=== reg_access_master ===
### Metal 1, reg_access_master

Scale bar: 20 um.
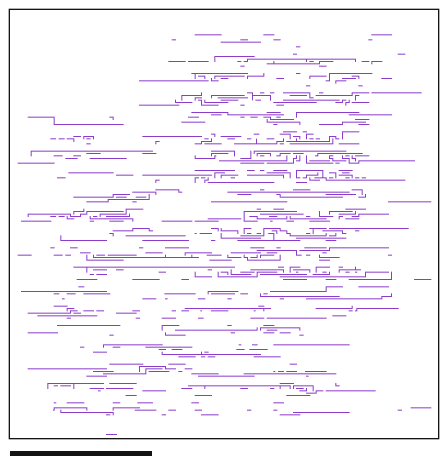
--- src/rtl/reg_access_master.sv ---
// Command-driven initiator for a registered-read register file: single writes, burst reads.
// Define REG_ACCESS_WRITE_VERIFY_EN to read back every write and flag mismatches on rsp_err.
module reg_access_master #(
  parameter int ADDR_W = 4,
  parameter int DATA_W = 8,
  parameter int RD_LAT = 2
) (
  input  logic              clk,
  input  logic              nreset,
  input  logic              cmd_valid,
  output logic              cmd_ready,
  input  logic              cmd_write,
  input  logic [ADDR_W-1:0] cmd_addr,
  input  logic [ADDR_W-1:0] cmd_len,
  input  logic [DATA_W-1:0] cmd_wdata,
  output logic              rsp_valid,
  input  logic              rsp_ready,
  output logic [DATA_W-1:0] rsp_rdata,
  output logic [ADDR_W-1:0] rsp_addr,
  output logic              rsp_last,
  output logic              rsp_err,
  output logic              reg_wr_en,
  output logic              reg_rd_en,
  output logic [ADDR_W-1:0] reg_addr,
  output logic [DATA_W-1:0] reg_data_in,
  input  logic [DATA_W-1:0] reg_data_out,
  output logic              busy
);

  localparam int WW = (RD_LAT > 1) ? $clog2(RD_LAT) : 1;

  typedef enum logic [2:0] {
    IDLE,
    WRITE,
    RD_ISSUE,
    RD_WAIT,
    RESP
  } state_t;

  state_t state, state_nx;

  logic [ADDR_W-1:0] addr_q;
  logic [ADDR_W-1:0] bcnt_q;
  logic [DATA_W-1:0] wdata_q;
  logic [DATA_W-1:0] rdata_q;
  logic [WW-1:0]     wcnt_q;
  logic              last_beat;

  assign last_beat = (bcnt_q == '0);

  always_ff @(posedge clk or negedge nreset) begin
    if (!nreset) state <= IDLE;
    else         state <= state_nx;
  end

  always_comb begin
    state_nx = state;
    unique case (state)
      IDLE:
        if (cmd_valid) state_nx = cmd_write ? WRITE : RD_ISSUE;
      WRITE:
`ifdef REG_ACCESS_WRITE_VERIFY_EN
        state_nx = RD_ISSUE;
`else
        state_nx = RESP;
`endif
      RD_ISSUE:
        state_nx = RD_WAIT;
      RD_WAIT:
        if (wcnt_q == '0) state_nx = RESP;
      RESP:
        if (rsp_ready) state_nx = last_beat ? IDLE : RD_ISSUE;
      default:
        state_nx = IDLE;
    endcase
  end

`ifdef REG_ACCESS_WRITE_VERIFY_EN
  logic wr_q;
  logic err_q;
`endif

  always_ff @(posedge clk or negedge nreset) begin
    if (!nreset) begin
      addr_q  <= '0;
      bcnt_q  <= '0;
      wdata_q <= '0;
      rdata_q <= '0;
      wcnt_q  <= '0;
`ifdef REG_ACCESS_WRITE_VERIFY_EN
      wr_q    <= 1'b0;
      err_q   <= 1'b0;
`endif
    end else begin
      unique case (state)
        IDLE:
          if (cmd_valid) begin
            addr_q <= cmd_addr;
            // writes are always a single beat
            bcnt_q <= cmd_write ? '0 : cmd_len;
            if (cmd_write) wdata_q <= cmd_wdata;
`ifdef REG_ACCESS_WRITE_VERIFY_EN
            wr_q   <= cmd_write;
            err_q  <= 1'b0;
`endif
          end
        WRITE:
          rdata_q <= '0;
        RD_ISSUE:
          wcnt_q <= WW'(RD_LAT - 1);
        RD_WAIT:
          if (wcnt_q == '0) begin
            rdata_q <= reg_data_out;
`ifdef REG_ACCESS_WRITE_VERIFY_EN
            err_q   <= wr_q && (reg_data_out != wdata_q);
`endif
          end else begin
            wcnt_q <= wcnt_q - 1'b1;
          end
        RESP:
          if (rsp_ready && !last_beat) begin
            bcnt_q <= bcnt_q - 1'b1;
            addr_q <= addr_q + 1'b1;
          end
        default: ;
      endcase
    end
  end

  assign cmd_ready   = (state == IDLE);
  assign busy        = (state != IDLE);
  assign reg_wr_en   = (state == WRITE);
  assign reg_rd_en   = (state == RD_ISSUE);
  assign reg_addr    = addr_q;
  assign reg_data_in = wdata_q;
  assign rsp_valid   = (state == RESP);
  assign rsp_rdata   = rdata_q;
  assign rsp_addr    = addr_q;
  assign rsp_last    = (state == RESP) && last_beat;

`ifdef REG_ACCESS_WRITE_VERIFY_EN
  assign rsp_err = err_q;
`else
  assign rsp_err = 1'b0;
`endif

endmodule

--- config.mk ---
export PLATFORM = sky130hd
export DESIGN_NAME = reg_access_master
export DESIGN_NICKNAME = d
export VERILOG_FILES = /design/src/rtl/reg_access_master.sv
export SDC_FILE = /design/constraint.sdc
export NUM_CORES = 1
export LEC_CHECK = 0
export ABC_AREA = 1
export CORE_MARGIN = 2
export CORE_UTILIZATION = 46
export CTS_BUF_LIST = sky130_fd_sc_hd__clkbuf_4 sky130_fd_sc_hd__clkbuf_8 sky130_fd_sc_hd__clkbuf_16
export DETAILED_ROUTE_END_ITERATION = 8
export GPL_TIMING_DRIVEN = 0
export PLACE_DENSITY = 0.85
export SLEW_MARGIN = 40
export SYNTH_ARGS = -nofsm -noshare
export SYNTH_HDL_FRONTEND = slang
export SYNTH_SLANG_ARGS = --single-unit
--- constraint.sdc ---
create_clock -name clk -period 2.8 [get_ports clk]
set_clock_uncertainty 0.1 [all_clocks]
set_input_delay 0.42 -clock clk [delete_from_list [all_inputs] [get_ports clk]]
set_output_delay 0.42 -clock clk [all_outputs]
set_load 0.02 [all_outputs]
==> job_summary.md <==
## Synthesis and layout report

| Metric | Value |
|---|---|
| Filler instances | `256` |
| Wire length on met1 | `1480 um` |
| Maximum Capacitance Violations | `0` |
| Iteration-0 DRC count of the detailed router | `95` |
| Clock root buffer | `sky130_fd_sc_hd__clkbuf_4` |
| Worst path bufs/invs | `2` |
| Proportion of final cell area spent on non-clock buffers | `0.300` |
| Final net count | `283` |
| Final count of hold timing violations | `0` |
| Initial antenna violation count | `0` |
| Ant. Diodes | `0` |
| Power Clock | `0.265 mW` |
| Met3 GRT Util | `0.0498` |
| Syn_nets | `219` |
| Global Route met2 Usage | `0.351` |
| Worst Path Arrival | `2.08 ns` |
| Share of the clock period used by the worst path | `0.928` |
| Detailed placement HPWL | `2470 um` |
| Capture point of the worst reg-to-reg path | `bcnt_q[2]$_DFFE_PN0P_` |
| Static Leakage | `1.06 nW` |
| Switching part of the total power | `0.429` |
| Core area | `3030 um^2` |
| Minimum clock period | `2.60 ns` |
| Number of signal-net inverters in the final layout | `34` |
| Outcome | `finished clean` |
| Syn avg cell area | `7.70 um^2` |
| Power Dens Cells | `1030 nW/um^2` |
| Worst path cell trace | `nor2_4 -> nand2_1 -> buf_4 -> nor2_1 -> clkdlybuf4s50_1` |
| Met3 Wirelength | `178 um` |
| Final Core Density | `0.707` |
| Fraction of area in registers | `0.327` |
| Layout overhead on the synthesized area | `47.9%` |
| Die area | `3610 um^2` |
| Internal power contribution | `1.26 mW` |
| Inst Count DP | `290` |
| Relative contribution of the clock network to total power | `0.120` |
| Endpoint of the most critical setup path | `rsp_last` |
| Worst hold margin | `0.408 ns` |
| Flip-flops | `28` |
| Port Buffer Count | `58` |
| Post-synth mux share | `0` |
Notes on 'Metal 1' of reg_access_master above:
main direction = horizontal
share of all routed wire = 44%
total vias in the final route: 1,370
met1 track utilization from global routing: 0.260

## cell usage after synthesis, drive strengths merged
| cell type | count | area [um^2] |
|---|---|---|
| a21oi | 3 | 15.0 |
| a31oi | 1 | 6.26 |
| buf | 7 | 56.3 |
| clkinv | 1 | 3.75 |
| conb | 1 | 3.75 |
| dfrtp | 28 | 701 |
| ha | 2 | 25.0 |
| inv | 33 | 124 |
| nand2 | 64 | 243 |
| nand3 | 12 | 60.1 |
| nand4 | 1 | 6.26 |
| nor2 | 8 | 40.0 |
| nor3 | 2 | 21.3 |
| o21ai | 22 | 118 |
| o21bai | 1 | 7.51 |
| xnor2 | 2 | 17.5 |

=== bp_update_sched_flat ===
### Metal 1, bp_update_sched_flat

Scale bar: 50 um.
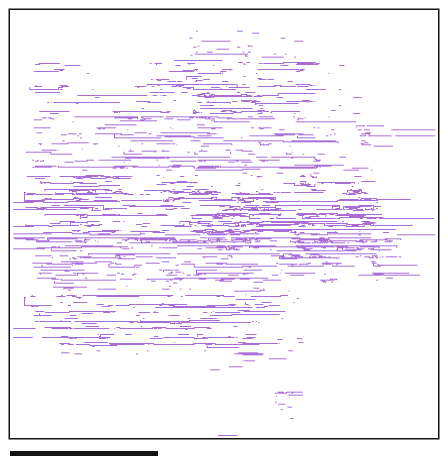
### The metal 2 layer, bp_update_sched_flat

Scale bar: 50 um. Cells faint in the background.
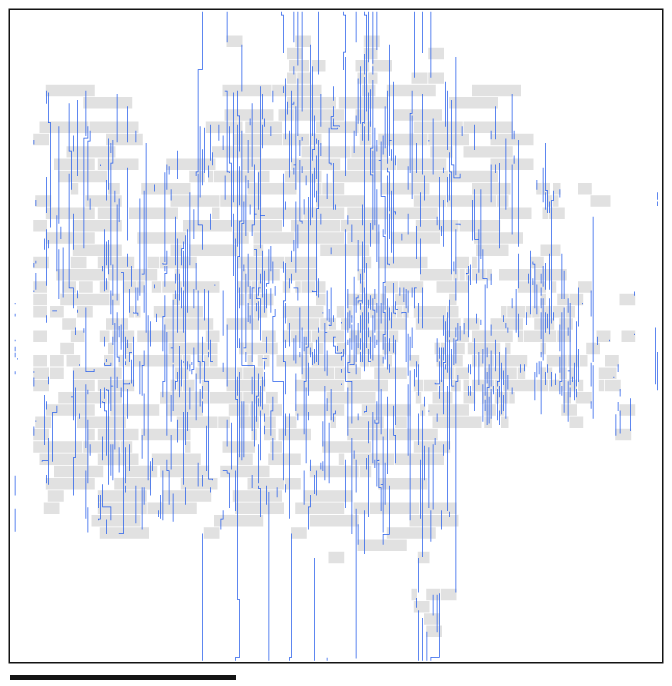
### Metal 3, bp_update_sched_flat

Scale bar: 50 um. Cells faint in the background.
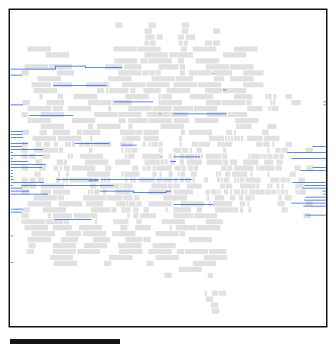
`src/rtl/bp_pkg.sv`:
```
// Shared constants, counter encodings and helpers for the local branch predictor
// update scheduler.
package bp_pkg;

  localparam int unsigned DEF_LHT_IDX  = 12;
  localparam int unsigned DEF_LPT_IDX  = 10;
  localparam int unsigned DEF_HIST_LEN = 10;

  localparam logic [1:0] CTR_SNT = 2'b00;
  localparam logic [1:0] CTR_WNT = 2'b01;
  localparam logic [1:0] CTR_WT  = 2'b10;
  localparam logic [1:0] CTR_ST  = 2'b11;

  typedef enum logic {StInit, StRun} bp_state_e;

  function automatic logic [1:0] sat_inc(input logic [1:0] c);
    return (c == CTR_ST) ? CTR_ST : c + 2'd1;
  endfunction

  function automatic logic [1:0] sat_dec(input logic [1:0] c);
    return (c == CTR_SNT) ? CTR_SNT : c - 2'd1;
  endfunction

endpackage

```
`src/rtl/bp_update_sched_if.sv`:
```
// Resolved-branch update channel from EX into the predictor update scheduler.
interface bp_update_sched_if #(
  parameter int unsigned HIST_LEN = bp_pkg::DEF_HIST_LEN
);
  logic                valid;
  logic                ready;
  logic [31:0]         pc;
  logic                taken;
  logic [HIST_LEN-1:0] hist;
  logic [1:0]          ctr;

  modport master (output valid, pc, taken, hist, ctr, input ready);
  modport slave  (input valid, pc, taken, hist, ctr, output ready);
endinterface

```
`src/rtl/bp_upd_fifo.sv`:
```
// Synchronous FIFO holding pending predictor updates; flush empties it in one cycle,
// and push+pop together is legal even when full.
module bp_upd_fifo #(
  parameter int unsigned WIDTH = 8,
  parameter int unsigned DEPTH = 4
) (
  input  logic                             clk,
  input  logic                             rst,
  input  logic                             i_flush,
  input  logic                             i_push,
  input  logic [WIDTH-1:0]                 i_data,
  input  logic                             i_pop,
  output logic [WIDTH-1:0]                 o_head,
  output logic                             o_empty,
  output logic                             o_full,
  output logic [$clog2(DEPTH+1)-1:0]       o_count
);
  localparam int unsigned PTR_W = $clog2(DEPTH);
  localparam int unsigned CNT_W = $clog2(DEPTH+1);

  logic [WIDTH-1:0] r_mem [DEPTH];
  logic [PTR_W-1:0] r_wptr, r_rptr;
  logic [CNT_W-1:0] r_count;

  always_ff @(posedge clk) begin
    if (rst || i_flush) begin
      r_wptr  <= '0;
      r_rptr  <= '0;
      r_count <= '0;
    end else begin
      if (i_push) r_wptr <= r_wptr + PTR_W'(1);
      if (i_pop)  r_rptr <= r_rptr + PTR_W'(1);
      unique case ({i_push, i_pop})
        2'b10:   r_count <= r_count + CNT_W'(1);
        2'b01:   r_count <= r_count - CNT_W'(1);
        default: r_count <= r_count;
      endcase
    end
  end

  // Storage needs no reset; pointers alone define validity.
  always_ff @(posedge clk) begin
    if (i_push && !i_flush) r_mem[r_wptr] <= i_data;
  end

  assign o_head  = r_mem[r_rptr];
  assign o_empty = (r_count == '0);
  assign o_full  = (r_count == CNT_W'(DEPTH));
  assign o_count = r_count;
endmodule

```
`src/rtl/bp_update_sched.sv`:
```
// Local predictor update scheduler: initialises LHT/LPT after reset or clear, then
// drains queued branch resolutions into one table write per cycle.
module bp_update_sched
  import bp_pkg::*;
#(
  parameter int unsigned LHT_IDX    = DEF_LHT_IDX,
  parameter int unsigned LPT_IDX    = DEF_LPT_IDX,
  parameter int unsigned HIST_LEN   = DEF_HIST_LEN,
  parameter int unsigned DEPTH      = 4,
  parameter int unsigned STARVE_MAX = 8
) (
  input  logic                clk,
  input  logic                rst,
  input  logic                i_clear,
  bp_update_sched_if.slave    upd,
  input  logic                i_port_busy,
  output logic                o_fetch_stall,
  output logic                o_lht_we,
  output logic [LHT_IDX-1:0]  o_lht_idx,
  output logic [HIST_LEN-1:0] o_lht_wdata,
  output logic                o_lpt_we,
  output logic [LPT_IDX-1:0]  o_lpt_idx,
  output logic [1:0]          o_lpt_wdata,
  output logic                o_init_done
);
  localparam int unsigned ENT_W = LHT_IDX + 1 + HIST_LEN + 2;
  localparam int unsigned ST_W  = $clog2(STARVE_MAX + 1);
  localparam int unsigned CNT_W = $clog2(DEPTH + 1);
  localparam logic [LHT_IDX-1:0] K_LAST     = '1;
  localparam logic [ST_W-1:0]    STARVE_LIM = ST_W'(STARVE_MAX);

  bp_state_e          r_state, w_state_nxt;
  logic [LHT_IDX-1:0] r_k, w_k_nxt;
  logic [ST_W-1:0]    r_starve, w_starve_nxt;

  logic                w_pop, w_flush, w_push, w_empty, w_full, w_k_in_lpt, w_unused;
  logic [ENT_W-1:0]    w_head;
  logic [CNT_W-1:0]    w_count;
  logic [LHT_IDX-1:0]  w_head_pcs;
  logic                w_head_taken;
  logic [HIST_LEN-1:0] w_head_hist;
  logic [1:0]          w_head_ctr;

  // Misaligned PCs are accepted but never enqueued, so they produce no write.
  assign w_push = upd.valid && upd.ready && (upd.pc[1:0] == 2'b00);
  assign upd.ready = (r_state == StRun) && (!w_full || w_pop);

  bp_upd_fifo #(
    .WIDTH (ENT_W),
    .DEPTH (DEPTH)
  ) u_fifo (
    .clk     (clk),
    .rst     (rst),
    .i_flush (w_flush),
    .i_push  (w_push),
    .i_data  ({upd.pc[LHT_IDX+1:2], upd.taken, upd.hist, upd.ctr}),
    .i_pop   (w_pop),
    .o_head  (w_head),
    .o_empty (w_empty),
    .o_full  (w_full),
    .o_count (w_count)
  );

  assign {w_head_pcs, w_head_taken, w_head_hist, w_head_ctr} = w_head;
  assign w_k_in_lpt = (LHT_IDX <= LPT_IDX) || ((r_k >> LPT_IDX) == '0);
  assign w_unused   = ^{upd.pc[31:LHT_IDX+2], w_head_hist[HIST_LEN-1], w_count};

  always_comb begin
    w_state_nxt   = r_state;
    w_k_nxt       = r_k;
    w_starve_nxt  = r_starve;
    w_pop         = 1'b0;
    w_flush       = 1'b0;
    o_fetch_stall = 1'b0;
    o_init_done   = 1'b0;
    o_lht_we      = 1'b0;
    o_lht_idx     = '0;
    o_lht_wdata   = '0;
    o_lpt_we      = 1'b0;
    o_lpt_idx     = '0;
    o_lpt_wdata   = '0;
    unique case (r_state)
      StInit: begin
        o_lht_we    = 1'b1;
        o_lht_idx   = r_k;
        o_lpt_we    = w_k_in_lpt;
        o_lpt_idx   = r_k[LPT_IDX-1:0];
        o_lpt_wdata = CTR_WNT;
        if (i_clear) begin
          w_k_nxt = '0;
        end else if (r_k == K_LAST) begin
          w_k_nxt     = '0;
          w_state_nxt = StRun;
        end else begin
          w_k_nxt = r_k + LHT_IDX'(1);
        end
      end
      StRun: begin
        o_init_done = 1'b1;
        if (i_clear) begin
          w_flush      = 1'b1;
          w_starve_nxt = '0;
          w_state_nxt  = StInit;
        end else if (w_empty) begin
          w_starve_nxt = '0;
        end else begin
          w_pop = !i_port_busy || (r_starve == STARVE_LIM);
          if (w_pop) begin
            w_starve_nxt  = '0;
            o_fetch_stall = i_port_busy;
            o_lht_we      = 1'b1;
            o_lht_idx     = w_head_pcs;
            o_lht_wdata   = {w_head_hist[HIST_LEN-2:0], w_head_taken};
            o_lpt_we      = 1'b1;
            // LPT index uses the history as it was at predict time.
            o_lpt_idx     = w_head_pcs[LPT_IDX-1:0] ^ w_head_hist[LPT_IDX-1:0];
            o_lpt_wdata   = w_head_taken ? sat_inc(w_head_ctr) : sat_dec(w_head_ctr);
          end else begin
            w_starve_nxt = r_starve + ST_W'(1);
          end
        end
      end
      default: w_state_nxt = StInit;
    endcase
  end

  always_ff @(posedge clk) begin
    if (rst) begin
      r_state  <= StInit;
      r_k      <= '0;
      r_starve <= '0;
    end else begin
      r_state  <= w_state_nxt;
      r_k      <= w_k_nxt;
      r_starve <= w_starve_nxt;
    end
  end
endmodule

```
`src/flat_wrapper.sv`:
```
// flat-port wrapper written by rule: the top's interface ports become plain ports
module bp_update_sched_flat import bp_pkg::*;
#(
  parameter int unsigned LHT_IDX    = DEF_LHT_IDX,
  parameter int unsigned LPT_IDX    = DEF_LPT_IDX,
  parameter int unsigned HIST_LEN   = DEF_HIST_LEN,
  parameter int unsigned DEPTH      = 4,
  parameter int unsigned STARVE_MAX = 8
)
  (clk, rst, i_clear, i_port_busy, o_fetch_stall, o_lht_we, o_lht_idx, o_lht_wdata, o_lpt_we, o_lpt_idx, o_lpt_wdata, o_init_done, upd_valid, upd_pc, upd_taken, upd_hist, upd_ctr, upd_ready);
  bp_update_sched_if #(.HIST_LEN(HIST_LEN)) upd_i ();
  input  logic clk;
  input  logic rst;
  input  logic i_clear;
  input  logic i_port_busy;
  output logic o_fetch_stall;
  output logic o_lht_we;
  output logic [LHT_IDX-1:0] o_lht_idx;
  output logic [HIST_LEN-1:0] o_lht_wdata;
  output logic o_lpt_we;
  output logic [LPT_IDX-1:0] o_lpt_idx;
  output logic [1:0] o_lpt_wdata;
  output logic o_init_done;
  input wire logic [$bits(upd_i.valid)-1:0] upd_valid;
  input wire logic [$bits(upd_i.pc)-1:0] upd_pc;
  input wire logic [$bits(upd_i.taken)-1:0] upd_taken;
  input wire logic [$bits(upd_i.hist)-1:0] upd_hist;
  input wire logic [$bits(upd_i.ctr)-1:0] upd_ctr;
  output wire logic [$bits(upd_i.ready)-1:0] upd_ready;
  assign upd_i.valid = upd_valid;
  assign upd_i.pc = upd_pc;
  assign upd_i.taken = upd_taken;
  assign upd_i.hist = upd_hist;
  assign upd_i.ctr = upd_ctr;
  assign upd_ready = upd_i.ready;
  bp_update_sched #(.LHT_IDX(LHT_IDX), .LPT_IDX(LPT_IDX), .HIST_LEN(HIST_LEN), .DEPTH(DEPTH), .STARVE_MAX(STARVE_MAX)) u_core (.clk(clk), .rst(rst), .i_clear(i_clear), .upd(upd_i), .i_port_busy(i_port_busy), .o_fetch_stall(o_fetch_stall), .o_lht_we(o_lht_we), .o_lht_idx(o_lht_idx), .o_lht_wdata(o_lht_wdata), .o_lpt_we(o_lpt_we), .o_lpt_idx(o_lpt_idx), .o_lpt_wdata(o_lpt_wdata), .o_init_done(o_init_done));
endmodule
```
`config.mk`:
```
export PLATFORM = sky130hd
export DESIGN_NAME = bp_update_sched_flat
export DESIGN_NICKNAME = d
export VERILOG_FILES = /design/src/rtl/bp_pkg.sv /design/src/rtl/bp_update_sched_if.sv /design/src/rtl/bp_upd_fifo.sv /design/src/rtl/bp_update_sched.sv /design/src/flat_wrapper.sv
export SDC_FILE = /design/constraint.sdc
export NUM_CORES = 1
export LEC_CHECK = 0
export CORE_MARGIN = 5
export CORE_UTILIZATION = 30
export CTS_CLUSTER_SIZE = 16
export DETAILED_ROUTE_END_ITERATION = 8
export GPL_ROUTABILITY_DRIVEN = 1
export SYNTH_ARGS = -nofsm -noshare
export SYNTH_HDL_FRONTEND = slang
export SYNTH_HIERARCHICAL = 1
export SYNTH_SLANG_ARGS = --single-unit
```
`constraint.sdc`:
```
create_clock -name clk -period 3.15 [get_ports clk]
set_clock_uncertainty 0.05 [all_clocks]
set_input_delay 0.63 -clock clk [delete_from_list [all_inputs] [get_ports clk]]
set_output_delay 0.63 -clock clk [all_outputs]
set_load 0.02 [all_outputs]
```
==> job_summary.md <==
## Synthesis and layout report

| Metric | Value |
|---|---|
| Outcome | `finished clean` |
| RePlAce Congestion | `0.793` |
| Xor/xnor share | `0.0389` |
| Static Leakage | `2.69 nW` |
| Tot GR Track Use | `0.125` |
| Ant. Diodes | `0` |
| Setup CP Type | `reg2out` |
| OpenROAD warnings | `49` |
| Share of the clock period used by the worst path | `0.971` |
| CTS tree | `done` |
| Number of hold buffers added after CTS | `0` |
| Main area contributors | `sky130_fd_sc_hd__edfxtp_1 56%, sky130_fd_sc_hd__dfxtp_1 9.6%, sky130_fd_sc_hd__mux4_2 8.3%` |
| GRT Residual Overflow | `0` |
| Sink Count | `126` |
| Delay contributed by the slowest stage of the critical path | `0.61 ns` |
| Tightest slew margin relative to the limit | `0.630` |
| Flops after synth | `126` |
| Sequential-cell power consumption | `1.80 mW` |
| Resized cells post-CTS | `37` |
| Power Dens Cells | `515 nW/um^2` |
| Die extent in y | `144 um` |
| Vias in the first global route | `3,517` |
| Post-Route Setup TNS | `0 ns` |
| Inst Count DP | `666` |
| Most used flip-flop cell | `sky130_fd_sc_hd__edfxtp_1` |
| Antenna Nets Post-Route | `0` |
| Cell type contributing the most total cell area after synthesis | `sky130_fd_sc_hd__edfxtp_1` |
| X dimension of the die | `144 um` |
| Worst hold margin | `0.467 ns` |
| Most common cell after layout, fill and taps aside | `sky130_fd_sc_hd__edfxtp_1` |
| Detailed placement HPWL | `8570 um` |
| Synth async-reset ratio | `0` |
| EDFF count, synth | `100` |
| Minimum clock period | `3.06 ns` |
| Power share of the combinational group | `0.022` |
| Cell with the biggest individual delay on the critical path | `sky130_fd_sc_hd__mux4_1` |
| Insertion delay at the late pin of the worst-skew pair | `0.40 ns` |
| Number of unique standard cell types used by synthesis | `46` |
## Picture notes: 'Metal 1' of bp_update_sched_flat
nets with wire on the layer = 457
share of all routed wire = 45%
wire length on this layer = 5,600 um
main direction = horizontal
longest straight run = 48.8 um
total vias in the final route: 3,318
total wirelength of the detailed-routed design: 12,500 um
met1 track utilization from global routing: 0.163

## Picture notes: 'The metal 2 layer' of bp_update_sched_flat
share of all routed wire = 49%
longest straight run = 57.8 um
wire length on this layer = 6,150 um
nets with wire on the layer = 444
main direction = vertical
Global Route met2 Usage: 0.204

## Picture notes: 'Metal 3' of bp_update_sched_flat
main direction = horizontal
wire length on this layer = 663 um
share of all routed wire = 5.3%
longest straight run = 41.9 um
met3 GRT Util: 0.0390

==> cell type report <==
cell class              instances  area, um^2
clock inverters                 6        57.6
multi-input cells             199        1710
well taps                     229         287
clock buffers                  26         499
repair buffers                102        1030
fillers                      1637       10700
inverters                      18        67.6
flip-flops and latches        126        3530
==> metal layers <==
layer  share of wire  global-route usage  routed length [um]  vias to the layer above
met5               0                   0                   0                        -
met2            0.49               0.204                6150                       80
met4          0.0072              0.0339                  90                        0
met1            0.45               0.163                5600                     1683
li1                -                   -                   -                     1548
met3           0.053              0.0390                 663                        7

=== grad_xy_stream ===
### Metal 1, grad_xy_stream

Scale bar: 20 um.
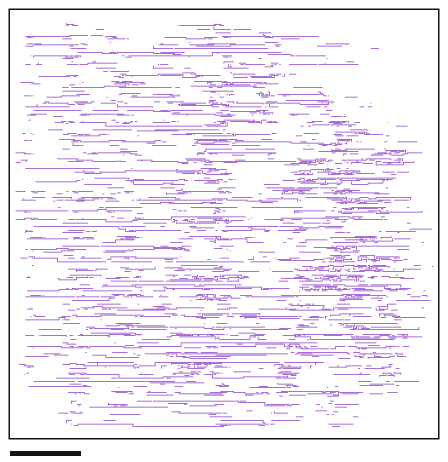
### The metal 2 layer, grad_xy_stream

Scale bar: 20 um. Cells faint in the background.
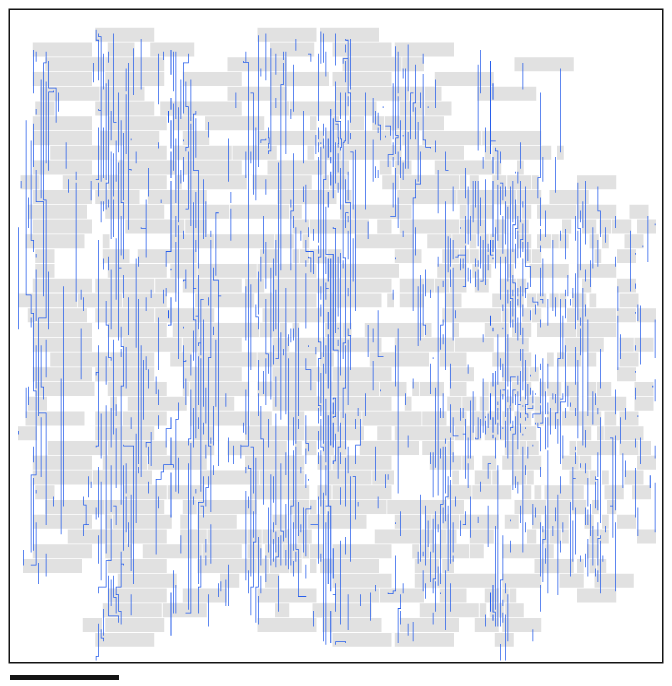
`config.mk`:
```
export PLATFORM = sky130hd
export DESIGN_NAME = grad_xy_stream
export DESIGN_NICKNAME = d
export VERILOG_FILES = /design/src/rtl/grad_xy_stream.sv
export SDC_FILE = /design/constraint.sdc
export NUM_CORES = 1
export LEC_CHECK = 0
export CORE_UTILIZATION = 55
export CTS_BUF_LIST = sky130_fd_sc_hd__clkbuf_8
export DETAILED_ROUTE_END_ITERATION = 12
export PLACE_DENSITY = 0.73
export SYNTH_ARGS = -nofsm -noshare
export SYNTH_HDL_FRONTEND = slang
export SYNTH_SLANG_ARGS = --single-unit
export TNS_END_PERCENT = 1
```
`constraint.sdc`:
```
create_clock -name clk -period 4.23 [get_ports clk]
set_input_delay 0.846 -clock clk [delete_from_list [all_inputs] [get_ports clk]]
set_output_delay 0.846 -clock clk [all_outputs]
set_load 0.03 [all_outputs]
```
`src/rtl/grad_xy_stream.sv`:
```
// grad_xy_stream: streaming central-difference gradient unit.
// Accepts a raster-order pixel stream one pixel per cycle and emits signed
// Ix/Iy for every interior pixel of a W x H frame through a single output
// register stage with val/rdy handshakes on both sides.
// Optional feature macro: GRAD_MAG_EN adds the out_mag = |Ix|+|Iy| port.
module grad_xy_stream #(
    parameter int W  = 8,
    parameter int H  = 8,
    parameter int DW = 8
) (
    input  logic                 clk,
    input  logic                 reset,
    input  logic                 in_val,
    output logic                 in_rdy,
    input  logic [DW-1:0]        in_pix,
    output logic                 out_val,
    input  logic                 out_rdy,
    output logic signed [DW:0]   out_ix,
    output logic signed [DW:0]   out_iy,
`ifdef GRAD_MAG_EN
    output logic [DW:0]          out_mag,
`endif
    output logic                 out_last
);

    localparam int CW = (W > 1) ? $clog2(W) : 1;
    localparam int RW = (H > 1) ? $clog2(H) : 1;

    // Absolute value of a (DW+1)-bit difference; result never exceeds 2^DW-1.
    function automatic logic [DW:0] abs_diff(input logic signed [DW:0] v);
        if (v[DW]) begin
            abs_diff = -v;
        end else begin
            abs_diff = v;
        end
    endfunction

    // Position of the pixel currently offered on the input.
    logic [CW-1:0] col_q, col_d;
    logic [RW-1:0] row_q, row_d;

    // Line buffers: lb1 holds row r-1, lb2 holds row r-2 (never cleared).
    logic [DW-1:0] lb1_q [W];
    logic [DW-1:0] lb2_q [W];

    // Window taps kept from earlier columns: column c-1 (top/bottom rows)
    // and columns c-1, c-2 of the middle row. Column c comes straight from
    // the line-buffer read and in_pix.
    logic [DW-1:0] win_top_q;
    logic [DW-1:0] win_bot_q;
    logic [DW-1:0] win_mid_q [2];

    // Output register stage.
    logic                 out_val_q, out_val_d;
    logic signed [DW:0]   out_ix_q, out_ix_d;
    logic signed [DW:0]   out_iy_q, out_iy_d;
    logic                 out_last_q, out_last_d;
    logic [DW:0]          out_mag_q, out_mag_d;

    logic                 accept_s;
    logic                 qualify_s;
    logic                 col_last_s;
    logic                 row_last_s;
    logic [DW-1:0]        lb1_rd_s;
    logic [DW-1:0]        lb2_rd_s;
    logic signed [DW:0]   ix_s;
    logic signed [DW:0]   iy_s;

    assign in_rdy     = !out_val_q || out_rdy;
    assign accept_s   = in_val && in_rdy;
    assign col_last_s = (col_q == CW'(W - 1));
    assign row_last_s = (row_q == RW'(H - 1));
    assign qualify_s  = (row_q >= RW'(2)) && (col_q >= CW'(2));
    assign lb1_rd_s   = lb1_q[col_q];
    assign lb2_rd_s   = lb2_q[col_q];

    // Exact differences of zero-extended operands around centre (r-1,c-1).
    assign ix_s = $signed({1'b0, lb1_rd_s}) - $signed({1'b0, win_mid_q[1]});
    assign iy_s = $signed({1'b0, win_bot_q}) - $signed({1'b0, win_top_q});

    // Raster counters advance only on an input transfer.
    always_comb begin
        col_d = col_q;
        row_d = row_q;
        if (accept_s) begin
            if (col_last_s) begin
                col_d = CW'(0);
                if (row_last_s) begin
                    row_d = RW'(0);
                end else begin
                    row_d = row_q + RW'(1);
                end
            end else begin
                col_d = col_q + CW'(1);
            end
        end else begin
            col_d = col_q;
        end
    end

    // Output register next state: load on a qualifying pixel, clear on drain.
    always_comb begin
        out_val_d  = out_val_q;
        out_ix_d   = out_ix_q;
        out_iy_d   = out_iy_q;
        out_last_d = out_last_q;
        out_mag_d  = out_mag_q;
        if (accept_s && qualify_s) begin
            out_val_d  = 1'b1;
            out_ix_d   = ix_s;
            out_iy_d   = iy_s;
            out_last_d = row_last_s && col_last_s;
`ifdef GRAD_MAG_EN
            out_mag_d  = abs_diff(ix_s) + abs_diff(iy_s);
`else
            out_mag_d  = {(DW+1){1'b0}};
`endif
        end else if (accept_s) begin
            out_val_d = 1'b0;
        end else if (out_rdy) begin
            out_val_d = 1'b0;
        end else begin
            out_val_d = out_val_q;
        end
    end

    // Counter and output register state with synchronous reset.
    always_ff @(posedge clk) begin
        if (reset) begin
            col_q      <= CW'(0);
            row_q      <= RW'(0);
            out_val_q  <= 1'b0;
            out_ix_q   <= '0;
            out_iy_q   <= '0;
            out_last_q <= 1'b0;
            out_mag_q  <= '0;
        end else begin
            col_q      <= col_d;
            row_q      <= row_d;
            out_val_q  <= out_val_d;
            out_ix_q   <= out_ix_d;
            out_iy_q   <= out_iy_d;
            out_last_q <= out_last_d;
            out_mag_q  <= out_mag_d;
        end
    end

    // Line buffers and window shift on each accepted pixel; no reset needed
    // because rows 0-1 of every frame never produce an output.
    always_ff @(posedge clk) begin
        if (accept_s) begin
            lb2_q[col_q] <= lb1_rd_s;
            lb1_q[col_q] <= in_pix;
            win_top_q    <= lb2_rd_s;
            win_bot_q    <= in_pix;
            win_mid_q[1] <= win_mid_q[0];
            win_mid_q[0] <= lb1_rd_s;
        end
    end

    assign out_val  = out_val_q;
    assign out_ix   = out_ix_q;
    assign out_iy   = out_iy_q;
    assign out_last = out_last_q;
`ifdef GRAD_MAG_EN
    assign out_mag  = out_mag_q;
`else
    logic unused_mag_s;
    assign unused_mag_s = ^{out_mag_q, abs_diff(ix_s)};
`endif

endmodule

```
==> job_summary.md <==
## Synthesis and layout report

| Metric | Value |
|---|---|
| Number of hold buffers added after CTS | `0` |
| Met3 GRT Util | `0.0447` |
| RePlAce Congestion | `0.870` |
| Adder-cell share of the synthesized area | `0.0394` |
| EDFF count, synth | `160` |
| Final count of hold timing violations | `0` |
| Relative contribution of the clock network to total power | `0.309` |
| Worst hold margin | `0.424 ns` |
| Tightest slew margin relative to the limit | `0.487` |
| Inst Count DP | `695` |
| Number of unique standard cell types used by synthesis | `48` |
| Outcome | `finished clean` |
| Count of unresolved DRC violations after routing | `0` |
| Post-route setup slack | `1.01 ns` |
| Most crowded layer after global routing | `met2` |
| Count of boundary I/O pins | `33` |
| Initial core utilization | `0.571` |
| First-pass GRT wire length | `22,900 um` |
| TritonCTS Buffers | `17` |
| Xor/xnor share | `0.00228` |
| Number of levels the H-tree was split into | `4` |
| Final Core Density | `0.642` |
| Layout overhead on the synthesized area | `12.5%` |
| Chip area in the Yosys report | `7680 um^2` |
| Post-detailed-route wirelength per cell | `19.4 um` |
| Largest cell class by area | `registers` |
| Data required time at the worst endpoint | `4.61 ns` |
| GRT Residual Overflow | `0` |
About 'Metal 1' of grad_xy_stream:
nets with wire on the layer = 534
wire length on this layer = 6,400 um
share of all routed wire = 45%
main direction = horizontal
longest straight run = 38.2 um
total vias in the final route: 4,268
met1 track utilization from global routing: 0.295
total wirelength of the detailed-routed design: 14,100 um

About 'The metal 2 layer' of grad_xy_stream:
wire length on this layer = 6,750 um
main direction = vertical
share of all routed wire = 48%
Global Route met2 Usage: 0.333

-- path summary, 6_finish.rpt --
path                        startpoint                    endpoint  slack [ns]  cells past startpoint
max                               flop      out_ix[5]$_SDFFE_PP0P_        1.01                      8
min          win_mid_q[0][6]$_DFFE_PP_  win_mid_q[0][14]$_DFFE_PP_        0.42                      0
max reg2reg                       flop      out_ix[5]$_SDFFE_PP0P_        1.01                      8
min reg2reg  win_mid_q[0][6]$_DFFE_PP_  win_mid_q[0][14]$_DFFE_PP_        0.42                      0

=== inference_ctrl ===
<file path="src/rtl/inference_ctrl.sv">
// inference_ctrl: sequences one CNN inference. It pulses the network start,
// meters INPUT_LENGTH host samples into the network, waits (with optional
// timeout) for the score vector, finds the argmax serially and presents the
// result on a valid/yumi interface.
module inference_ctrl #(
  parameter int unsigned WORD_SIZE      = 16,
  parameter int unsigned INPUT_LENGTH   = 256,
  parameter int unsigned OUTPUT_SIZE    = 10,
  parameter int unsigned TIMEOUT_CYCLES = 65535
) (
  input  logic                              clk_i,
  input  logic                              reset_i,
  input  logic                              cmd_start_i,
  input  logic                              abort_i,
  output logic                              busy_o,
  output logic                              error_o,
  input  logic [WORD_SIZE-1:0]              data_i,
  input  logic                              valid_i,
  output logic                              ready_o,
  output logic                              net_start_o,
  output logic [WORD_SIZE-1:0]              net_data_o,
  output logic                              net_valid_o,
  input  logic                              net_ready_i,
  input  logic [OUTPUT_SIZE*WORD_SIZE-1:0]  net_data_i,
  input  logic                              net_valid_i,
  output logic                              net_yumi_o,
  output logic [OUTPUT_SIZE*WORD_SIZE-1:0]  data_o,
  output logic [$clog2(OUTPUT_SIZE)-1:0]    class_o,
  output logic                              valid_o,
  input  logic                              yumi_i
);

  localparam int unsigned IW = $clog2(OUTPUT_SIZE);
  localparam int unsigned CW = $clog2(INPUT_LENGTH + 1);
  localparam int unsigned TW = (TIMEOUT_CYCLES > 0) ? $clog2(TIMEOUT_CYCLES + 1) : 1;
  localparam int unsigned VW = OUTPUT_SIZE * WORD_SIZE;

  typedef enum logic [2:0] {
    S_IDLE,
    S_START,
    S_STREAM,
    S_WAIT,
    S_ARGMAX,
    S_DONE
  } state_e;

  state_e               state_q, state_d;
  logic [CW-1:0]        cnt_q, cnt_d;
  logic [TW-1:0]        tmo_q, tmo_d;
  logic                 err_q, err_d;
  logic [VW-1:0]        data_q, data_d;
  logic [IW-1:0]        best_idx_q, best_idx_d;
  logic [WORD_SIZE-1:0] best_val_q, best_val_d;
  logic [IW-1:0]        idx_q, idx_d;
  logic [WORD_SIZE-1:0] elem;

  // State and datapath registers with synchronous reset.
  always_ff @(posedge clk_i) begin
    if (reset_i) begin
      state_q    <= S_IDLE;
      cnt_q      <= '0;
      tmo_q      <= '0;
      err_q      <= 1'b0;
      data_q     <= '0;
      best_idx_q <= '0;
      best_val_q <= '0;
      idx_q      <= '0;
    end else begin
      state_q    <= state_d;
      cnt_q      <= cnt_d;
      tmo_q      <= tmo_d;
      err_q      <= err_d;
      data_q     <= data_d;
      best_idx_q <= best_idx_d;
      best_val_q <= best_val_d;
      idx_q      <= idx_d;
    end
  end

  // Select the captured score currently under comparison.
  always_comb begin
    elem = '0;
    for (int unsigned k = 0; k < OUTPUT_SIZE; k++) begin
      if (idx_q == IW'(k)) begin
        elem = data_q[k*WORD_SIZE +: WORD_SIZE];
      end
    end
  end

  // Next-state and register update logic; abort overrides every state.
  always_comb begin
    state_d    = state_q;
    cnt_d      = cnt_q;
    tmo_d      = tmo_q;
    err_d      = err_q;
    data_d     = data_q;
    best_idx_d = best_idx_q;
    best_val_d = best_val_q;
    idx_d      = idx_q;

    if (abort_i) begin
      state_d = S_IDLE;
      cnt_d   = '0;
      tmo_d   = '0;
      idx_d   = '0;
    end else begin
      case (state_q)
        S_IDLE: begin
          if (cmd_start_i) begin
            state_d = S_START;
            err_d   = 1'b0;
          end
        end

        S_START: begin
          cnt_d   = '0;
          tmo_d   = '0;
          state_d = S_STREAM;
        end

        S_STREAM: begin
          if (valid_i && net_ready_i) begin
            cnt_d = cnt_q + 1'b1;
            if (cnt_q == CW'(INPUT_LENGTH - 1)) begin
              state_d = S_WAIT;
            end
          end
        end

        S_WAIT: begin
          // Arriving scores take precedence over an expiring timeout.
          if (net_valid_i) begin
            data_d     = net_data_i;
            best_idx_d = '0;
            best_val_d = net_data_i[WORD_SIZE-1:0];
            idx_d      = IW'(1);
            tmo_d      = '0;
            state_d    = S_ARGMAX;
          end else if (TIMEOUT_CYCLES != 0) begin
            if (tmo_q == TW'(TIMEOUT_CYCLES - 1)) begin
              err_d   = 1'b1;
              tmo_d   = '0;
              state_d = S_IDLE;
            end else begin
              tmo_d = tmo_q + 1'b1;
            end
          end
        end

        S_ARGMAX: begin
          // Strictly greater only, so ties keep the lower index.
          if ($signed(elem) > $signed(best_val_q)) begin
            best_val_d = elem;
            best_idx_d = idx_q;
          end
          if (idx_q == IW'(OUTPUT_SIZE - 1)) begin
            idx_d   = '0;
            state_d = S_DONE;
          end else begin
            idx_d = idx_q + 1'b1;
          end
        end

        S_DONE: begin
          if (yumi_i) begin
            state_d = S_IDLE;
          end
        end

        default: state_d = S_IDLE;
      endcase
    end
  end

  // Output decode from the current state plus pass-through handshakes.
  always_comb begin
    busy_o      = (state_q != S_IDLE);
    error_o     = err_q;
    net_start_o = (state_q == S_START);
    ready_o     = (state_q == S_STREAM) && net_ready_i;
    net_valid_o = (state_q == S_STREAM) && valid_i;
    net_data_o  = data_i;
    net_yumi_o  = (state_q == S_WAIT) && net_valid_i;
    valid_o     = (state_q == S_DONE);
    data_o      = data_q;
    class_o     = best_idx_q;
  end

endmodule

</file>
<file path="config.mk">
export PLATFORM = sky130hd
export DESIGN_NAME = inference_ctrl
export DESIGN_NICKNAME = d
export VERILOG_FILES = /design/src/rtl/inference_ctrl.sv
export SDC_FILE = /design/constraint.sdc
export NUM_CORES = 1
export LEC_CHECK = 0
export CELL_PAD_IN_SITES_DETAIL_PLACEMENT = 2
export CELL_PAD_IN_SITES_GLOBAL_PLACEMENT = 2
export CORE_MARGIN = 5
export CORE_UTILIZATION = 26
export DETAILED_ROUTE_END_ITERATION = 16
export PLACE_DENSITY = 0.95
export SKIP_LAST_GASP = 1
export SYNTH_ARGS = -nofsm -noshare
export SYNTH_HDL_FRONTEND = slang
export SYNTH_SLANG_ARGS = --single-unit
</file>
<file path="constraint.sdc">
create_clock -name clk_i -period 6.8 [get_ports clk_i]
set_input_delay 1.36 -clock clk_i [delete_from_list [all_inputs] [get_ports clk_i]]
set_output_delay 1.36 -clock clk_i [all_outputs]
set_load 0.01 [all_outputs]
</file>
### Metal 1, inference_ctrl

Scale bar: 50 um.
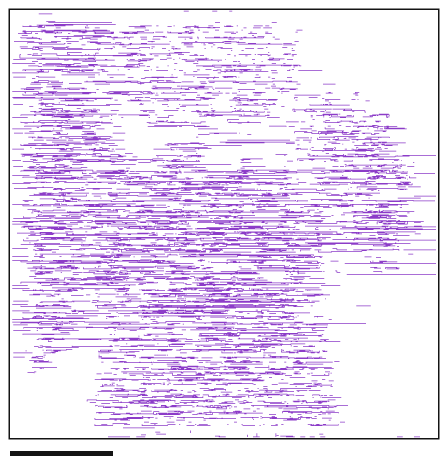
share of all routed wire = 39%
main direction = horizontal
wire length on this layer = 21.0 mm
nets with wire on the layer = 1,636
longest straight run = 69.9 um
total wirelength of the detailed-routed design: 54,400 um
met1 track utilization from global routing: 0.272
total vias in the final route: 11,200

### The metal 2 layer, inference_ctrl

Scale bar: 50 um. Cells faint in the background.
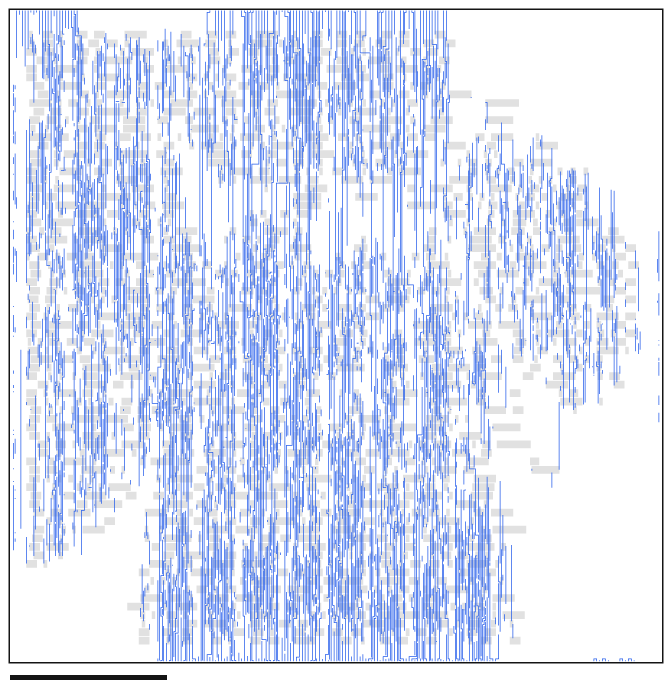
longest straight run = 97.6 um
share of all routed wire = 50%
main direction = vertical
Global Route met2 Usage: 0.423

==> job_summary.md <==
## Synthesis and layout report

| Metric | Value |
|---|---|
| Outcome | `finished clean` |
| Post-route setup slack | `1.67 ns` |
| Tightest slew margin relative to the limit | `0.194` |
| Number of cells in Yosys stat | `1,325` |
| CTS tree | `done` |
| Area share of the largest cell type after synthesis | `0.419` |
| Cell with the biggest individual delay on the critical path | `sky130_fd_sc_hd__dfxtp_2` |
| Worst path cell trace | `and4b_1 -> nor2_1 -> o21ai_0 -> o21ai_0 -> ha_1 -> nand4_1 -> or3_1 -> o22ai_1 -> o21a_1 -> nor2_4 -> o41ai_2` |
| Delay contributed by the slowest stage of the critical path | `1.04 ns` |
| Design area | `14,800 um^2` |
| Final net count | `1,792` |
| Source of the worst register-to-register timing path | `idx_q[2]$_SDFFE_PP0P_` |
| Number of unique standard cell types used by synthesis | `66` |
| Yosys synthesis warning count | `0` |
| Sink Count | `213` |
| Worst path bufs/invs | `0` |
| Clock root buffer | `sky130_fd_sc_hd__clkbuf_16` |
### Metal 3, inference_ctrl

Scale bar: 50 um. Cells faint in the background.
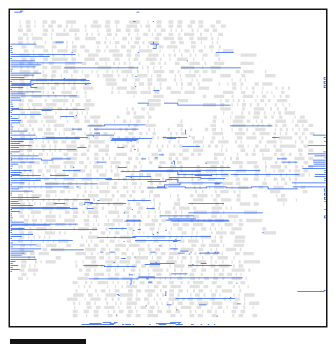
main direction = horizontal
wire length on this layer = 3,680 um
met3 GRT Util: 0.0614

power breakdown:
part,switching (mW),internal [mW]
Combinational,0.0693,0.0996
Sequential,0.00449,1.25
Clock,0.628,1.04
Total,0.702,2.39
cell type report:
type                            count  share of cell area
Clock buffer                       31              0.0493
Antenna cell                        5            0.000845
Sequential cell                   213               0.288
Multi-Input combinational cell    973               0.359
Inverter                           27             0.00684
Clock inverter                     18              0.0193
Tap cell                          518              0.0437
Timing Repair Buffer              346               0.232
sequential cells by signal (all words and copies together), names as in the netlist:
register	cells
data_o	160
class_o	4
idx_q	4
tmo_q	16
best_val_q	16
state_q	3
cnt_q	9
error_o	1

=== cpu_exec_path ===
==> src/rtl/cpu_pkg.sv <==
// Types and encodings shared by the CPU execution path, its register file
// and the external ALU.
package cpu_pkg;

  typedef enum logic [1:0] {
    IDLE,
    OPERAND,
    EXEC,
    WB
  } state_t;

  // Operand and writeback mux selects
  localparam logic SEL_REG  = 1'b0;
  localparam logic SEL_PC   = 1'b1;
  localparam logic SEL_IR   = 1'b1;
  localparam logic SEL_DATA = 1'b0;
  localparam logic SEL_ALU  = 1'b1;

  localparam logic [2:0] ALU_ADD  = 3'd0;
  localparam logic [2:0] ALU_SUB  = 3'd1;
  localparam logic [2:0] ALU_AND  = 3'd2;
  localparam logic [2:0] ALU_OR   = 3'd3;
  localparam logic [2:0] ALU_XOR  = 3'd4;
  localparam logic [2:0] ALU_SHL  = 3'd5;
  localparam logic [2:0] ALU_SHR  = 3'd6;
  localparam logic [2:0] ALU_PASS = 3'd7;

endpackage

==> src/rtl/rf_param.sv <==
// Parametrised register file: one synchronous write port, two combinational
// read ports, optional hard-wired zero register.
module rf_param #(
  parameter int DATA_W   = 16,
  parameter int NUM_REGS = 8,
  parameter int ZERO_REG = 1,
  localparam int SEL_W   = $clog2(NUM_REGS)
) (
  input  logic              clk,
  input  logic              reset,
  input  logic              we,
  input  logic [SEL_W-1:0]  waddr,
  input  logic [DATA_W-1:0] wdata,
  input  logic [SEL_W-1:0]  raddr1,
  input  logic [SEL_W-1:0]  raddr2,
  output logic [DATA_W-1:0] rdata1,
  output logic [DATA_W-1:0] rdata2
);

  logic [DATA_W-1:0] regs [NUM_REGS];
  logic              zero_hit;

  assign zero_hit = (ZERO_REG != 0) && (waddr == '0);

  always_ff @(posedge clk) begin
    if (!reset) begin
      for (int i = 0; i < NUM_REGS; i++) begin
        regs[i] <= '0;
      end
    end else if (we && !zero_hit) begin
      regs[waddr] <= wdata;
    end
  end

  assign rdata1 = ((ZERO_REG != 0) && (raddr1 == '0)) ? '0 : regs[raddr1];
  assign rdata2 = ((ZERO_REG != 0) && (raddr2 == '0)) ? '0 : regs[raddr2];

endmodule

==> src/rtl/cpu_exec_path.sv <==
// Execution path: sequences one instruction through operand fetch, an
// external execute handshake (with optional watchdog) and writeback.
module cpu_exec_path #(
  parameter int              DATA_W   = 16,
  parameter int              NUM_REGS = 8,
  parameter int              ZERO_REG = 1,
  parameter logic [DATA_W-1:0] RESET_PC = '0,
  parameter int              TIMEOUT  = 0,
  localparam int             SEL_W    = $clog2(NUM_REGS)
) (
  input  logic              clk,
  input  logic              reset,
  input  logic              start,
  input  logic [DATA_W-1:0] ir,
  input  logic [DATA_W-1:0] pc_in,
  input  logic [SEL_W-1:0]  rd_sel,
  input  logic [SEL_W-1:0]  rs1_sel,
  input  logic [SEL_W-1:0]  rs2_sel,
  input  logic              op_a_sel,
  input  logic              op_b_sel,
  input  logic [2:0]        alu_op,
  input  logic              wb_en,
  input  logic              wb_sel,
  input  logic              pc_sel,
  input  logic [DATA_W-1:0] data_in,
  output logic              ex_valid,
  output logic [DATA_W-1:0] ex_a,
  output logic [DATA_W-1:0] ex_b,
  output logic [2:0]        ex_op,
  input  logic              ex_done,
  input  logic [DATA_W-1:0] ex_result,
  output logic [DATA_W-1:0] pc_out,
  output logic              next_ir,
  output logic              busy,
  output logic              err,
  output logic [DATA_W-1:0] rs1_data,
  output logic [DATA_W-1:0] rs2_data
);

  import cpu_pkg::*;

  localparam int CNT_W = (TIMEOUT > 1) ? $clog2(TIMEOUT) : 1;
  localparam logic [CNT_W-1:0] TERM = CNT_W'((TIMEOUT == 0) ? 0 : TIMEOUT - 1);

  state_t            state;
  logic [DATA_W-1:0] ir_q, pc_q, result_q, wr_data, pc_inc;
  logic [SEL_W-1:0]  rd_q, rs1_q, rs2_q, raddr1, raddr2;
  logic              op_a_q, op_b_q, wb_en_q, wb_sel_q, pc_sel_q, rf_we;
  logic [CNT_W-1:0]  cnt;

  assign ex_valid = (state == EXEC);
  assign next_ir  = (state == IDLE);
  assign busy     = (state != IDLE);
  assign pc_inc   = pc_q + DATA_W'(1);

  // Read ports follow the live selects while idle so callers can inspect
  // the register file; during an instruction they use the latched selects.
  assign raddr1  = (state == IDLE) ? rs1_sel : rs1_q;
  assign raddr2  = (state == IDLE) ? rs2_sel : rs2_q;
  assign rf_we   = (state == WB) && wb_en_q;
  assign wr_data = (wb_sel_q == SEL_ALU) ? result_q : data_in;

  rf_param #(
    .DATA_W  (DATA_W),
    .NUM_REGS(NUM_REGS),
    .ZERO_REG(ZERO_REG)
  ) u_rf (
    .clk   (clk),
    .reset (reset),
    .we    (rf_we),
    .waddr (rd_q),
    .wdata (wr_data),
    .raddr1(raddr1),
    .raddr2(raddr2),
    .rdata1(rs1_data),
    .rdata2(rs2_data)
  );

  always_ff @(posedge clk) begin
    if (!reset) begin
      state    <= IDLE;
      ir_q     <= '0;
      pc_q     <= '0;
      rd_q     <= '0;
      rs1_q    <= '0;
      rs2_q    <= '0;
      op_a_q   <= 1'b0;
      op_b_q   <= 1'b0;
      wb_en_q  <= 1'b0;
      wb_sel_q <= 1'b0;
      pc_sel_q <= 1'b0;
      result_q <= '0;
      cnt      <= '0;
      ex_a     <= '0;
      ex_b     <= '0;
      ex_op    <= '0;
      err      <= 1'b0;
      pc_out   <= RESET_PC;
    end else begin
      case (state)
        IDLE: begin
          if (start) begin
            ir_q     <= ir;
            pc_q     <= pc_in;
            rd_q     <= rd_sel;
            rs1_q    <= rs1_sel;
            rs2_q    <= rs2_sel;
            op_a_q   <= op_a_sel;
            op_b_q   <= op_b_sel;
            ex_op    <= alu_op;
            wb_en_q  <= wb_en;
            wb_sel_q <= wb_sel;
            pc_sel_q <= pc_sel;
            err      <= 1'b0;
            state    <= OPERAND;
          end
        end
        OPERAND: begin
          ex_a  <= (op_a_q == SEL_PC) ? pc_q : rs1_data;
          ex_b  <= (op_b_q == SEL_IR) ? ir_q : rs2_data;
          cnt   <= '0;
          state <= EXEC;
        end
        // ex_done takes priority over a watchdog expiry in the same cycle
        EXEC: begin
          if (ex_done) begin
            result_q <= ex_result;
            state    <= WB;
          end else if (TIMEOUT != 0 && cnt == TERM) begin
            err    <= 1'b1;
            pc_out <= pc_inc;
            state  <= IDLE;
          end else begin
            cnt <= cnt + 1'b1;
          end
        end
        WB: begin
          pc_out <= (pc_sel_q == SEL_ALU) ? result_q : pc_inc;
          state  <= IDLE;
        end
        default: state <= IDLE;
      endcase
    end
  end

endmodule

==> config.mk <==
export PLATFORM = sky130hd
export DESIGN_NAME = cpu_exec_path
export DESIGN_NICKNAME = d
export VERILOG_FILES = /design/src/rtl/cpu_pkg.sv /design/src/rtl/rf_param.sv /design/src/rtl/cpu_exec_path.sv
export SDC_FILE = /design/constraint.sdc
export NUM_CORES = 1
export LEC_CHECK = 0
export CELL_PAD_IN_SITES_DETAIL_PLACEMENT = 1
export CELL_PAD_IN_SITES_GLOBAL_PLACEMENT = 1
export CORE_MARGIN = 2
export CORE_UTILIZATION = 47
export CTS_CLUSTER_SIZE = 30
export DETAILED_ROUTE_END_ITERATION = 7
export PLACE_DENSITY_LB_ADDON = 0.1
export RECOVER_POWER = 25
export SYNTH_ARGS = -nofsm -noshare
export SYNTH_HDL_FRONTEND = slang
export SYNTH_HIERARCHICAL = 1
export SYNTH_SLANG_ARGS = --single-unit
==> constraint.sdc <==
create_clock -name clk -period 4.6 [get_ports clk]
set_input_delay 0.69 -clock clk [delete_from_list [all_inputs] [get_ports clk]]
set_output_delay 0.69 -clock clk [all_outputs]
set_load 0.005 [all_outputs]
==> job_summary.md <==
## Synthesis and layout report

| Metric | Value |
|---|---|
| Combined area of all synthesized cells | `11,700 um^2` |
| Most used flip-flop cell | `sky130_fd_sc_hd__dfxtp_1` |
| Insertion delay at the late pin of the worst-skew pair | `0.54 ns` |
| Clock root buffer | `sky130_fd_sc_hd__clkbuf_16` |
| Met3 Wirelength | `2020 um` |
| Highest routed layer | `met4` |
| Tot GR Track Use | `0.292` |
| Sequential fraction of design power | `0.306` |
| Proportion of synthesized chip area in sequential cells | `0.486` |
| Area share of the largest cell type after synthesis | `0.288` |
| Worst slew pin tran | `1.34 ns` |
| Worst path cell trace | `inv_1 -> ha_2 -> mux2_2 -> nor2b_2 -> buf_4 -> a221oi_2 -> clkdlybuf4s50_1` |
| Clock Buffer Count | `34` |
| Xor/xnor share | `0.0105` |
| Endpoint of the most critical setup path | `rs2_data[1]` |
| Top Family by Delay on Critical Path | `buffers and inverters` |
| Number of cells traversed by the worst register-to-register path | `8` |
| Worst hold margin | `0.455 ns` |
| Cell with the biggest individual delay on the critical path | `sky130_fd_sc_hd__a221oi_2` |
| Crit path launch | `state[0]$_SDFFE_PN0P_` |
| EDFF count, synth | `112` |
| Tightest slew margin relative to the limit | `0.110` |
| Power dissipated in combinational cells | `4.00 mW` |
| Number of cells in Yosys stat | `1,056` |
| Sink Count | `227` |
| Post-synth mux share | `0.135` |
| Number of logic stages on the critical path including buffering | `7` |
| Dominant combinational cell family by area after synthesis | `simple AND/OR/NAND/NOR gates` |
| Final net count | `1,283` |
| Count of unresolved DRC violations after routing | `0` |
| Outcome | `finished clean` |
| Delay contributed by the slowest stage of the critical path | `0.65 ns` |
| Initial core utilization | `0.479` |
| Most common cell after layout, fill and taps aside | `sky130_fd_sc_hd__clkdlybuf4s50_1` |
| Number of signal-net inverters in the final layout | `6` |
[stage by stage]
step / util / setup slack, ns / power [mW]
finish: 0.586 / 0.158 / 8.63
global route: 0.586 / 0.0507 / 9.02
CTS: 0.588 / 0.139 / 8.68
detailed placement: 0.553 / 0.495 / 6.66
global placement: 0.553 / 0.532 / 6.58
floorplan: - / 1.63 / 5.06
[worst min-delay path: cells and delay by family (launching register included)]
family,cells,cell delay (ns)
flip-flops,1,0.31
AND/OR/NAND/NOR,1,0.05
AND-OR/OR-AND,1,0.05
### Metal 1, cpu_exec_path

Scale bar: 50 um.
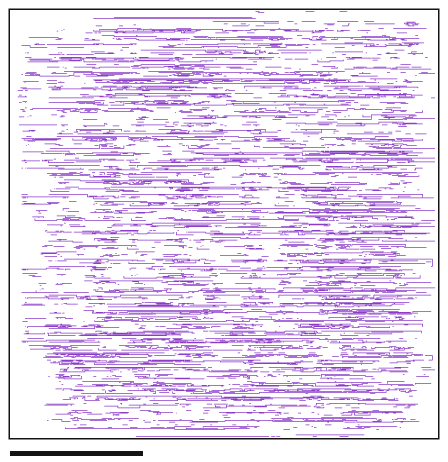
main direction = horizontal
share of all routed wire = 44%
nets with wire on the layer = 1,191
wire length on this layer = 17,000 um
total vias in the final route: 8,896
met1 track utilization from global routing: 0.399
total wirelength of the detailed-routed design: 38,500 um

### The metal 2 layer, cpu_exec_path

Scale bar: 50 um. Cells faint in the background.
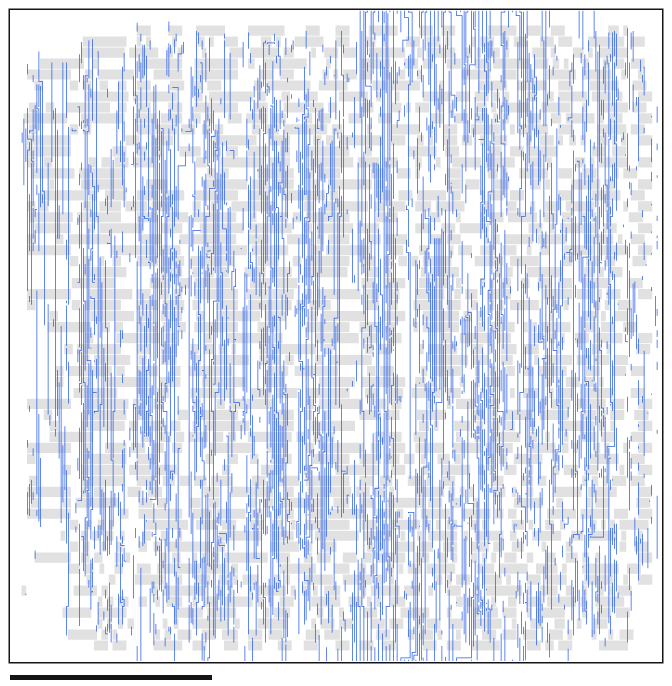
longest straight run = 104 um
wire length on this layer = 18,400 um
share of all routed wire = 48%
nets with wire on the layer = 1,131
main direction = vertical
Global Route met2 Usage: 0.486


=== poly_accumulator_flat ===
## config.mk

```make
export PLATFORM = sky130hd
export DESIGN_NAME = poly_accumulator_flat
export DESIGN_NICKNAME = d
export VERILOG_FILES = /design/src/rtl/poly_accumulator_if.sv /design/src/rtl/poly_accumulator.sv /design/src/flat_wrapper.sv
export SDC_FILE = /design/constraint.sdc
export NUM_CORES = 1
export LEC_CHECK = 0
export CAP_MARGIN = 0
export CORE_UTILIZATION = 35
export CTS_BUF_LIST = sky130_fd_sc_hd__clkbuf_4 sky130_fd_sc_hd__clkbuf_8 sky130_fd_sc_hd__clkbuf_16
export DETAILED_ROUTE_END_ITERATION = 6
export GPL_TIMING_DRIVEN = 0
export PLACE_DENSITY_LB_ADDON = 0.15
export RECOVER_POWER = 25
export SLEW_MARGIN = 20
export SYNTH_ARGS = -nofsm -noshare
export SYNTH_HDL_FRONTEND = slang
export SYNTH_SLANG_ARGS = --single-unit
```

## constraint.sdc

```tcl
create_clock -name clk -period 4.5 [get_ports clk]
set_clock_uncertainty 0.05 [all_clocks]
set_input_delay 0.675 -clock clk [delete_from_list [all_inputs] [get_ports clk]]
set_output_delay 0.675 -clock clk [all_outputs]
set_load 0.02 [all_outputs]
```

## src/rtl/poly_accumulator_if.sv

```systemverilog
// Handshake/data bundle between the polynomial multiplier and poly_accumulator.
// slave: accumulator side; master: producer/consumer side.
interface poly_accumulator_if #(
    parameter int unsigned N = 4,
    parameter int unsigned q = 10,
    parameter int unsigned K = 2
);
    localparam int unsigned CntW = $clog2(K) + 1;

    logic            in_valid;
    logic            in_ready;
    logic [q-1:0]    in_0, in_1, in_2, in_3;
    logic [q-1:0]    b_0, b_1, b_2, b_3;
    logic            out_valid;
    logic            out_ready;
    logic [q-1:0]    acc_0, acc_1, acc_2, acc_3;
    logic [N-1:0]    dec;
    logic [CntW-1:0] beat_cnt;

    modport slave (
        input  in_valid, in_0, in_1, in_2, in_3, b_0, b_1, b_2, b_3, out_ready,
        output in_ready, out_valid, acc_0, acc_1, acc_2, acc_3, dec, beat_cnt
    );

    modport master (
        output in_valid, in_0, in_1, in_2, in_3, b_0, b_1, b_2, b_3, out_ready,
        input  in_ready, out_valid, acc_0, acc_1, acc_2, acc_3, dec, beat_cnt
    );
endinterface

```

## src/rtl/poly_accumulator.sv

```systemverilog
// Sums K product polynomials plus a bias polynomial mod 2^q, then holds the result.
// Optional message decode is enabled by defining POLY_ACC_DECODE_EN.
module poly_accumulator #(
    parameter int unsigned N = 4,
    parameter int unsigned q = 10,
    parameter int unsigned K = 2
) (
    input logic                clk,
    input logic                rst,
    poly_accumulator_if.slave  bus
);
    localparam int unsigned     CntW    = $clog2(K) + 1;
    localparam logic [CntW-1:0] LastCnt = CntW'(K - 1);

    typedef enum logic {StAcc, StFull} state_e;

    state_e          r_state, w_state_nxt;
    logic [CntW-1:0] r_cnt, w_cnt_nxt;
    logic [q-1:0]    r_acc [N];
    logic [q-1:0]    w_in  [N];
    logic [q-1:0]    w_b   [N];
    logic [q-1:0]    w_sum [N];
    logic            w_accept;

    assign w_in[0] = bus.in_0;
    assign w_in[1] = bus.in_1;
    assign w_in[2] = bus.in_2;
    assign w_in[3] = bus.in_3;
    assign w_b[0]  = bus.b_0;
    assign w_b[1]  = bus.b_1;
    assign w_b[2]  = bus.b_2;
    assign w_b[3]  = bus.b_3;

    always_comb begin
        w_state_nxt = r_state;
        w_cnt_nxt   = r_cnt;
        w_accept    = 1'b0;
        case (r_state)
            StAcc: begin
                if (bus.in_valid) begin
                    w_accept = 1'b1;
                    if (r_cnt == LastCnt) begin
                        w_state_nxt = StFull;
                        w_cnt_nxt   = '0;
                    end else begin
                        w_cnt_nxt = r_cnt + CntW'(1);
                    end
                end
            end
            StFull: begin
                if (bus.out_ready) begin
                    w_state_nxt = StAcc;
                end
            end
            default: w_state_nxt = StAcc;
        endcase
    end

    // First beat of a result starts from the bias instead of the stale sum.
    always_comb begin
        for (int i = 0; i < N; i++) begin
            w_sum[i] = ((r_cnt == '0) ? w_b[i] : r_acc[i]) + w_in[i];
        end
    end

    always_ff @(posedge clk) begin
        if (rst) begin
            r_state <= StAcc;
            r_cnt   <= '0;
            for (int i = 0; i < N; i++) begin
                r_acc[i] <= '0;
            end
        end else begin
            r_state <= w_state_nxt;
            r_cnt   <= w_cnt_nxt;
            if (w_accept) begin
                for (int i = 0; i < N; i++) begin
                    r_acc[i] <= w_sum[i];
                end
            end
        end
    end

    assign bus.in_ready  = (r_state == StAcc);
    assign bus.out_valid = (r_state == StFull);
    assign bus.beat_cnt  = r_cnt;
    assign bus.acc_0     = r_acc[0];
    assign bus.acc_1     = r_acc[1];
    assign bus.acc_2     = r_acc[2];
    assign bus.acc_3     = r_acc[3];

`ifdef POLY_ACC_DECODE_EN
    // Two MSBs differ exactly when acc lies nearer 2^(q-1) than 0.
    always_comb begin
        for (int i = 0; i < N; i++) begin
            bus.dec[i] = r_acc[i][q-1] ^ r_acc[i][q-2];
        end
    end
`else
    assign bus.dec = '0;
`endif

endmodule

```

## src/flat_wrapper.sv

```systemverilog
// flat-port wrapper written by rule: the top's interface ports become plain ports
module poly_accumulator_flat 
#(
    parameter int unsigned N = 4,
    parameter int unsigned q = 10,
    parameter int unsigned K = 2
)
  (clk, rst, bus_in_valid, bus_in_0, bus_in_1, bus_in_2, bus_in_3, bus_b_0, bus_b_1, bus_b_2, bus_b_3, bus_out_ready, bus_in_ready, bus_out_valid, bus_acc_0, bus_acc_1, bus_acc_2, bus_acc_3, bus_dec, bus_beat_cnt);
  poly_accumulator_if #(.N(N), .q(q), .K(K)) bus_i ();
  input logic clk;
  input logic rst;
  input wire logic [$bits(bus_i.in_valid)-1:0] bus_in_valid;
  input wire logic [$bits(bus_i.in_0)-1:0] bus_in_0;
  input wire logic [$bits(bus_i.in_1)-1:0] bus_in_1;
  input wire logic [$bits(bus_i.in_2)-1:0] bus_in_2;
  input wire logic [$bits(bus_i.in_3)-1:0] bus_in_3;
  input wire logic [$bits(bus_i.b_0)-1:0] bus_b_0;
  input wire logic [$bits(bus_i.b_1)-1:0] bus_b_1;
  input wire logic [$bits(bus_i.b_2)-1:0] bus_b_2;
  input wire logic [$bits(bus_i.b_3)-1:0] bus_b_3;
  input wire logic [$bits(bus_i.out_ready)-1:0] bus_out_ready;
  output wire logic [$bits(bus_i.in_ready)-1:0] bus_in_ready;
  output wire logic [$bits(bus_i.out_valid)-1:0] bus_out_valid;
  output wire logic [$bits(bus_i.acc_0)-1:0] bus_acc_0;
  output wire logic [$bits(bus_i.acc_1)-1:0] bus_acc_1;
  output wire logic [$bits(bus_i.acc_2)-1:0] bus_acc_2;
  output wire logic [$bits(bus_i.acc_3)-1:0] bus_acc_3;
  output wire logic [$bits(bus_i.dec)-1:0] bus_dec;
  output wire logic [$bits(bus_i.beat_cnt)-1:0] bus_beat_cnt;
  assign bus_i.in_valid = bus_in_valid;
  assign bus_i.in_0 = bus_in_0;
  assign bus_i.in_1 = bus_in_1;
  assign bus_i.in_2 = bus_in_2;
  assign bus_i.in_3 = bus_in_3;
  assign bus_i.b_0 = bus_b_0;
  assign bus_i.b_1 = bus_b_1;
  assign bus_i.b_2 = bus_b_2;
  assign bus_i.b_3 = bus_b_3;
  assign bus_i.out_ready = bus_out_ready;
  assign bus_in_ready = bus_i.in_ready;
  assign bus_out_valid = bus_i.out_valid;
  assign bus_acc_0 = bus_i.acc_0;
  assign bus_acc_1 = bus_i.acc_1;
  assign bus_acc_2 = bus_i.acc_2;
  assign bus_acc_3 = bus_i.acc_3;
  assign bus_dec = bus_i.dec;
  assign bus_beat_cnt = bus_i.beat_cnt;
  poly_accumulator #(.N(N), .q(q), .K(K)) u_core (.clk(clk), .rst(rst), .bus(bus_i));
endmodule
```

==> job_summary.md <==
## Synthesis and layout report

| Metric | Value |
|---|---|
| Outcome | `finished clean` |
| Proportion of final cell area spent on non-clock buffers | `0.264` |
| Internal power contribution | `0.977 mW` |
| Worst setup slack after placement | `0.634 ns` |
| Detailed placement HPWL | `6970 um` |
| Switching part of the total power | `0.342` |
| Delay contributed by the slowest stage of the critical path | `0.46 ns` |
| Post-route setup slack | `0.704 ns` |
| Data required time at the worst endpoint | `4.61 ns` |
| Clock root buffer | `sky130_fd_sc_hd__clkbuf_8` |
| Filler instances | `926` |
| Number of signal-net inverters in the final layout | `12` |
| Clock-pin slew of the registers on the worst-case setup and hold paths | `0.08 ns` |
| Post-synth mux share | `0.137` |
| Number of levels the H-tree was split into | `2` |
| Logic share of the area | `0.428` |
| Largest register FFs | `40` |
| Number of unique standard cell types used by synthesis | `43` |
| TritonCTS Buffers | `5` |
| RePlAce Congestion | `0.779` |
| Nonclk buf count | `140` |
| Die area | `10,500 um^2` |
| Area fraction in and, or, nand and nor cells | `0.133` |
| Most frequent cell after synthesis | `sky130_fd_sc_hd__edfxtp_1` |
| Tightest slew margin relative to the limit | `0.294` |
| Final net count | `601` |
| GRT Residual Overflow | `0` |
| Xor/xnor share | `0.0595` |
| Min-Delay Startpoint | `u_core.bus.beat_cnt[1]$_SDFFE_PP0P_` |
==> metal layers <==
| metal | GRT usage | vias to the layer above | part of all wire |
|---|---|---|---|
| li1 | - | 1518 | - |
| met1 | 0.227 | 1381 | 0.46 |
| met5 | 0 | - | 0 |
| met4 | 0.0330 | 0 | 0.0048 |
| met3 | 0.0472 | 4 | 0.064 |
| met2 | 0.293 | 82 | 0.47 |
==> stage by stage <==
step	std cells	power (mW)	hold slack (ns)
after floorplan	343	0.980	0.492
after global placement	603	1.22	0.415
after detailed placement	603	1.24	0.417
after CTS	611	1.51	0.438
after global routing	611	1.59	0.475
final	611	1.49	0.434
### Metal 1, poly_accumulator_flat

Scale bar: 20 um.
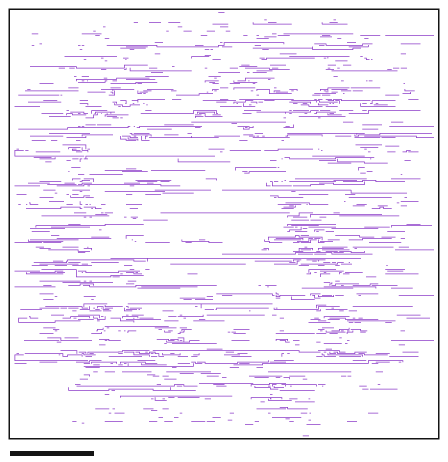
wire length on this layer = 4,220 um
main direction = horizontal
total wirelength of the detailed-routed design: 9100 um
met1 track utilization from global routing: 0.227
total vias in the final route: 2,985

### The metal 2 layer, poly_accumulator_flat

Scale bar: 20 um. Cells faint in the background.
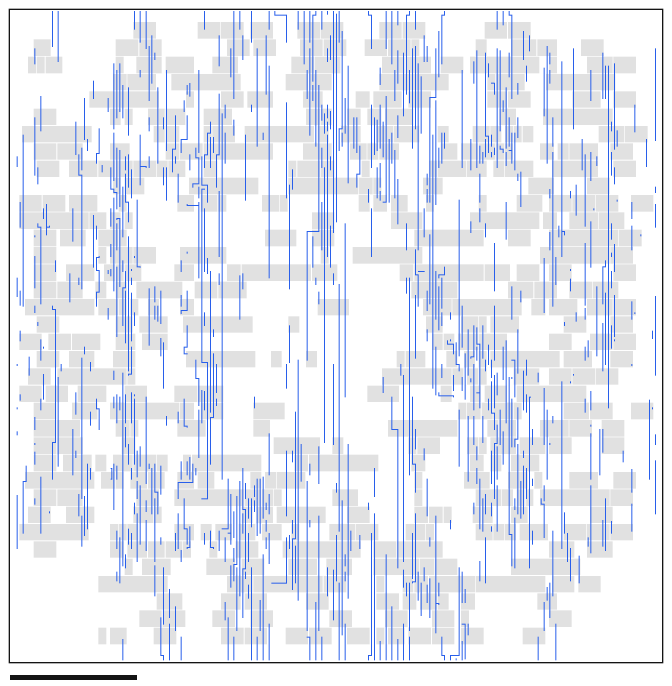
wire length on this layer = 4,250 um
share of all routed wire = 47%
Global Route met2 Usage: 0.293


=== seg7_scan_4dig ===
### Metal 1, seg7_scan_4dig

Scale bar: 20 um.
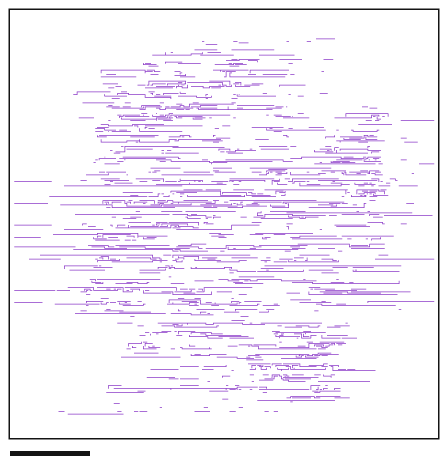
### The metal 2 layer, seg7_scan_4dig

Scale bar: 20 um. Cells faint in the background.
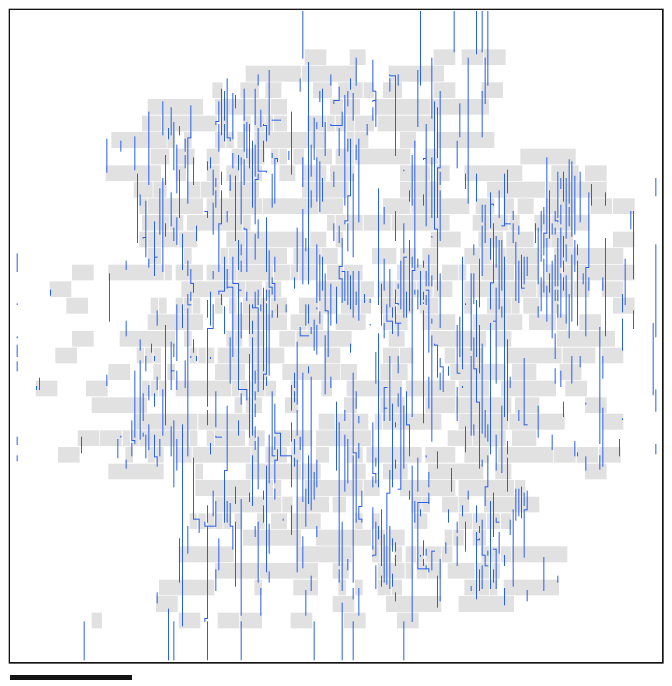
File: config.mk
export PLATFORM = sky130hd
export DESIGN_NAME = seg7_scan_4dig
export DESIGN_NICKNAME = d
export VERILOG_FILES = /design/src/rtl/seg7_scan_4dig.sv
export SDC_FILE = /design/constraint.sdc
export NUM_CORES = 1
export LEC_CHECK = 0
export ABC_CLOCK_PERIOD_IN_PS = 3100
export CAP_MARGIN = 20
export CORE_MARGIN = 4
export CORE_UTILIZATION = 36
export CTS_CLUSTER_SIZE = 10
export DETAILED_ROUTE_END_ITERATION = 10
export HOLD_SLACK_MARGIN = 0.05
export PLACE_DENSITY_LB_ADDON = 0.3
export SLEW_MARGIN = 15
export SYNTH_ARGS = -nofsm -noshare
export SYNTH_HDL_FRONTEND = slang
export SYNTH_SLANG_ARGS = --single-unit
File: constraint.sdc
create_clock -name CLK -period 3.1 [get_ports CLK]
set_input_delay 0.62 -clock CLK [delete_from_list [all_inputs] [get_ports CLK]]
set_output_delay 0.62 -clock CLK [all_outputs]
set_load 0.02 [all_outputs]
File: src/rtl/seg7_scan_4dig.sv
// seg7_scan_4dig: time-multiplexed driver for four 7-segment digits.
// Snapshots the nibble bus and per-digit controls once per scan frame, then
// scans digit 3 down to digit 0. Each slot opens with an all-anodes-off
// dead time to suppress ghosting.
//
// Ports:
//   CLK        system clock
//   RST_N      asynchronous active-low reset
//   data       four hex digits, [15:12] = digit 3 ... [3:0] = digit 0
//   neg        per-digit decimal-point request
//   blank      per-digit force-dark
//   blink      per-digit blink enable (dark while the blink phase is off)
//   DISP       [11:8] anodes (active-low), [7] DP, [6:0] g..a (active-low)
//   frame_tick one-cycle pulse aligned with the input snapshot
module seg7_scan_4dig #(
    parameter int unsigned INTERVAL     = 50000,
    parameter int unsigned DEAD         = 64,
    parameter int unsigned BLINK_FRAMES = 250
) (
    input  logic        CLK,
    input  logic        RST_N,
    input  logic [15:0] data,
    input  logic [3:0]  neg,
    input  logic [3:0]  blank,
    input  logic [3:0]  blink,
    output logic [11:0] DISP,
    output logic        frame_tick
);

    localparam int unsigned CNT_W  = (INTERVAL > 2) ? $clog2(INTERVAL) : 1;
    localparam int unsigned FCNT_W = (BLINK_FRAMES > 1) ? $clog2(BLINK_FRAMES) : 1;

    logic [CNT_W-1:0]  cnt_q, cnt_d;
    logic [1:0]        idx_q, idx_d;
    logic [15:0]       data_s_q, data_s_d;
    logic [3:0]        neg_s_q, neg_s_d;
    logic [3:0]        blank_s_q, blank_s_d;
    logic [3:0]        blink_s_q, blink_s_d;
    logic [FCNT_W-1:0] fcnt_q, fcnt_d;
    logic              bph_q, bph_d;
    logic              first_q, first_d;
    logic [11:0]       disp_q, disp_d;
    logic              frame_tick_q, frame_tick_d;

    logic              frame_start;
    logic              slot_wrap;
    logic              lit;
    logic [3:0]        nib;

    // Hex nibble to active-low gfedcba pattern.
    function automatic logic [6:0] seg_decode(input logic [3:0] n);
        logic [6:0] s;
        s = 7'h7F;
        case (n)
            4'h0: s = 7'h40;
            4'h1: s = 7'h79;
            4'h2: s = 7'h24;
            4'h3: s = 7'h30;
            4'h4: s = 7'h19;
            4'h5: s = 7'h12;
            4'h6: s = 7'h02;
            4'h7: s = 7'h78;
            4'h8: s = 7'h00;
            4'h9: s = 7'h10;
            4'hA: s = 7'h08;
            4'hB: s = 7'h03;
            4'hC: s = 7'h46;
            4'hD: s = 7'h21;
            4'hE: s = 7'h06;
            4'hF: s = 7'h0E;
            default: s = 7'h7F;
        endcase
        return s;
    endfunction

    // Next-state: slot/digit counters, frame snapshot, blink timing, DISP.
    always_comb begin
        cnt_d        = cnt_q;
        idx_d        = idx_q;
        data_s_d     = data_s_q;
        neg_s_d      = neg_s_q;
        blank_s_d    = blank_s_q;
        blink_s_d    = blink_s_q;
        fcnt_d       = fcnt_q;
        bph_d        = bph_q;
        first_d      = first_q;
        disp_d       = 12'hFFF;
        lit          = 1'b0;
        nib          = 4'h0;

        frame_start  = (cnt_q == '0) && (idx_q == 2'd3);
        slot_wrap    = (cnt_q == CNT_W'(INTERVAL - 1));
        frame_tick_d = frame_start;

        if (slot_wrap) begin
            cnt_d = '0;
            idx_d = idx_q - 2'd1;
        end else begin
            cnt_d = cnt_q + CNT_W'(1);
        end

        if (frame_start) begin
            data_s_d  = data;
            neg_s_d   = neg;
            blank_s_d = blank;
            blink_s_d = blink;
            first_d   = 1'b0;
            // The capture right after reset release starts blink timing at zero.
            if (!first_q) begin
                if (fcnt_q == FCNT_W'(BLINK_FRAMES - 1)) begin
                    fcnt_d = '0;
                    bph_d  = ~bph_q;
                end else begin
                    fcnt_d = fcnt_q + FCNT_W'(1);
                end
            end
        end

        // Uses the values being loaded this cycle so a zero dead time still
        // shows the new frame in the very first slot.
        lit = (cnt_q >= CNT_W'(DEAD)) && !blank_s_d[idx_q]
              && !(blink_s_d[idx_q] && bph_d);
        nib = data_s_d[{idx_q, 2'b00} +: 4];

        if (lit) begin
            disp_d[11:8] = ~(4'b0001 << idx_q);
            disp_d[7]    = ~neg_s_d[idx_q];
            disp_d[6:0]  = seg_decode(nib);
        end
    end

    // State registers.
    always_ff @(posedge CLK or negedge RST_N) begin
        if (!RST_N) begin
            cnt_q        <= '0;
            idx_q        <= 2'd3;
            data_s_q     <= 16'h0000;
            neg_s_q      <= 4'h0;
            blank_s_q    <= 4'hF;
            blink_s_q    <= 4'h0;
            fcnt_q       <= '0;
            bph_q        <= 1'b0;
            first_q      <= 1'b1;
            disp_q       <= 12'hFFF;
            frame_tick_q <= 1'b0;
        end else begin
            cnt_q        <= cnt_d;
            idx_q        <= idx_d;
            data_s_q     <= data_s_d;
            neg_s_q      <= neg_s_d;
            blank_s_q    <= blank_s_d;
            blink_s_q    <= blink_s_d;
            fcnt_q       <= fcnt_d;
            bph_q        <= bph_d;
            first_q      <= first_d;
            disp_q       <= disp_d;
            frame_tick_q <= frame_tick_d;
        end
    end

    assign DISP       = disp_q;
    assign frame_tick = frame_tick_q;

endmodule

==> job_summary.md <==
## Synthesis and layout report

| Metric | Value |
|---|---|
| CTS tree | `done` |
| Iteration-0 DRC count of the detailed router | `172` |
| Crit. End Element | `flop` |
| Relative contribution of the clock network to total power | `0.432` |
| Chip area in the Yosys report | `3530 um^2` |
| Vias per Instance | `4.98` |
| Fraction of area in registers | `0.375` |
| Met3 GRT Util | `0.0337` |
| Crit path launch | `cnt_q[14]$_DFF_PN0_` |
| Pin count of the biggest net entering global routing | `37` |
| Nonclk buf count | `80` |
| Outcome | `finished with violations` |
| Inst Count DP | `539` |
| Capture point of the worst reg-to-reg path | `DISP[0]$_DFF_PN1_` |
| Post-CTS Repair Setup Buffers | `2` |
| Layout overhead on the synthesized area | `32.2%` |
| Share of the clock period used by the worst path | `1.01` |
| Antenna Nets Post-Route | `0` |
| Clock-pin slew of the registers on the worst-case setup and hold paths | `0.08 ns` |
| Number of cells traversed by the worst register-to-register path | `10` |
| Clock Buffer Count | `11` |
| Proportion of synthesized chip area in sequential cells | `0.496` |
| Max-slew violation count | `0` |
| Area fraction in and, or, nand and nor cells | `0.199` |
| Flop-to-flop setup slack | `-0.04 ns` |
| Post-Route Setup TNS | `-0.117 ns` |
| Wire length on met2 | `3580 um` |
| Post-synth mux share | `0.0801` |
| X dimension of the die | `107 um` |
| Sequential fraction of design power | `0.510` |
| Highest routed layer | `met4` |
| RePlAce Congestion | `0.795` |
| Fraction of layout cells with a size suffix above 1 | `0.274` |
| Xor/xnor share | `0.0372` |
| Post-route setup slack | `-0.0369 ns` |
| Final count of hold timing violations | `0` |
| Delay contributed by the slowest stage of the critical path | `0.55 ns` |
| Number of logic stages on the critical path including buffering | `10` |
| Worst ir drop on vdd | `0.000156 V` |
| Setup repair after global routing missed its margin | `yes` |
| Design area | `4670 um^2` |
| Setup violations, final | `4` |
| Violations in the final reports | `negative setup slack` |
| Number of unique standard cell types used by synthesis | `52` |
About 'Metal 1' of seg7_scan_4dig:
wire length on this layer = 4,150 um
share of all routed wire = 51%
longest straight run = 34.0 um
total wirelength of the detailed-routed design: 8170 um
total vias in the final route: 2,791
met1 track utilization from global routing: 0.220

About 'The metal 2 layer' of seg7_scan_4dig:
longest straight run = 36.4 um
share of all routed wire = 44%
wire length on this layer = 3,580 um
nets with wire on the layer = 391
main direction = vertical
Global Route met2 Usage: 0.215

cell usage after synthesis (all sizes together) (4+ instances only):
cell	number	area share
clkbuf	7	0.0074
buf	4	0.0046
and3	11	0.019
nor2	23	0.024
nand2b	5	0.0089
o211ai	5	0.011
xor2	10	0.025
ha	14	0.050
a21o	4	0.0085
nor3	4	0.0057
nand2	68	0.074
mux2	15	0.049
or2	5	0.0089
dfrtp	50	0.35
inv	10	0.011
a22oi	4	0.0085
nand3	12	0.017
xnor2	5	0.012
mux4	4	0.026
o21ai	18	0.026
dfstp	19	0.14

=== cu_datapath_flat ===
### Metal 1, cu_datapath_flat

Scale bar: 50 um.
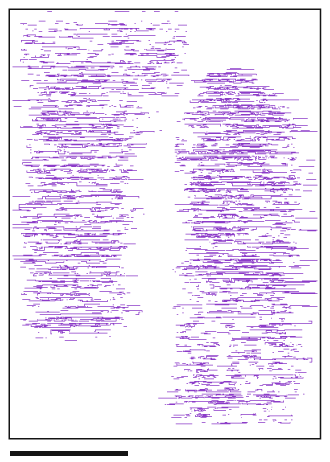
### The metal 2 layer, cu_datapath_flat

Scale bar: 50 um. Cells faint in the background.
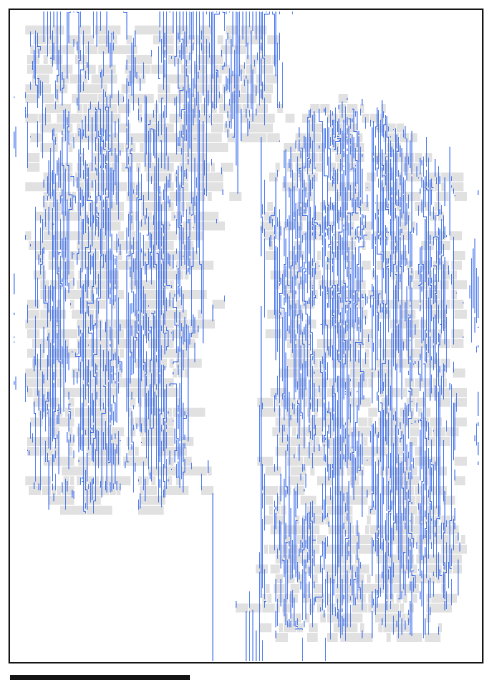
==> src/rtl/cu_pkg.sv <==
// cu_pkg: shared widths, ALU function codes and flag bit positions for the datapath
package cu_pkg;
  localparam int DW = 8;
  localparam int NREG = 8;
  localparam int RW = $clog2(NREG);
  localparam logic [3:0] ALU_ADD = 4'h0;
  localparam logic [3:0] ALU_SUB = 4'h1;
  localparam logic [3:0] ALU_MUL = 4'h2;
  localparam logic [3:0] ALU_AND = 4'h3;
  localparam logic [3:0] ALU_OR = 4'h4;
  localparam logic [3:0] ALU_XOR = 4'h5;
  localparam logic [3:0] ALU_NOT = 4'h6;
  localparam logic [3:0] ALU_NEG = 4'h7;
  localparam logic [3:0] ALU_INC = 4'h8;
  localparam logic [3:0] ALU_DEC = 4'h9;
  localparam logic [3:0] ALU_LSL = 4'hA;
  localparam logic [3:0] ALU_LSR = 4'hB;
  localparam logic [3:0] ALU_ASR = 4'hC;
  localparam logic [3:0] ALU_ROL = 4'hD;
  localparam logic [3:0] ALU_ROR = 4'hE;
  localparam logic [3:0] ALU_PASS = 4'hF;
  localparam int FLAG_C = 0;
  localparam int FLAG_Z = 1;
  localparam int FLAG_N = 2;
  localparam int FLAG_V = 3;
endpackage

==> src/rtl/cu_datapath_if.sv <==
// cu_datapath_if: control-unit to datapath bus covering PC, register file and ALU
interface cu_datapath_if;
  import cu_pkg::*;
  logic pc_jump;
  logic [DW-1:0] pc_jump_addr;
  logic pc_hold;
  logic [DW-1:0] pc;
  logic [DW-1:0] pc_next;
  logic rf_read_en;
  logic rf_write_en;
  logic [RW-1:0] rf_ra;
  logic [RW-1:0] rf_rb;
  logic [RW-1:0] rf_rc;
  logic [DW-1:0] rf_wdata;
  logic [DW-1:0] rf_whi;
  logic [DW-1:0] rf_rdata_a;
  logic [DW-1:0] rf_rdata_b;
  logic [DW-1:0] rf_hi;
  logic [DW-1:0] alu_a;
  logic [DW-1:0] alu_b;
  logic [3:0] alu_fsel;
  logic [DW-1:0] alu_lo;
  logic [DW-1:0] alu_hi;
  logic [3:0] alu_flags;
  modport master (
    output pc_jump, pc_jump_addr, pc_hold, rf_read_en, rf_write_en, rf_ra, rf_rb, rf_rc,
           rf_wdata, rf_whi, alu_a, alu_b, alu_fsel,
    input pc, pc_next, rf_rdata_a, rf_rdata_b, rf_hi, alu_lo, alu_hi, alu_flags
  );
  modport slave (
    input pc_jump, pc_jump_addr, pc_hold, rf_read_en, rf_write_en, rf_ra, rf_rb, rf_rc,
          rf_wdata, rf_whi, alu_a, alu_b, alu_fsel,
    output pc, pc_next, rf_rdata_a, rf_rdata_b, rf_hi, alu_lo, alu_hi, alu_flags
  );
endinterface

==> src/rtl/alu_core.sv <==
// alu_core: combinational 16-function ALU producing a 16-bit result and {V,N,Z,C} flags
module alu_core
  import cu_pkg::*;
(
  input  logic [DW-1:0] a,
  input  logic [DW-1:0] b,
  input  logic [3:0]    fsel,
  output logic [DW-1:0] lo,
  output logic [DW-1:0] hi,
  output logic [3:0]    flags
);
  logic c;
  logic v;
  // Result, carry and overflow per function; hi stays zero except for MUL
  always_comb begin
    lo = '0;
    hi = '0;
    c = 1'b0;
    v = 1'b0;
    case (fsel)
      ALU_ADD: begin
        {c, lo} = {1'b0, a} + {1'b0, b};
        v = (a[DW-1] == b[DW-1]) && (lo[DW-1] != a[DW-1]);
      end
      ALU_SUB: begin
        lo = a - b;
        c = a < b;
        v = (a[DW-1] != b[DW-1]) && (lo[DW-1] != a[DW-1]);
      end
      ALU_MUL: begin
        {hi, lo} = {{DW{1'b0}}, a} * {{DW{1'b0}}, b};
        c = |hi;
      end
      ALU_AND: lo = a & b;
      ALU_OR: lo = a | b;
      ALU_XOR: lo = a ^ b;
      ALU_NOT: lo = ~a;
      ALU_NEG: begin
        lo = '0 - a;
        c = |a;
        v = a[DW-1] & ~|a[DW-2:0];
      end
      ALU_INC: begin
        {c, lo} = {1'b0, a} + (DW+1)'(1);
        v = ~a[DW-1] & &a[DW-2:0];
      end
      ALU_DEC: begin
        lo = a - DW'(1);
        c = ~|a;
        v = a[DW-1] & ~|a[DW-2:0];
      end
      ALU_LSL: {c, lo} = {a, 1'b0};
      ALU_LSR: {lo, c} = {1'b0, a};
      ALU_ASR: {lo, c} = {a[DW-1], a};
      ALU_ROL: begin
        lo = {a[DW-2:0], a[DW-1]};
        c = a[DW-1];
      end
      ALU_ROR: begin
        lo = {a[0], a[DW-1:1]};
        c = a[0];
      end
      default: lo = a;
    endcase
  end
  // Pack flags; Z covers the full product and N comes from hi for MUL
  always_comb begin
    flags = '0;
    flags[FLAG_C] = c;
    flags[FLAG_Z] = ~|{hi, lo};
    flags[FLAG_N] = (fsel == ALU_MUL) ? hi[DW-1] : lo[DW-1];
    flags[FLAG_V] = v;
  end
endmodule

==> src/rtl/cu_datapath.sv <==
// cu_datapath: program counter, register file with HI register, and ALU under control-unit direction
module cu_datapath
  import cu_pkg::*;
(
  input logic clk,
  input logic rst,
  cu_datapath_if.slave bus
);
  logic [DW-1:0] pc_q, pc_d;
  logic [NREG-1:0][DW-1:0] regs_q, regs_d;
  logic [DW-1:0] hi_q, hi_d;
  logic [DW-1:0] rdata_a_q, rdata_a_d;
  logic [DW-1:0] rdata_b_q, rdata_b_d;
  // Next PC: jump beats hold, otherwise increment with natural wrap
  always_comb begin
    pc_d = bus.pc_jump ? bus.pc_jump_addr : bus.pc_hold ? pc_q : pc_q + DW'(1);
  end
  // Register file next state; reads sample the pre-write contents so there is no bypass
  always_comb begin
    regs_d = regs_q;
    if (bus.rf_write_en) regs_d[bus.rf_rc] = bus.rf_wdata;
    hi_d = bus.rf_write_en ? bus.rf_whi : hi_q;
    rdata_a_d = bus.rf_read_en ? regs_q[bus.rf_ra] : rdata_a_q;
    rdata_b_d = bus.rf_read_en ? regs_q[bus.rf_rb] : rdata_b_q;
  end
  // State registers; reset clears everything and masks every enable
  always_ff @(posedge clk) begin
    if (rst) begin
      pc_q <= '0;
      regs_q <= '0;
      hi_q <= '0;
      rdata_a_q <= '0;
      rdata_b_q <= '0;
    end else begin
      pc_q <= pc_d;
      regs_q <= regs_d;
      hi_q <= hi_d;
      rdata_a_q <= rdata_a_d;
      rdata_b_q <= rdata_b_d;
    end
  end
  assign bus.pc = pc_q;
  assign bus.pc_next = pc_d;
  assign bus.rf_rdata_a = rdata_a_q;
  assign bus.rf_rdata_b = rdata_b_q;
  assign bus.rf_hi = hi_q;
  alu_core u_alu (
    .a(bus.alu_a),
    .b(bus.alu_b),
    .fsel(bus.alu_fsel),
    .lo(bus.alu_lo),
    .hi(bus.alu_hi),
    .flags(bus.alu_flags)
  );
endmodule

==> src/flat_wrapper.sv <==
// flat-port wrapper written by rule: the top's interface ports become plain ports
module cu_datapath_flat import cu_pkg::*;
  (clk, rst, bus_pc_jump, bus_pc_jump_addr, bus_pc_hold, bus_rf_read_en, bus_rf_write_en, bus_rf_ra, bus_rf_rb, bus_rf_rc, bus_rf_wdata, bus_rf_whi, bus_alu_a, bus_alu_b, bus_alu_fsel, bus_pc, bus_pc_next, bus_rf_rdata_a, bus_rf_rdata_b, bus_rf_hi, bus_alu_lo, bus_alu_hi, bus_alu_flags);
  cu_datapath_if bus_i ();
  input logic clk;
  input logic rst;
  input wire logic [$bits(bus_i.pc_jump)-1:0] bus_pc_jump;
  input wire logic [$bits(bus_i.pc_jump_addr)-1:0] bus_pc_jump_addr;
  input wire logic [$bits(bus_i.pc_hold)-1:0] bus_pc_hold;
  input wire logic [$bits(bus_i.rf_read_en)-1:0] bus_rf_read_en;
  input wire logic [$bits(bus_i.rf_write_en)-1:0] bus_rf_write_en;
  input wire logic [$bits(bus_i.rf_ra)-1:0] bus_rf_ra;
  input wire logic [$bits(bus_i.rf_rb)-1:0] bus_rf_rb;
  input wire logic [$bits(bus_i.rf_rc)-1:0] bus_rf_rc;
  input wire logic [$bits(bus_i.rf_wdata)-1:0] bus_rf_wdata;
  input wire logic [$bits(bus_i.rf_whi)-1:0] bus_rf_whi;
  input wire logic [$bits(bus_i.alu_a)-1:0] bus_alu_a;
  input wire logic [$bits(bus_i.alu_b)-1:0] bus_alu_b;
  input wire logic [$bits(bus_i.alu_fsel)-1:0] bus_alu_fsel;
  output wire logic [$bits(bus_i.pc)-1:0] bus_pc;
  output wire logic [$bits(bus_i.pc_next)-1:0] bus_pc_next;
  output wire logic [$bits(bus_i.rf_rdata_a)-1:0] bus_rf_rdata_a;
  output wire logic [$bits(bus_i.rf_rdata_b)-1:0] bus_rf_rdata_b;
  output wire logic [$bits(bus_i.rf_hi)-1:0] bus_rf_hi;
  output wire logic [$bits(bus_i.alu_lo)-1:0] bus_alu_lo;
  output wire logic [$bits(bus_i.alu_hi)-1:0] bus_alu_hi;
  output wire logic [$bits(bus_i.alu_flags)-1:0] bus_alu_flags;
  assign bus_i.pc_jump = bus_pc_jump;
  assign bus_i.pc_jump_addr = bus_pc_jump_addr;
  assign bus_i.pc_hold = bus_pc_hold;
  assign bus_i.rf_read_en = bus_rf_read_en;
  assign bus_i.rf_write_en = bus_rf_write_en;
  assign bus_i.rf_ra = bus_rf_ra;
  assign bus_i.rf_rb = bus_rf_rb;
  assign bus_i.rf_rc = bus_rf_rc;
  assign bus_i.rf_wdata = bus_rf_wdata;
  assign bus_i.rf_whi = bus_rf_whi;
  assign bus_i.alu_a = bus_alu_a;
  assign bus_i.alu_b = bus_alu_b;
  assign bus_i.alu_fsel = bus_alu_fsel;
  assign bus_pc = bus_i.pc;
  assign bus_pc_next = bus_i.pc_next;
  assign bus_rf_rdata_a = bus_i.rf_rdata_a;
  assign bus_rf_rdata_b = bus_i.rf_rdata_b;
  assign bus_rf_hi = bus_i.rf_hi;
  assign bus_alu_lo = bus_i.alu_lo;
  assign bus_alu_hi = bus_i.alu_hi;
  assign bus_alu_flags = bus_i.alu_flags;
  cu_datapath u_core (.clk(clk), .rst(rst), .bus(bus_i));
endmodule
==> config.mk <==
export PLATFORM = sky130hd
export DESIGN_NAME = cu_datapath_flat
export DESIGN_NICKNAME = d
export VERILOG_FILES = /design/src/rtl/cu_pkg.sv /design/src/rtl/cu_datapath_if.sv /design/src/rtl/alu_core.sv /design/src/rtl/cu_datapath.sv /design/src/flat_wrapper.sv
export SDC_FILE = /design/constraint.sdc
export NUM_CORES = 1
export LEC_CHECK = 0
export CAP_MARGIN = 0
export CORE_AREA = 4 4 127 177
export DETAILED_ROUTE_END_ITERATION = 8
export DIE_AREA = 0 0 131 181
export HOLD_SLACK_MARGIN = 0.15
export PLACE_DENSITY = 0.71
export SETUP_SLACK_MARGIN = 0.4
export SLEW_MARGIN = 25
export SYNTH_ARGS = -nofsm -noshare
export SYNTH_HDL_FRONTEND = slang
export SYNTH_SLANG_ARGS = --single-unit
==> constraint.sdc <==
create_clock -name clk -period 9.3 [get_ports clk]
set_input_delay 1.86 -clock clk [delete_from_list [all_inputs] [get_ports clk]]
set_output_delay 1.86 -clock clk [all_outputs]
set_load 0.01 [all_outputs]
==> job_summary.md <==
## Synthesis and layout report

| Metric | Value |
|---|---|
| Power dissipated in combinational cells | `0.846 mW` |
| Wire length on met2 | `14,600 um` |
| Power Clock | `0.374 mW` |
| Worst setup slack after placement | `-0.0432 ns` |
| Final net count | `1,338` |
| Number of levels the H-tree was split into | `3` |
| Yosys synthesis warning count | `0` |
| Pin count of the biggest net entering global routing | `97` |
| Syn_nets | `1,217` |
| Proportion of synthesized chip area in sequential cells | `0.222` |
| Class of the tightest hold or removal check | `reg2reg` |
| Non-filler instance count after layout | `1,444` |
| Most crowded layer after global routing | `met2` |
| Chip area in the Yosys report | `8660 um^2` |
| Sequential fraction of design power | `0.263` |
| Buffer levels on the longest clock path | `2` |
| Post-route setup slack | `0.443 ns` |
| Number of logic stages on the critical path including buffering | `21` |
| Port Buffer Count | `118` |
| Source of the worst register-to-register timing path | `u_core.bus.pc[1]$_SDFF_PP0_` |
| Outcome | `finished clean` |
| Minimum clock period | `8.86 ns` |
| Resized cells post-CTS | `18` |
| Heaviest power group | `combinational logic` |
| Number of hold buffers added after CTS | `0` |
| Main area contributors | `sky130_fd_sc_hd__dfxtp_1 22%, sky130_fd_sc_hd__ha_1 9.1%, sky130_fd_sc_hd__fa_1 8.8%` |
| EDFF count, synth | `0` |
| Count of mapped cells out of synthesis | `1,057` |
| Adder-cell share of the synthesized area | `0.179` |
| Post-Route Setup TNS | `0 ns` |
| Most used flip-flop cell | `sky130_fd_sc_hd__dfxtp_1` |
| Count of unresolved DRC violations after routing | `0` |
| Post-detailed-route wirelength per cell | `19.0 um` |
| Flop-to-flop setup slack | `7.77 ns` |
| Share of the clock period used by the worst path | `0.952` |
| Most frequent cell after synthesis | `sky130_fd_sc_hd__nand2_1` |
| Cell depth of the worst min-delay path | `2` |
| Xor/xnor share | `0.0303` |
| Worst clock skew on the final layout | `0.00420 ns` |
| Static Leakage | `4.38 nW` |
| Inst Count DP | `1,423` |
| Worst path cell trace | `clkdlybuf4s50_1 -> buf_4 -> nand2_1 -> fa_1 -> fa_1 -> inv_1 -> fa_1 -> inv_1 -> fa_1 -> inv_1 -> ha_4 -> buf_4 -> xnor2_4 -> buf_6 -> o22ai_1 -> nor4b_1 -> o21ai_1 -> o22a_1 -> buf_4 -> nor4b_2 -> buf_2` |
| Clock-pin slew of the registers on the worst-case setup and hold paths | `0.06 ns` |
Notes on 'Metal 1' of cu_datapath_flat above:
nets with wire on the layer = 1,234
share of all routed wire = 36%
longest straight run = 30.4 um
main direction = horizontal
total vias in the final route: 8,283
total wirelength of the detailed-routed design: 27,400 um
met1 track utilization from global routing: 0.252

Notes on 'The metal 2 layer' of cu_datapath_flat above:
nets with wire on the layer = 1,134
wire length on this layer = 14,600 um
Global Route met2 Usage: 0.412

## cell type report
type | count | area share
flip-flops and latches | 96 | 0.179
inverters | 75 | 0.0263
well taps | 260 | 0.0304
diodes | 1 | 0.000234
clock inverters | 6 | 0.00643
repair buffers | 180 | 0.150
clock buffers | 10 | 0.0214
multi-input cells | 816 | 0.586
## state kept, by name, summed over array words and instances (netlist names)
signal / count
u_core.bus.pc: 8
u_core.bus.rf_hi: 8
u_core.bus.rf_rdata_a: 8
u_core.bus.rf_rdata_b: 8
u_core.regs_q: 64

=== param_chain_loader ===
### Metal 1, param_chain_loader

Scale bar: 50 um.
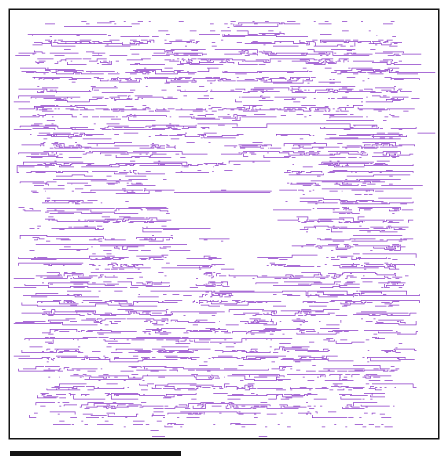
### The metal 2 layer, param_chain_loader

Scale bar: 50 um. Cells faint in the background.
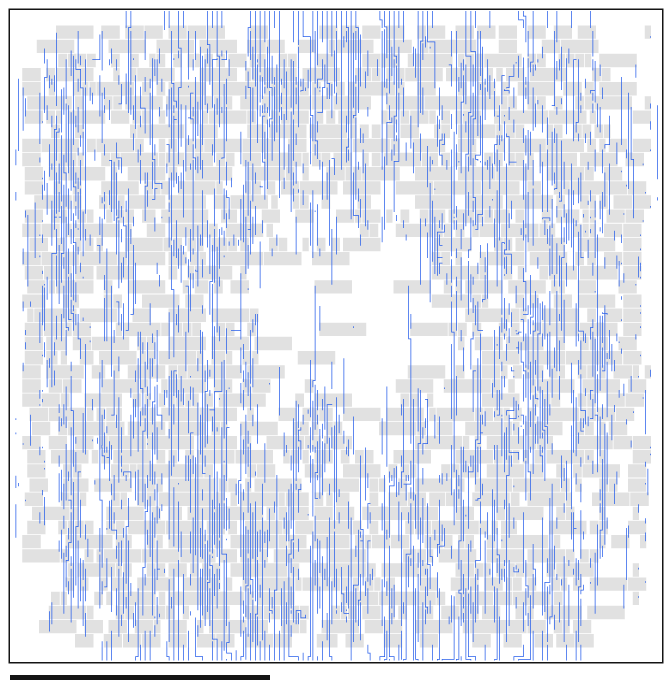
File: src/rtl/param_chain_loader.sv
// Serial neuron-parameter chain: bytes shift in at the top slot, frame completes after DEPTH accepts.
// Define PARAM_READBACK_EN to make cmd 11 rotate the chain and expose slot 0 on rd_data.
module param_chain_loader #(
   parameter  int DATA_W    = 8,
   parameter  int N_NEURONS = 4,
   parameter  int N_INPUTS  = 4,
   localparam int PER_N     = N_INPUTS + 2,
   localparam int DEPTH     = N_NEURONS * PER_N,
   localparam int CNT_W     = $clog2(DEPTH + 1)
) (
   input  logic                    clk,
   input  logic                    reset,
   input  logic [1:0]              cmd,
   input  logic                    in_valid,
   input  logic [DATA_W-1:0]       in_data,
   output logic                    in_ready,
   output logic [DEPTH*DATA_W-1:0] params_flat,
   output logic [CNT_W-1:0]        load_count,
   output logic                    params_valid,
   output logic                    frame_done,
   output logic [DATA_W-1:0]       rd_data
);
   localparam int              W          = DEPTH * DATA_W;
   localparam logic [1:0]      CMD_LOAD   = 2'b01;
   localparam logic [1:0]      CMD_CLEAR  = 2'b10;
   localparam logic [CNT_W-1:0] LAST_SLOT = CNT_W'(DEPTH - 1);

   logic accept;

   // Once a frame is complete the chain is frozen until an explicit clear.
   assign in_ready = (cmd == CMD_LOAD) && !params_valid;
   assign accept   = in_valid && in_ready;

`ifdef PARAM_READBACK_EN
   localparam logic [1:0] CMD_ROT = 2'b11;
`endif

   // Slot 0 lives in the low bits, so a shift moves everything down one slot.
   always_ff @(posedge clk) begin
      frame_done <= 1'b0;
      if (reset) begin
         params_flat  <= '0;
         load_count   <= '0;
         params_valid <= 1'b0;
      end else if (accept) begin
         params_flat <= {in_data, params_flat[W-1:DATA_W]};
         load_count  <= load_count + CNT_W'(1);
         if (load_count == LAST_SLOT) begin
            params_valid <= 1'b1;
            frame_done   <= 1'b1;
         end
      end else if (cmd == CMD_CLEAR) begin
         params_flat  <= '0;
         load_count   <= '0;
         params_valid <= 1'b0;
`ifdef PARAM_READBACK_EN
      end else if (cmd == CMD_ROT) begin
         params_flat <= {params_flat[DATA_W-1:0], params_flat[W-1:DATA_W]};
`endif
      end
   end

`ifdef PARAM_READBACK_EN
   always_ff @(posedge clk) begin
      if (reset) begin
         rd_data <= '0;
      end else if (cmd == CMD_ROT) begin
         rd_data <= params_flat[DATA_W-1:0];
      end
   end
`else
   assign rd_data = '0;
`endif

endmodule

File: config.mk
export PLATFORM = sky130hd
export DESIGN_NAME = param_chain_loader
export DESIGN_NICKNAME = d
export VERILOG_FILES = /design/src/rtl/param_chain_loader.sv
export SDC_FILE = /design/constraint.sdc
export NUM_CORES = 1
export LEC_CHECK = 0
export ABC_AREA = 1
export CAP_MARGIN = 20
export CORE_MARGIN = 2
export CORE_UTILIZATION = 50
export DETAILED_ROUTE_END_ITERATION = 7
export PLACE_DENSITY_LB_ADDON = 0.2
export SKIP_CTS_REPAIR_TIMING = 1
export SLEW_MARGIN = 0
export SYNTH_ARGS = -nofsm -noshare
export SYNTH_HDL_FRONTEND = slang
export SYNTH_SLANG_ARGS = --single-unit
File: constraint.sdc
create_clock -name clk -period 1.84 [get_ports clk]
set_input_delay 0.184 -clock clk [delete_from_list [all_inputs] [get_ports clk]]
set_output_delay 0.184 -clock clk [all_outputs]
set_load 0.02 [all_outputs]
==> job_summary.md <==
## Synthesis and layout report

| Metric | Value |
|---|---|
| Met3 Wirelength | `1510 um` |
| Insertion delay at the late pin of the worst-skew pair | `0.43 ns` |
| Outcome | `finished clean` |
| Capture point of the worst reg-to-reg path | `params_flat[43]$_SDFFE_PP0P_` |
| Cell with the biggest individual delay on the critical path | `sky130_fd_sc_hd__clkdlybuf4s50_1` |
| Post-Route Setup TNS | `0 ns` |
| Vias per Instance | `5.51` |
| Share of the clock period used by the worst path | `0.941` |
| Static Leakage | `3.34 nW` |
| Number of signal-net inverters in the final layout | `7` |
| Number of unique standard cell types used by synthesis | `22` |
| Flop-to-flop setup slack | `0.27 ns` |
| Clock root buffer | `sky130_fd_sc_hd__clkbuf_16` |
| Setup violations, final | `0` |
| Yosys synthesis warning count | `0` |
| Endpoint of the worst hold path | `params_flat[188]$_SDFFE_PP0P_` |
| Switching part of the total power | `0.228` |
Notes on 'Metal 1' of param_chain_loader above:
share of all routed wire = 42%
nets with wire on the layer = 965
total vias in the final route: 7,066
met1 track utilization from global routing: 0.320
total wirelength of the detailed-routed design: 19,800 um

Notes on 'The metal 2 layer' of param_chain_loader above:
share of all routed wire = 48%
wire length on this layer = 9,540 um
main direction = vertical
nets with wire on the layer = 917
longest straight run = 39.9 um
Global Route met2 Usage: 0.388

==> logic make-up after synthesis <==
| kind of cell | synth area share |
|---|---|
| DFF | 0.541 |
| buffers and inverters | 0.0745 |
| other | 0.000510 |
| AOI/OAI and AO/OA | 0.137 |
| and+or+nand+nor | 0.245 |
| adders and majority gates | 0.00170 |
==> power groups by stage <==
stage	Combinational [mW]	Clock (mW)	Sequential, mW
floorplan	0.274	0	4.43
global placement	0.431	0	4.42
detailed placement	0.428	0	4.42
CTS	0.430	3.92	4.32
global route	0.463	4.11	4.32
finish	0.432	3.86	4.32

=== fetch_unit ===
===== src/rtl/fetch_unit.sv =====
// Fetch stage: owns the program counter, drives the synchronous-read
// instruction memory and hands {instr, pc, pc+4} to decode over a
// valid/stall handshake. A one-entry skid buffer catches the word that
// is already in flight when decode stalls, so nothing is lost or
// duplicated and the stream resumes without a bubble.
//
// state     | meaning
// ----------+--------------------------------------------------------------
// ST_FILL   | nothing in flight, skid empty (after reset or redirect)
// ST_STREAM | one read in flight; its data arrives on Instruction this cycle
// ST_HOLD   | decode stalled; the in-flight word is parked in the skid buffer
module fetch_unit #(
    parameter logic [31:0] RESET_PC  = 32'd0,
    parameter int unsigned MEM_WORDS = 8
) (
    input  logic        clock,
    input  logic        reset,
    output logic [31:0] ReadAddress,
    input  logic [31:0] Instruction,
    input  logic        stall,
    input  logic        redirect,
    input  logic [31:0] redirect_pc,
    output logic        fetch_valid,
    output logic [31:0] fetch_instr,
    output logic [31:0] fetch_pc,
    output logic [31:0] fetch_pc_plus4,
    output logic        misaligned,
    output logic [31:0] fetch_count
);

    // MEM_WORDS is a power of two, so the wrap is a simple mask.
    localparam logic [31:0] PC_MASK = 32'(MEM_WORDS * 4) - 32'd1;

    typedef enum logic [1:0] {
        ST_FILL   = 2'd0,
        ST_STREAM = 2'd1,
        ST_HOLD   = 2'd2
    } state_e;

    state_e      state_q;
    logic [31:0] pc_q;
    logic [31:0] inflight_pc_q;
    logic [31:0] skid_instr_q;
    logic [31:0] skid_pc_q;
    logic        valid_q;
    logic [31:0] instr_q;
    logic [31:0] out_pc_q;
    logic [31:0] out_pc4_q;
    logic        misaligned_q;
    logic [31:0] count_q;

    logic        accept;
    logic        consume;
    logic [31:0] pc_incr;
    logic [31:0] inflight_pc4;
    logic [31:0] skid_pc4;
    logic [31:0] redirect_target;

    // Handshake terms and wrapped address arithmetic.
    always_comb begin
        accept          = ~valid_q | ~stall;
        consume         = valid_q & ~stall;
        pc_incr         = (pc_q + 32'd4) & PC_MASK;
        inflight_pc4    = (inflight_pc_q + 32'd4) & PC_MASK;
        skid_pc4        = (skid_pc_q + 32'd4) & PC_MASK;
        redirect_target = {redirect_pc[31:2], 2'b00} & PC_MASK;
    end

    // Fetch control: redirect flushes first, then skid drain, then skid
    // capture on stall, otherwise stream the in-flight word to decode.
    always_ff @(posedge clock or negedge reset) begin
        if (!reset) begin
            state_q       <= ST_FILL;
            pc_q          <= RESET_PC;
            inflight_pc_q <= 32'd0;
            skid_instr_q  <= 32'd0;
            skid_pc_q     <= 32'd0;
            valid_q       <= 1'b0;
            instr_q       <= 32'd0;
            out_pc_q      <= 32'd0;
            out_pc4_q     <= 32'd0;
            misaligned_q  <= 1'b0;
            count_q       <= 32'd0;
        end else begin
            // The word on the outputs is consumed even on a redirect edge.
            if (consume) begin
                count_q <= count_q + 32'd1;
            end

            if (redirect) begin
                // Stall is ignored: in-flight and skid words are wrong-path.
                pc_q    <= redirect_target;
                state_q <= ST_FILL;
                valid_q <= 1'b0;
                if (redirect_pc[1:0] != 2'b00) begin
                    misaligned_q <= 1'b1;
                end
            end else begin
                case (state_q)
                    ST_HOLD: begin
                        if (accept) begin
                            valid_q       <= 1'b1;
                            instr_q       <= skid_instr_q;
                            out_pc_q      <= skid_pc_q;
                            out_pc4_q     <= skid_pc4;
                            inflight_pc_q <= pc_q;
                            pc_q          <= pc_incr;
                            state_q       <= ST_STREAM;
                        end
                    end
                    ST_STREAM: begin
                        if (!accept) begin
                            // Memory data is only valid this cycle; park it.
                            skid_instr_q <= Instruction;
                            skid_pc_q    <= inflight_pc_q;
                            state_q      <= ST_HOLD;
                        end else begin
                            valid_q       <= 1'b1;
                            instr_q       <= Instruction;
                            out_pc_q      <= inflight_pc_q;
                            out_pc4_q     <= inflight_pc4;
                            inflight_pc_q <= pc_q;
                            pc_q          <= pc_incr;
                            state_q       <= ST_STREAM;
                        end
                    end
                    default: begin
                        // Nothing in flight, so the loaded word is marked invalid.
                        if (accept) begin
                            valid_q       <= 1'b0;
                            instr_q       <= Instruction;
                            out_pc_q      <= inflight_pc_q;
                            out_pc4_q     <= inflight_pc4;
                            inflight_pc_q <= pc_q;
                            pc_q          <= pc_incr;
                            state_q       <= ST_STREAM;
                        end
                    end
                endcase
            end
        end
    end

    // Outputs come straight from registers; no input reaches them combinationally.
    always_comb begin
        ReadAddress    = pc_q;
        fetch_valid    = valid_q;
        fetch_instr    = instr_q;
        fetch_pc       = out_pc_q;
        fetch_pc_plus4 = out_pc4_q;
        misaligned     = misaligned_q;
        fetch_count    = count_q;
    end

endmodule

===== config.mk =====
export PLATFORM = sky130hd
export DESIGN_NAME = fetch_unit
export DESIGN_NICKNAME = d
export VERILOG_FILES = /design/src/rtl/fetch_unit.sv
export SDC_FILE = /design/constraint.sdc
export NUM_CORES = 1
export LEC_CHECK = 0
export CAP_MARGIN = 25
export CORE_UTILIZATION = 35
export CTS_CLUSTER_SIZE = 20
export DETAILED_ROUTE_END_ITERATION = 10
export MAX_ROUTING_LAYER = met4
export PLACE_DENSITY = 0.66
export SLEW_MARGIN = 15
export SYNTH_ARGS = -nofsm -noshare
export SYNTH_HDL_FRONTEND = slang
export SYNTH_SLANG_ARGS = --single-unit

===== constraint.sdc =====
create_clock -name clock -period 2.1 [get_ports clock]
set_input_delay 0.315 -clock clock [delete_from_list [all_inputs] [get_ports clock]]
set_output_delay 0.315 -clock clock [all_outputs]
set_load 0.005 [all_outputs]

==> job_summary.md <==
## Synthesis and layout report

| Metric | Value |
|---|---|
| Violations in the final reports | `negative hold slack` |
| Number of cells traversed by the worst register-to-register path | `6` |
| Iteration-0 DRC count of the detailed router | `113` |
| Post-Place Cell Area | `6810 um^2` |
| Nonclk buf count | `129` |
| Number of logic stages on the critical path including buffering | `6` |
| Heaviest power group | `the clock network` |
| Worst hold margin | `-0.0203 ns` |
| Setup CP Type | `reg2reg` |
| Count of mapped cells out of synthesis | `493` |
| Die extent in y | `129 um` |
| Flop-to-flop setup slack | `0.25 ns` |
| Setup violations, final | `0` |
| Sequential-cell power consumption | `2.86 mW` |
| Clock Buffer Count | `20` |
| Commonest cells after routing, fill and taps aside | `115 x sky130_fd_sc_hd__dfrtp_1, 114 x sky130_fd_sc_hd__clkdlybuf4s50_1, 87 x sky130_fd_sc_hd__conb_1, 38 x sky130_fd_sc_hd__nor2_1, 37 x sky130_fd_sc_hd__mux2_2` |
| Port Buffer Count | `115` |
| Met3 GRT Util | `0.0384` |
| Resized cells post-CTS | `0` |
| Met1 track utilization from global routing | `0.166` |
| Cell type contributing the most total cell area after synthesis | `sky130_fd_sc_hd__dfrtp_1` |
| Clock-pin slew of the registers on the worst-case setup and hold paths | `0.05 ns` |
| Count of boundary I/O pins | `230` |
| Number of levels the H-tree was split into | `4` |
| Final count of hold timing violations | `7` |
| Crit-path max FO | `19` |
| Count of multi-input gates | `348` |
| Highest routed layer | `met4` |
| Number of unique standard cell types used by synthesis | `35` |
| Outcome | `finished with violations` |
| GRT Residual Overflow | `0` |
| Pin count of the biggest net entering global routing | `116` |
| Sink Count | `115` |
| Non-filler instance count after layout | `850` |
| Worst Path Arrival | `2.15 ns` |
| Setup repair after global routing missed its margin | `no` |
| Number of signal-net inverters in the final layout | `10` |
| Final Core Density | `0.469` |
| Area share of the largest cell type after synthesis | `0.506` |
| Flops after synth | `115` |
| Main area contributors | `sky130_fd_sc_hd__dfrtp_1 51%, sky130_fd_sc_hd__buf_4 12%, sky130_fd_sc_hd__mux2_2 7.3%` |
| TritonCTS Buffers | `17` |
| Vias in the first global route | `3,633` |
| Most frequent cell after synthesis | `sky130_fd_sc_hd__dfrtp_1` |
| EDFF count, synth | `0` |
## kinds of logic (layout without fill, tap and decap cells)
family | count (synthesis) | count (layout) | share of synthesized area
multiplexers | 78 | 78 | 0.147
XOR/XNOR | 34 | 34 | 0.0524
buffers and inverters | 116 | 171 | 0.139
AND-OR/OR-AND | 43 | 43 | 0.0387
other | 1 | 87 | 0.000660
AND/OR/NAND/NOR | 101 | 101 | 0.104
flip-flops | 115 | 115 | 0.506
adder cells (fa/ha/maj) | 5 | 5 | 0.0110
### The metal 2 layer, fetch_unit

Scale bar: 50 um. Cells faint in the background.
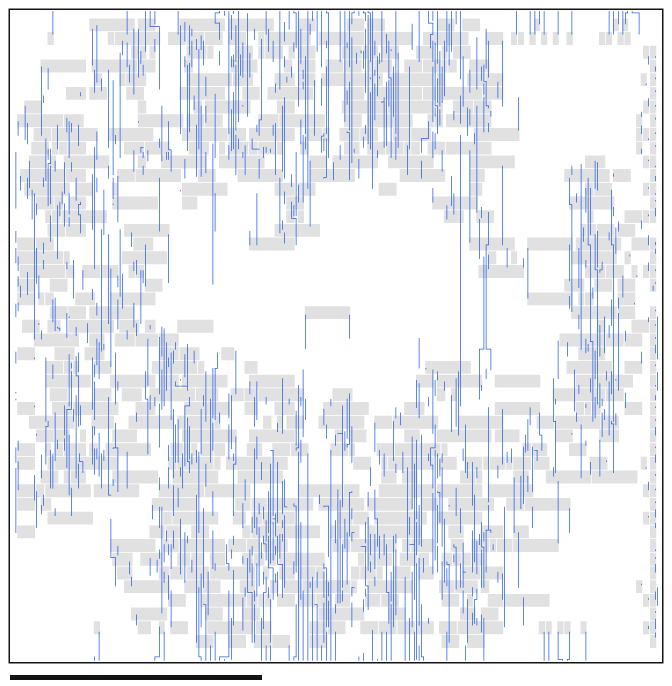
share of all routed wire = 50%
main direction = vertical
longest straight run = 53.7 um
Global Route met2 Usage: 0.243
total vias in the final route: 3,716
total wirelength of the detailed-routed design: 11,300 um

### Routing congestion, fetch_unit

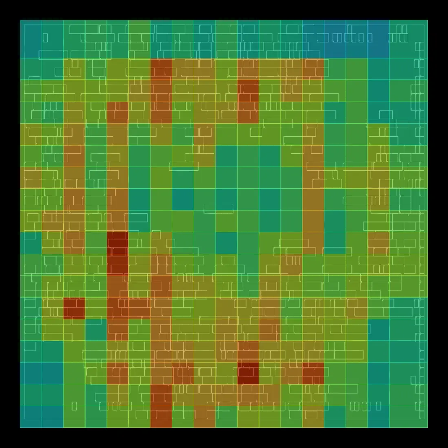
most crowded layer after global routing: met2
post-detailed-route wirelength per cell: 13.3 um



==> layout pictures side by side <==
Metal 3.
Plate I
Scale bar: 50 um. Cells faint in the background.
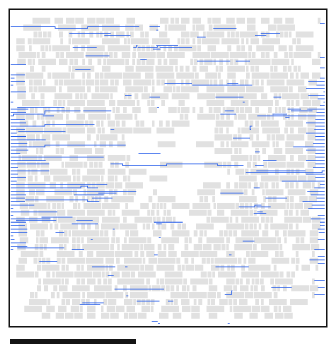
Plate II
Scale bar: 50 um. Cells faint in the background.
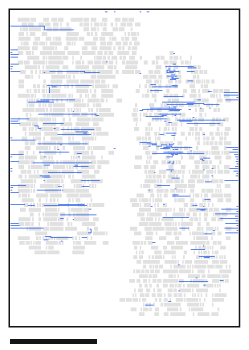
Plate III
Scale bar: 20 um. Cells faint in the background.
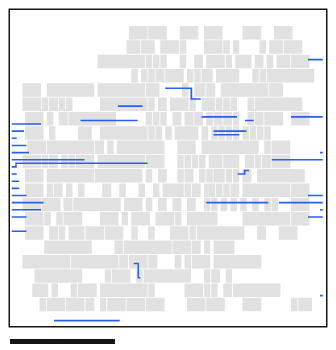
Plate IV
Scale bar: 50 um. Cells faint in the background.
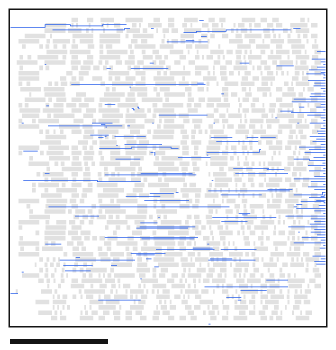
Plate V
Scale bar: 20 um. Cells faint in the background.
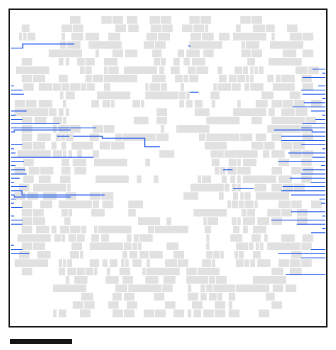
Plate VI
Scale bar: 20 um. Cells faint in the background.
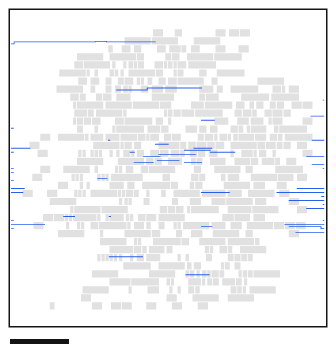
Plate IV comes from cpu_exec_path.
Plate III comes from reg_access_master.
Plate I comes from param_chain_loader.
Plate II comes from cu_datapath_flat.
Plate V comes from poly_accumulator_flat.
Plate VI comes from seg7_scan_4dig.
Of these, smallest die: Plate III

Key to Plate III:
share of all routed wire = 5.4%
wire length on this layer = 178 um
nets with wire on the layer = 33
longest straight run = 24.8 um
main direction = horizontal


==> notes/layouts.md <==
Pictures saved along the way, in no particular order.

Met4 routing.
picture 1
Scale bar: 50 um.
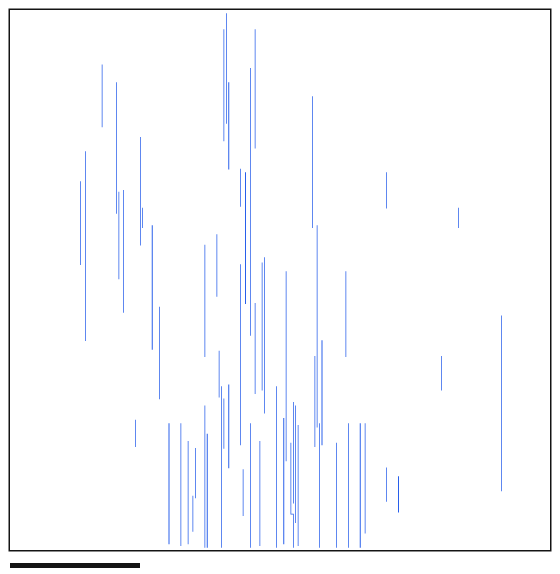
picture 2
Scale bar: 50 um.
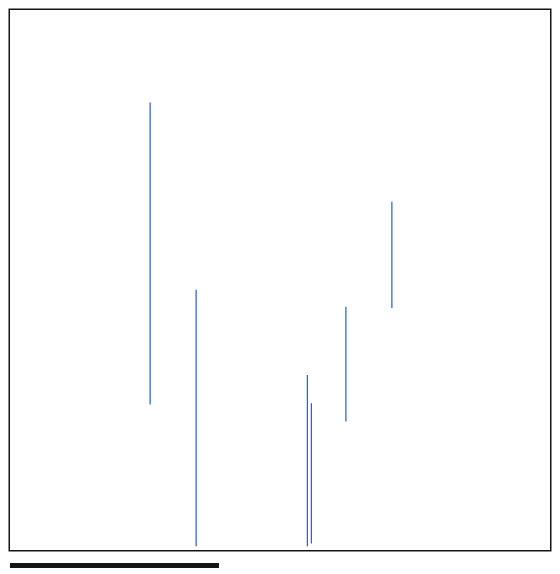
picture 3
Scale bar: 50 um.
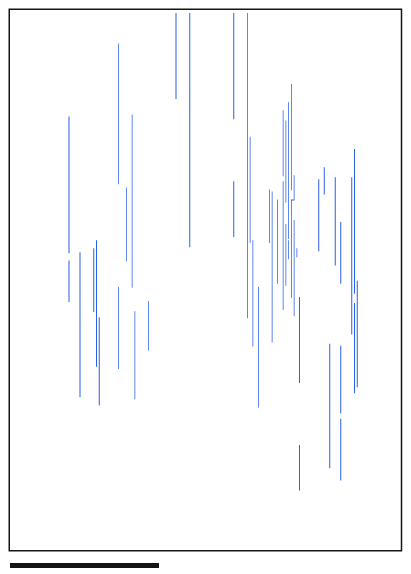
picture 4
Scale bar: 50 um.
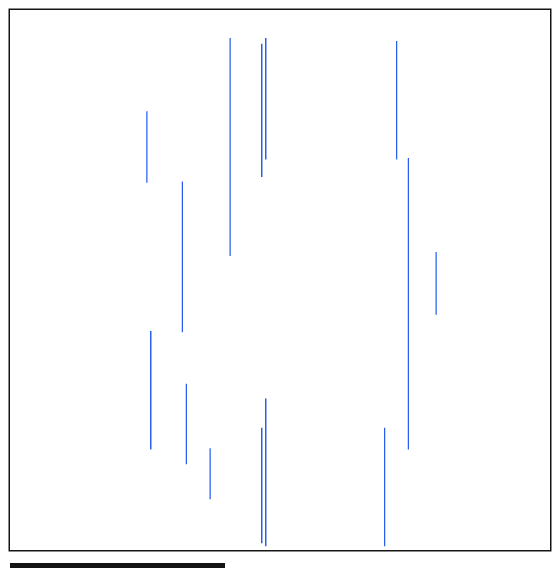
picture 5
Scale bar: 50 um.
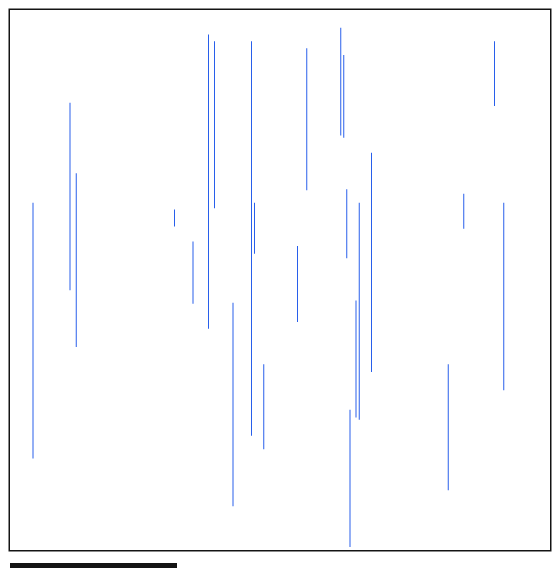
picture 6
Scale bar: 20 um.
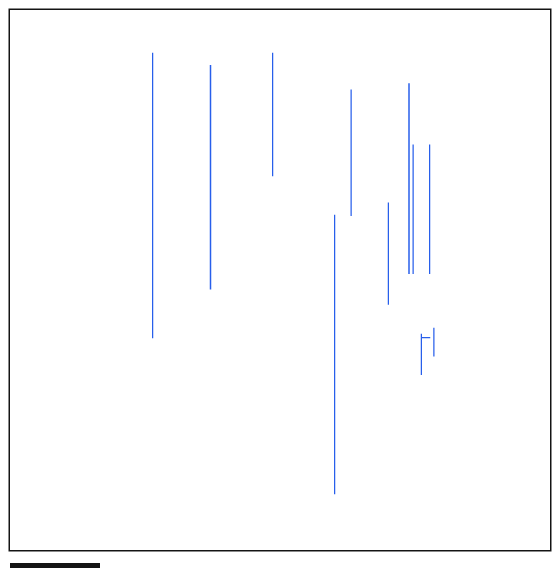
grad_xy_stream -> picture 6
param_chain_loader -> picture 4
cpu_exec_path -> picture 5
fetch_unit -> picture 2
inference_ctrl -> picture 1
cu_datapath_flat -> picture 3
Of these, largest die: picture 1

No activity file was given, so power comes from the tool's default toggle rates.
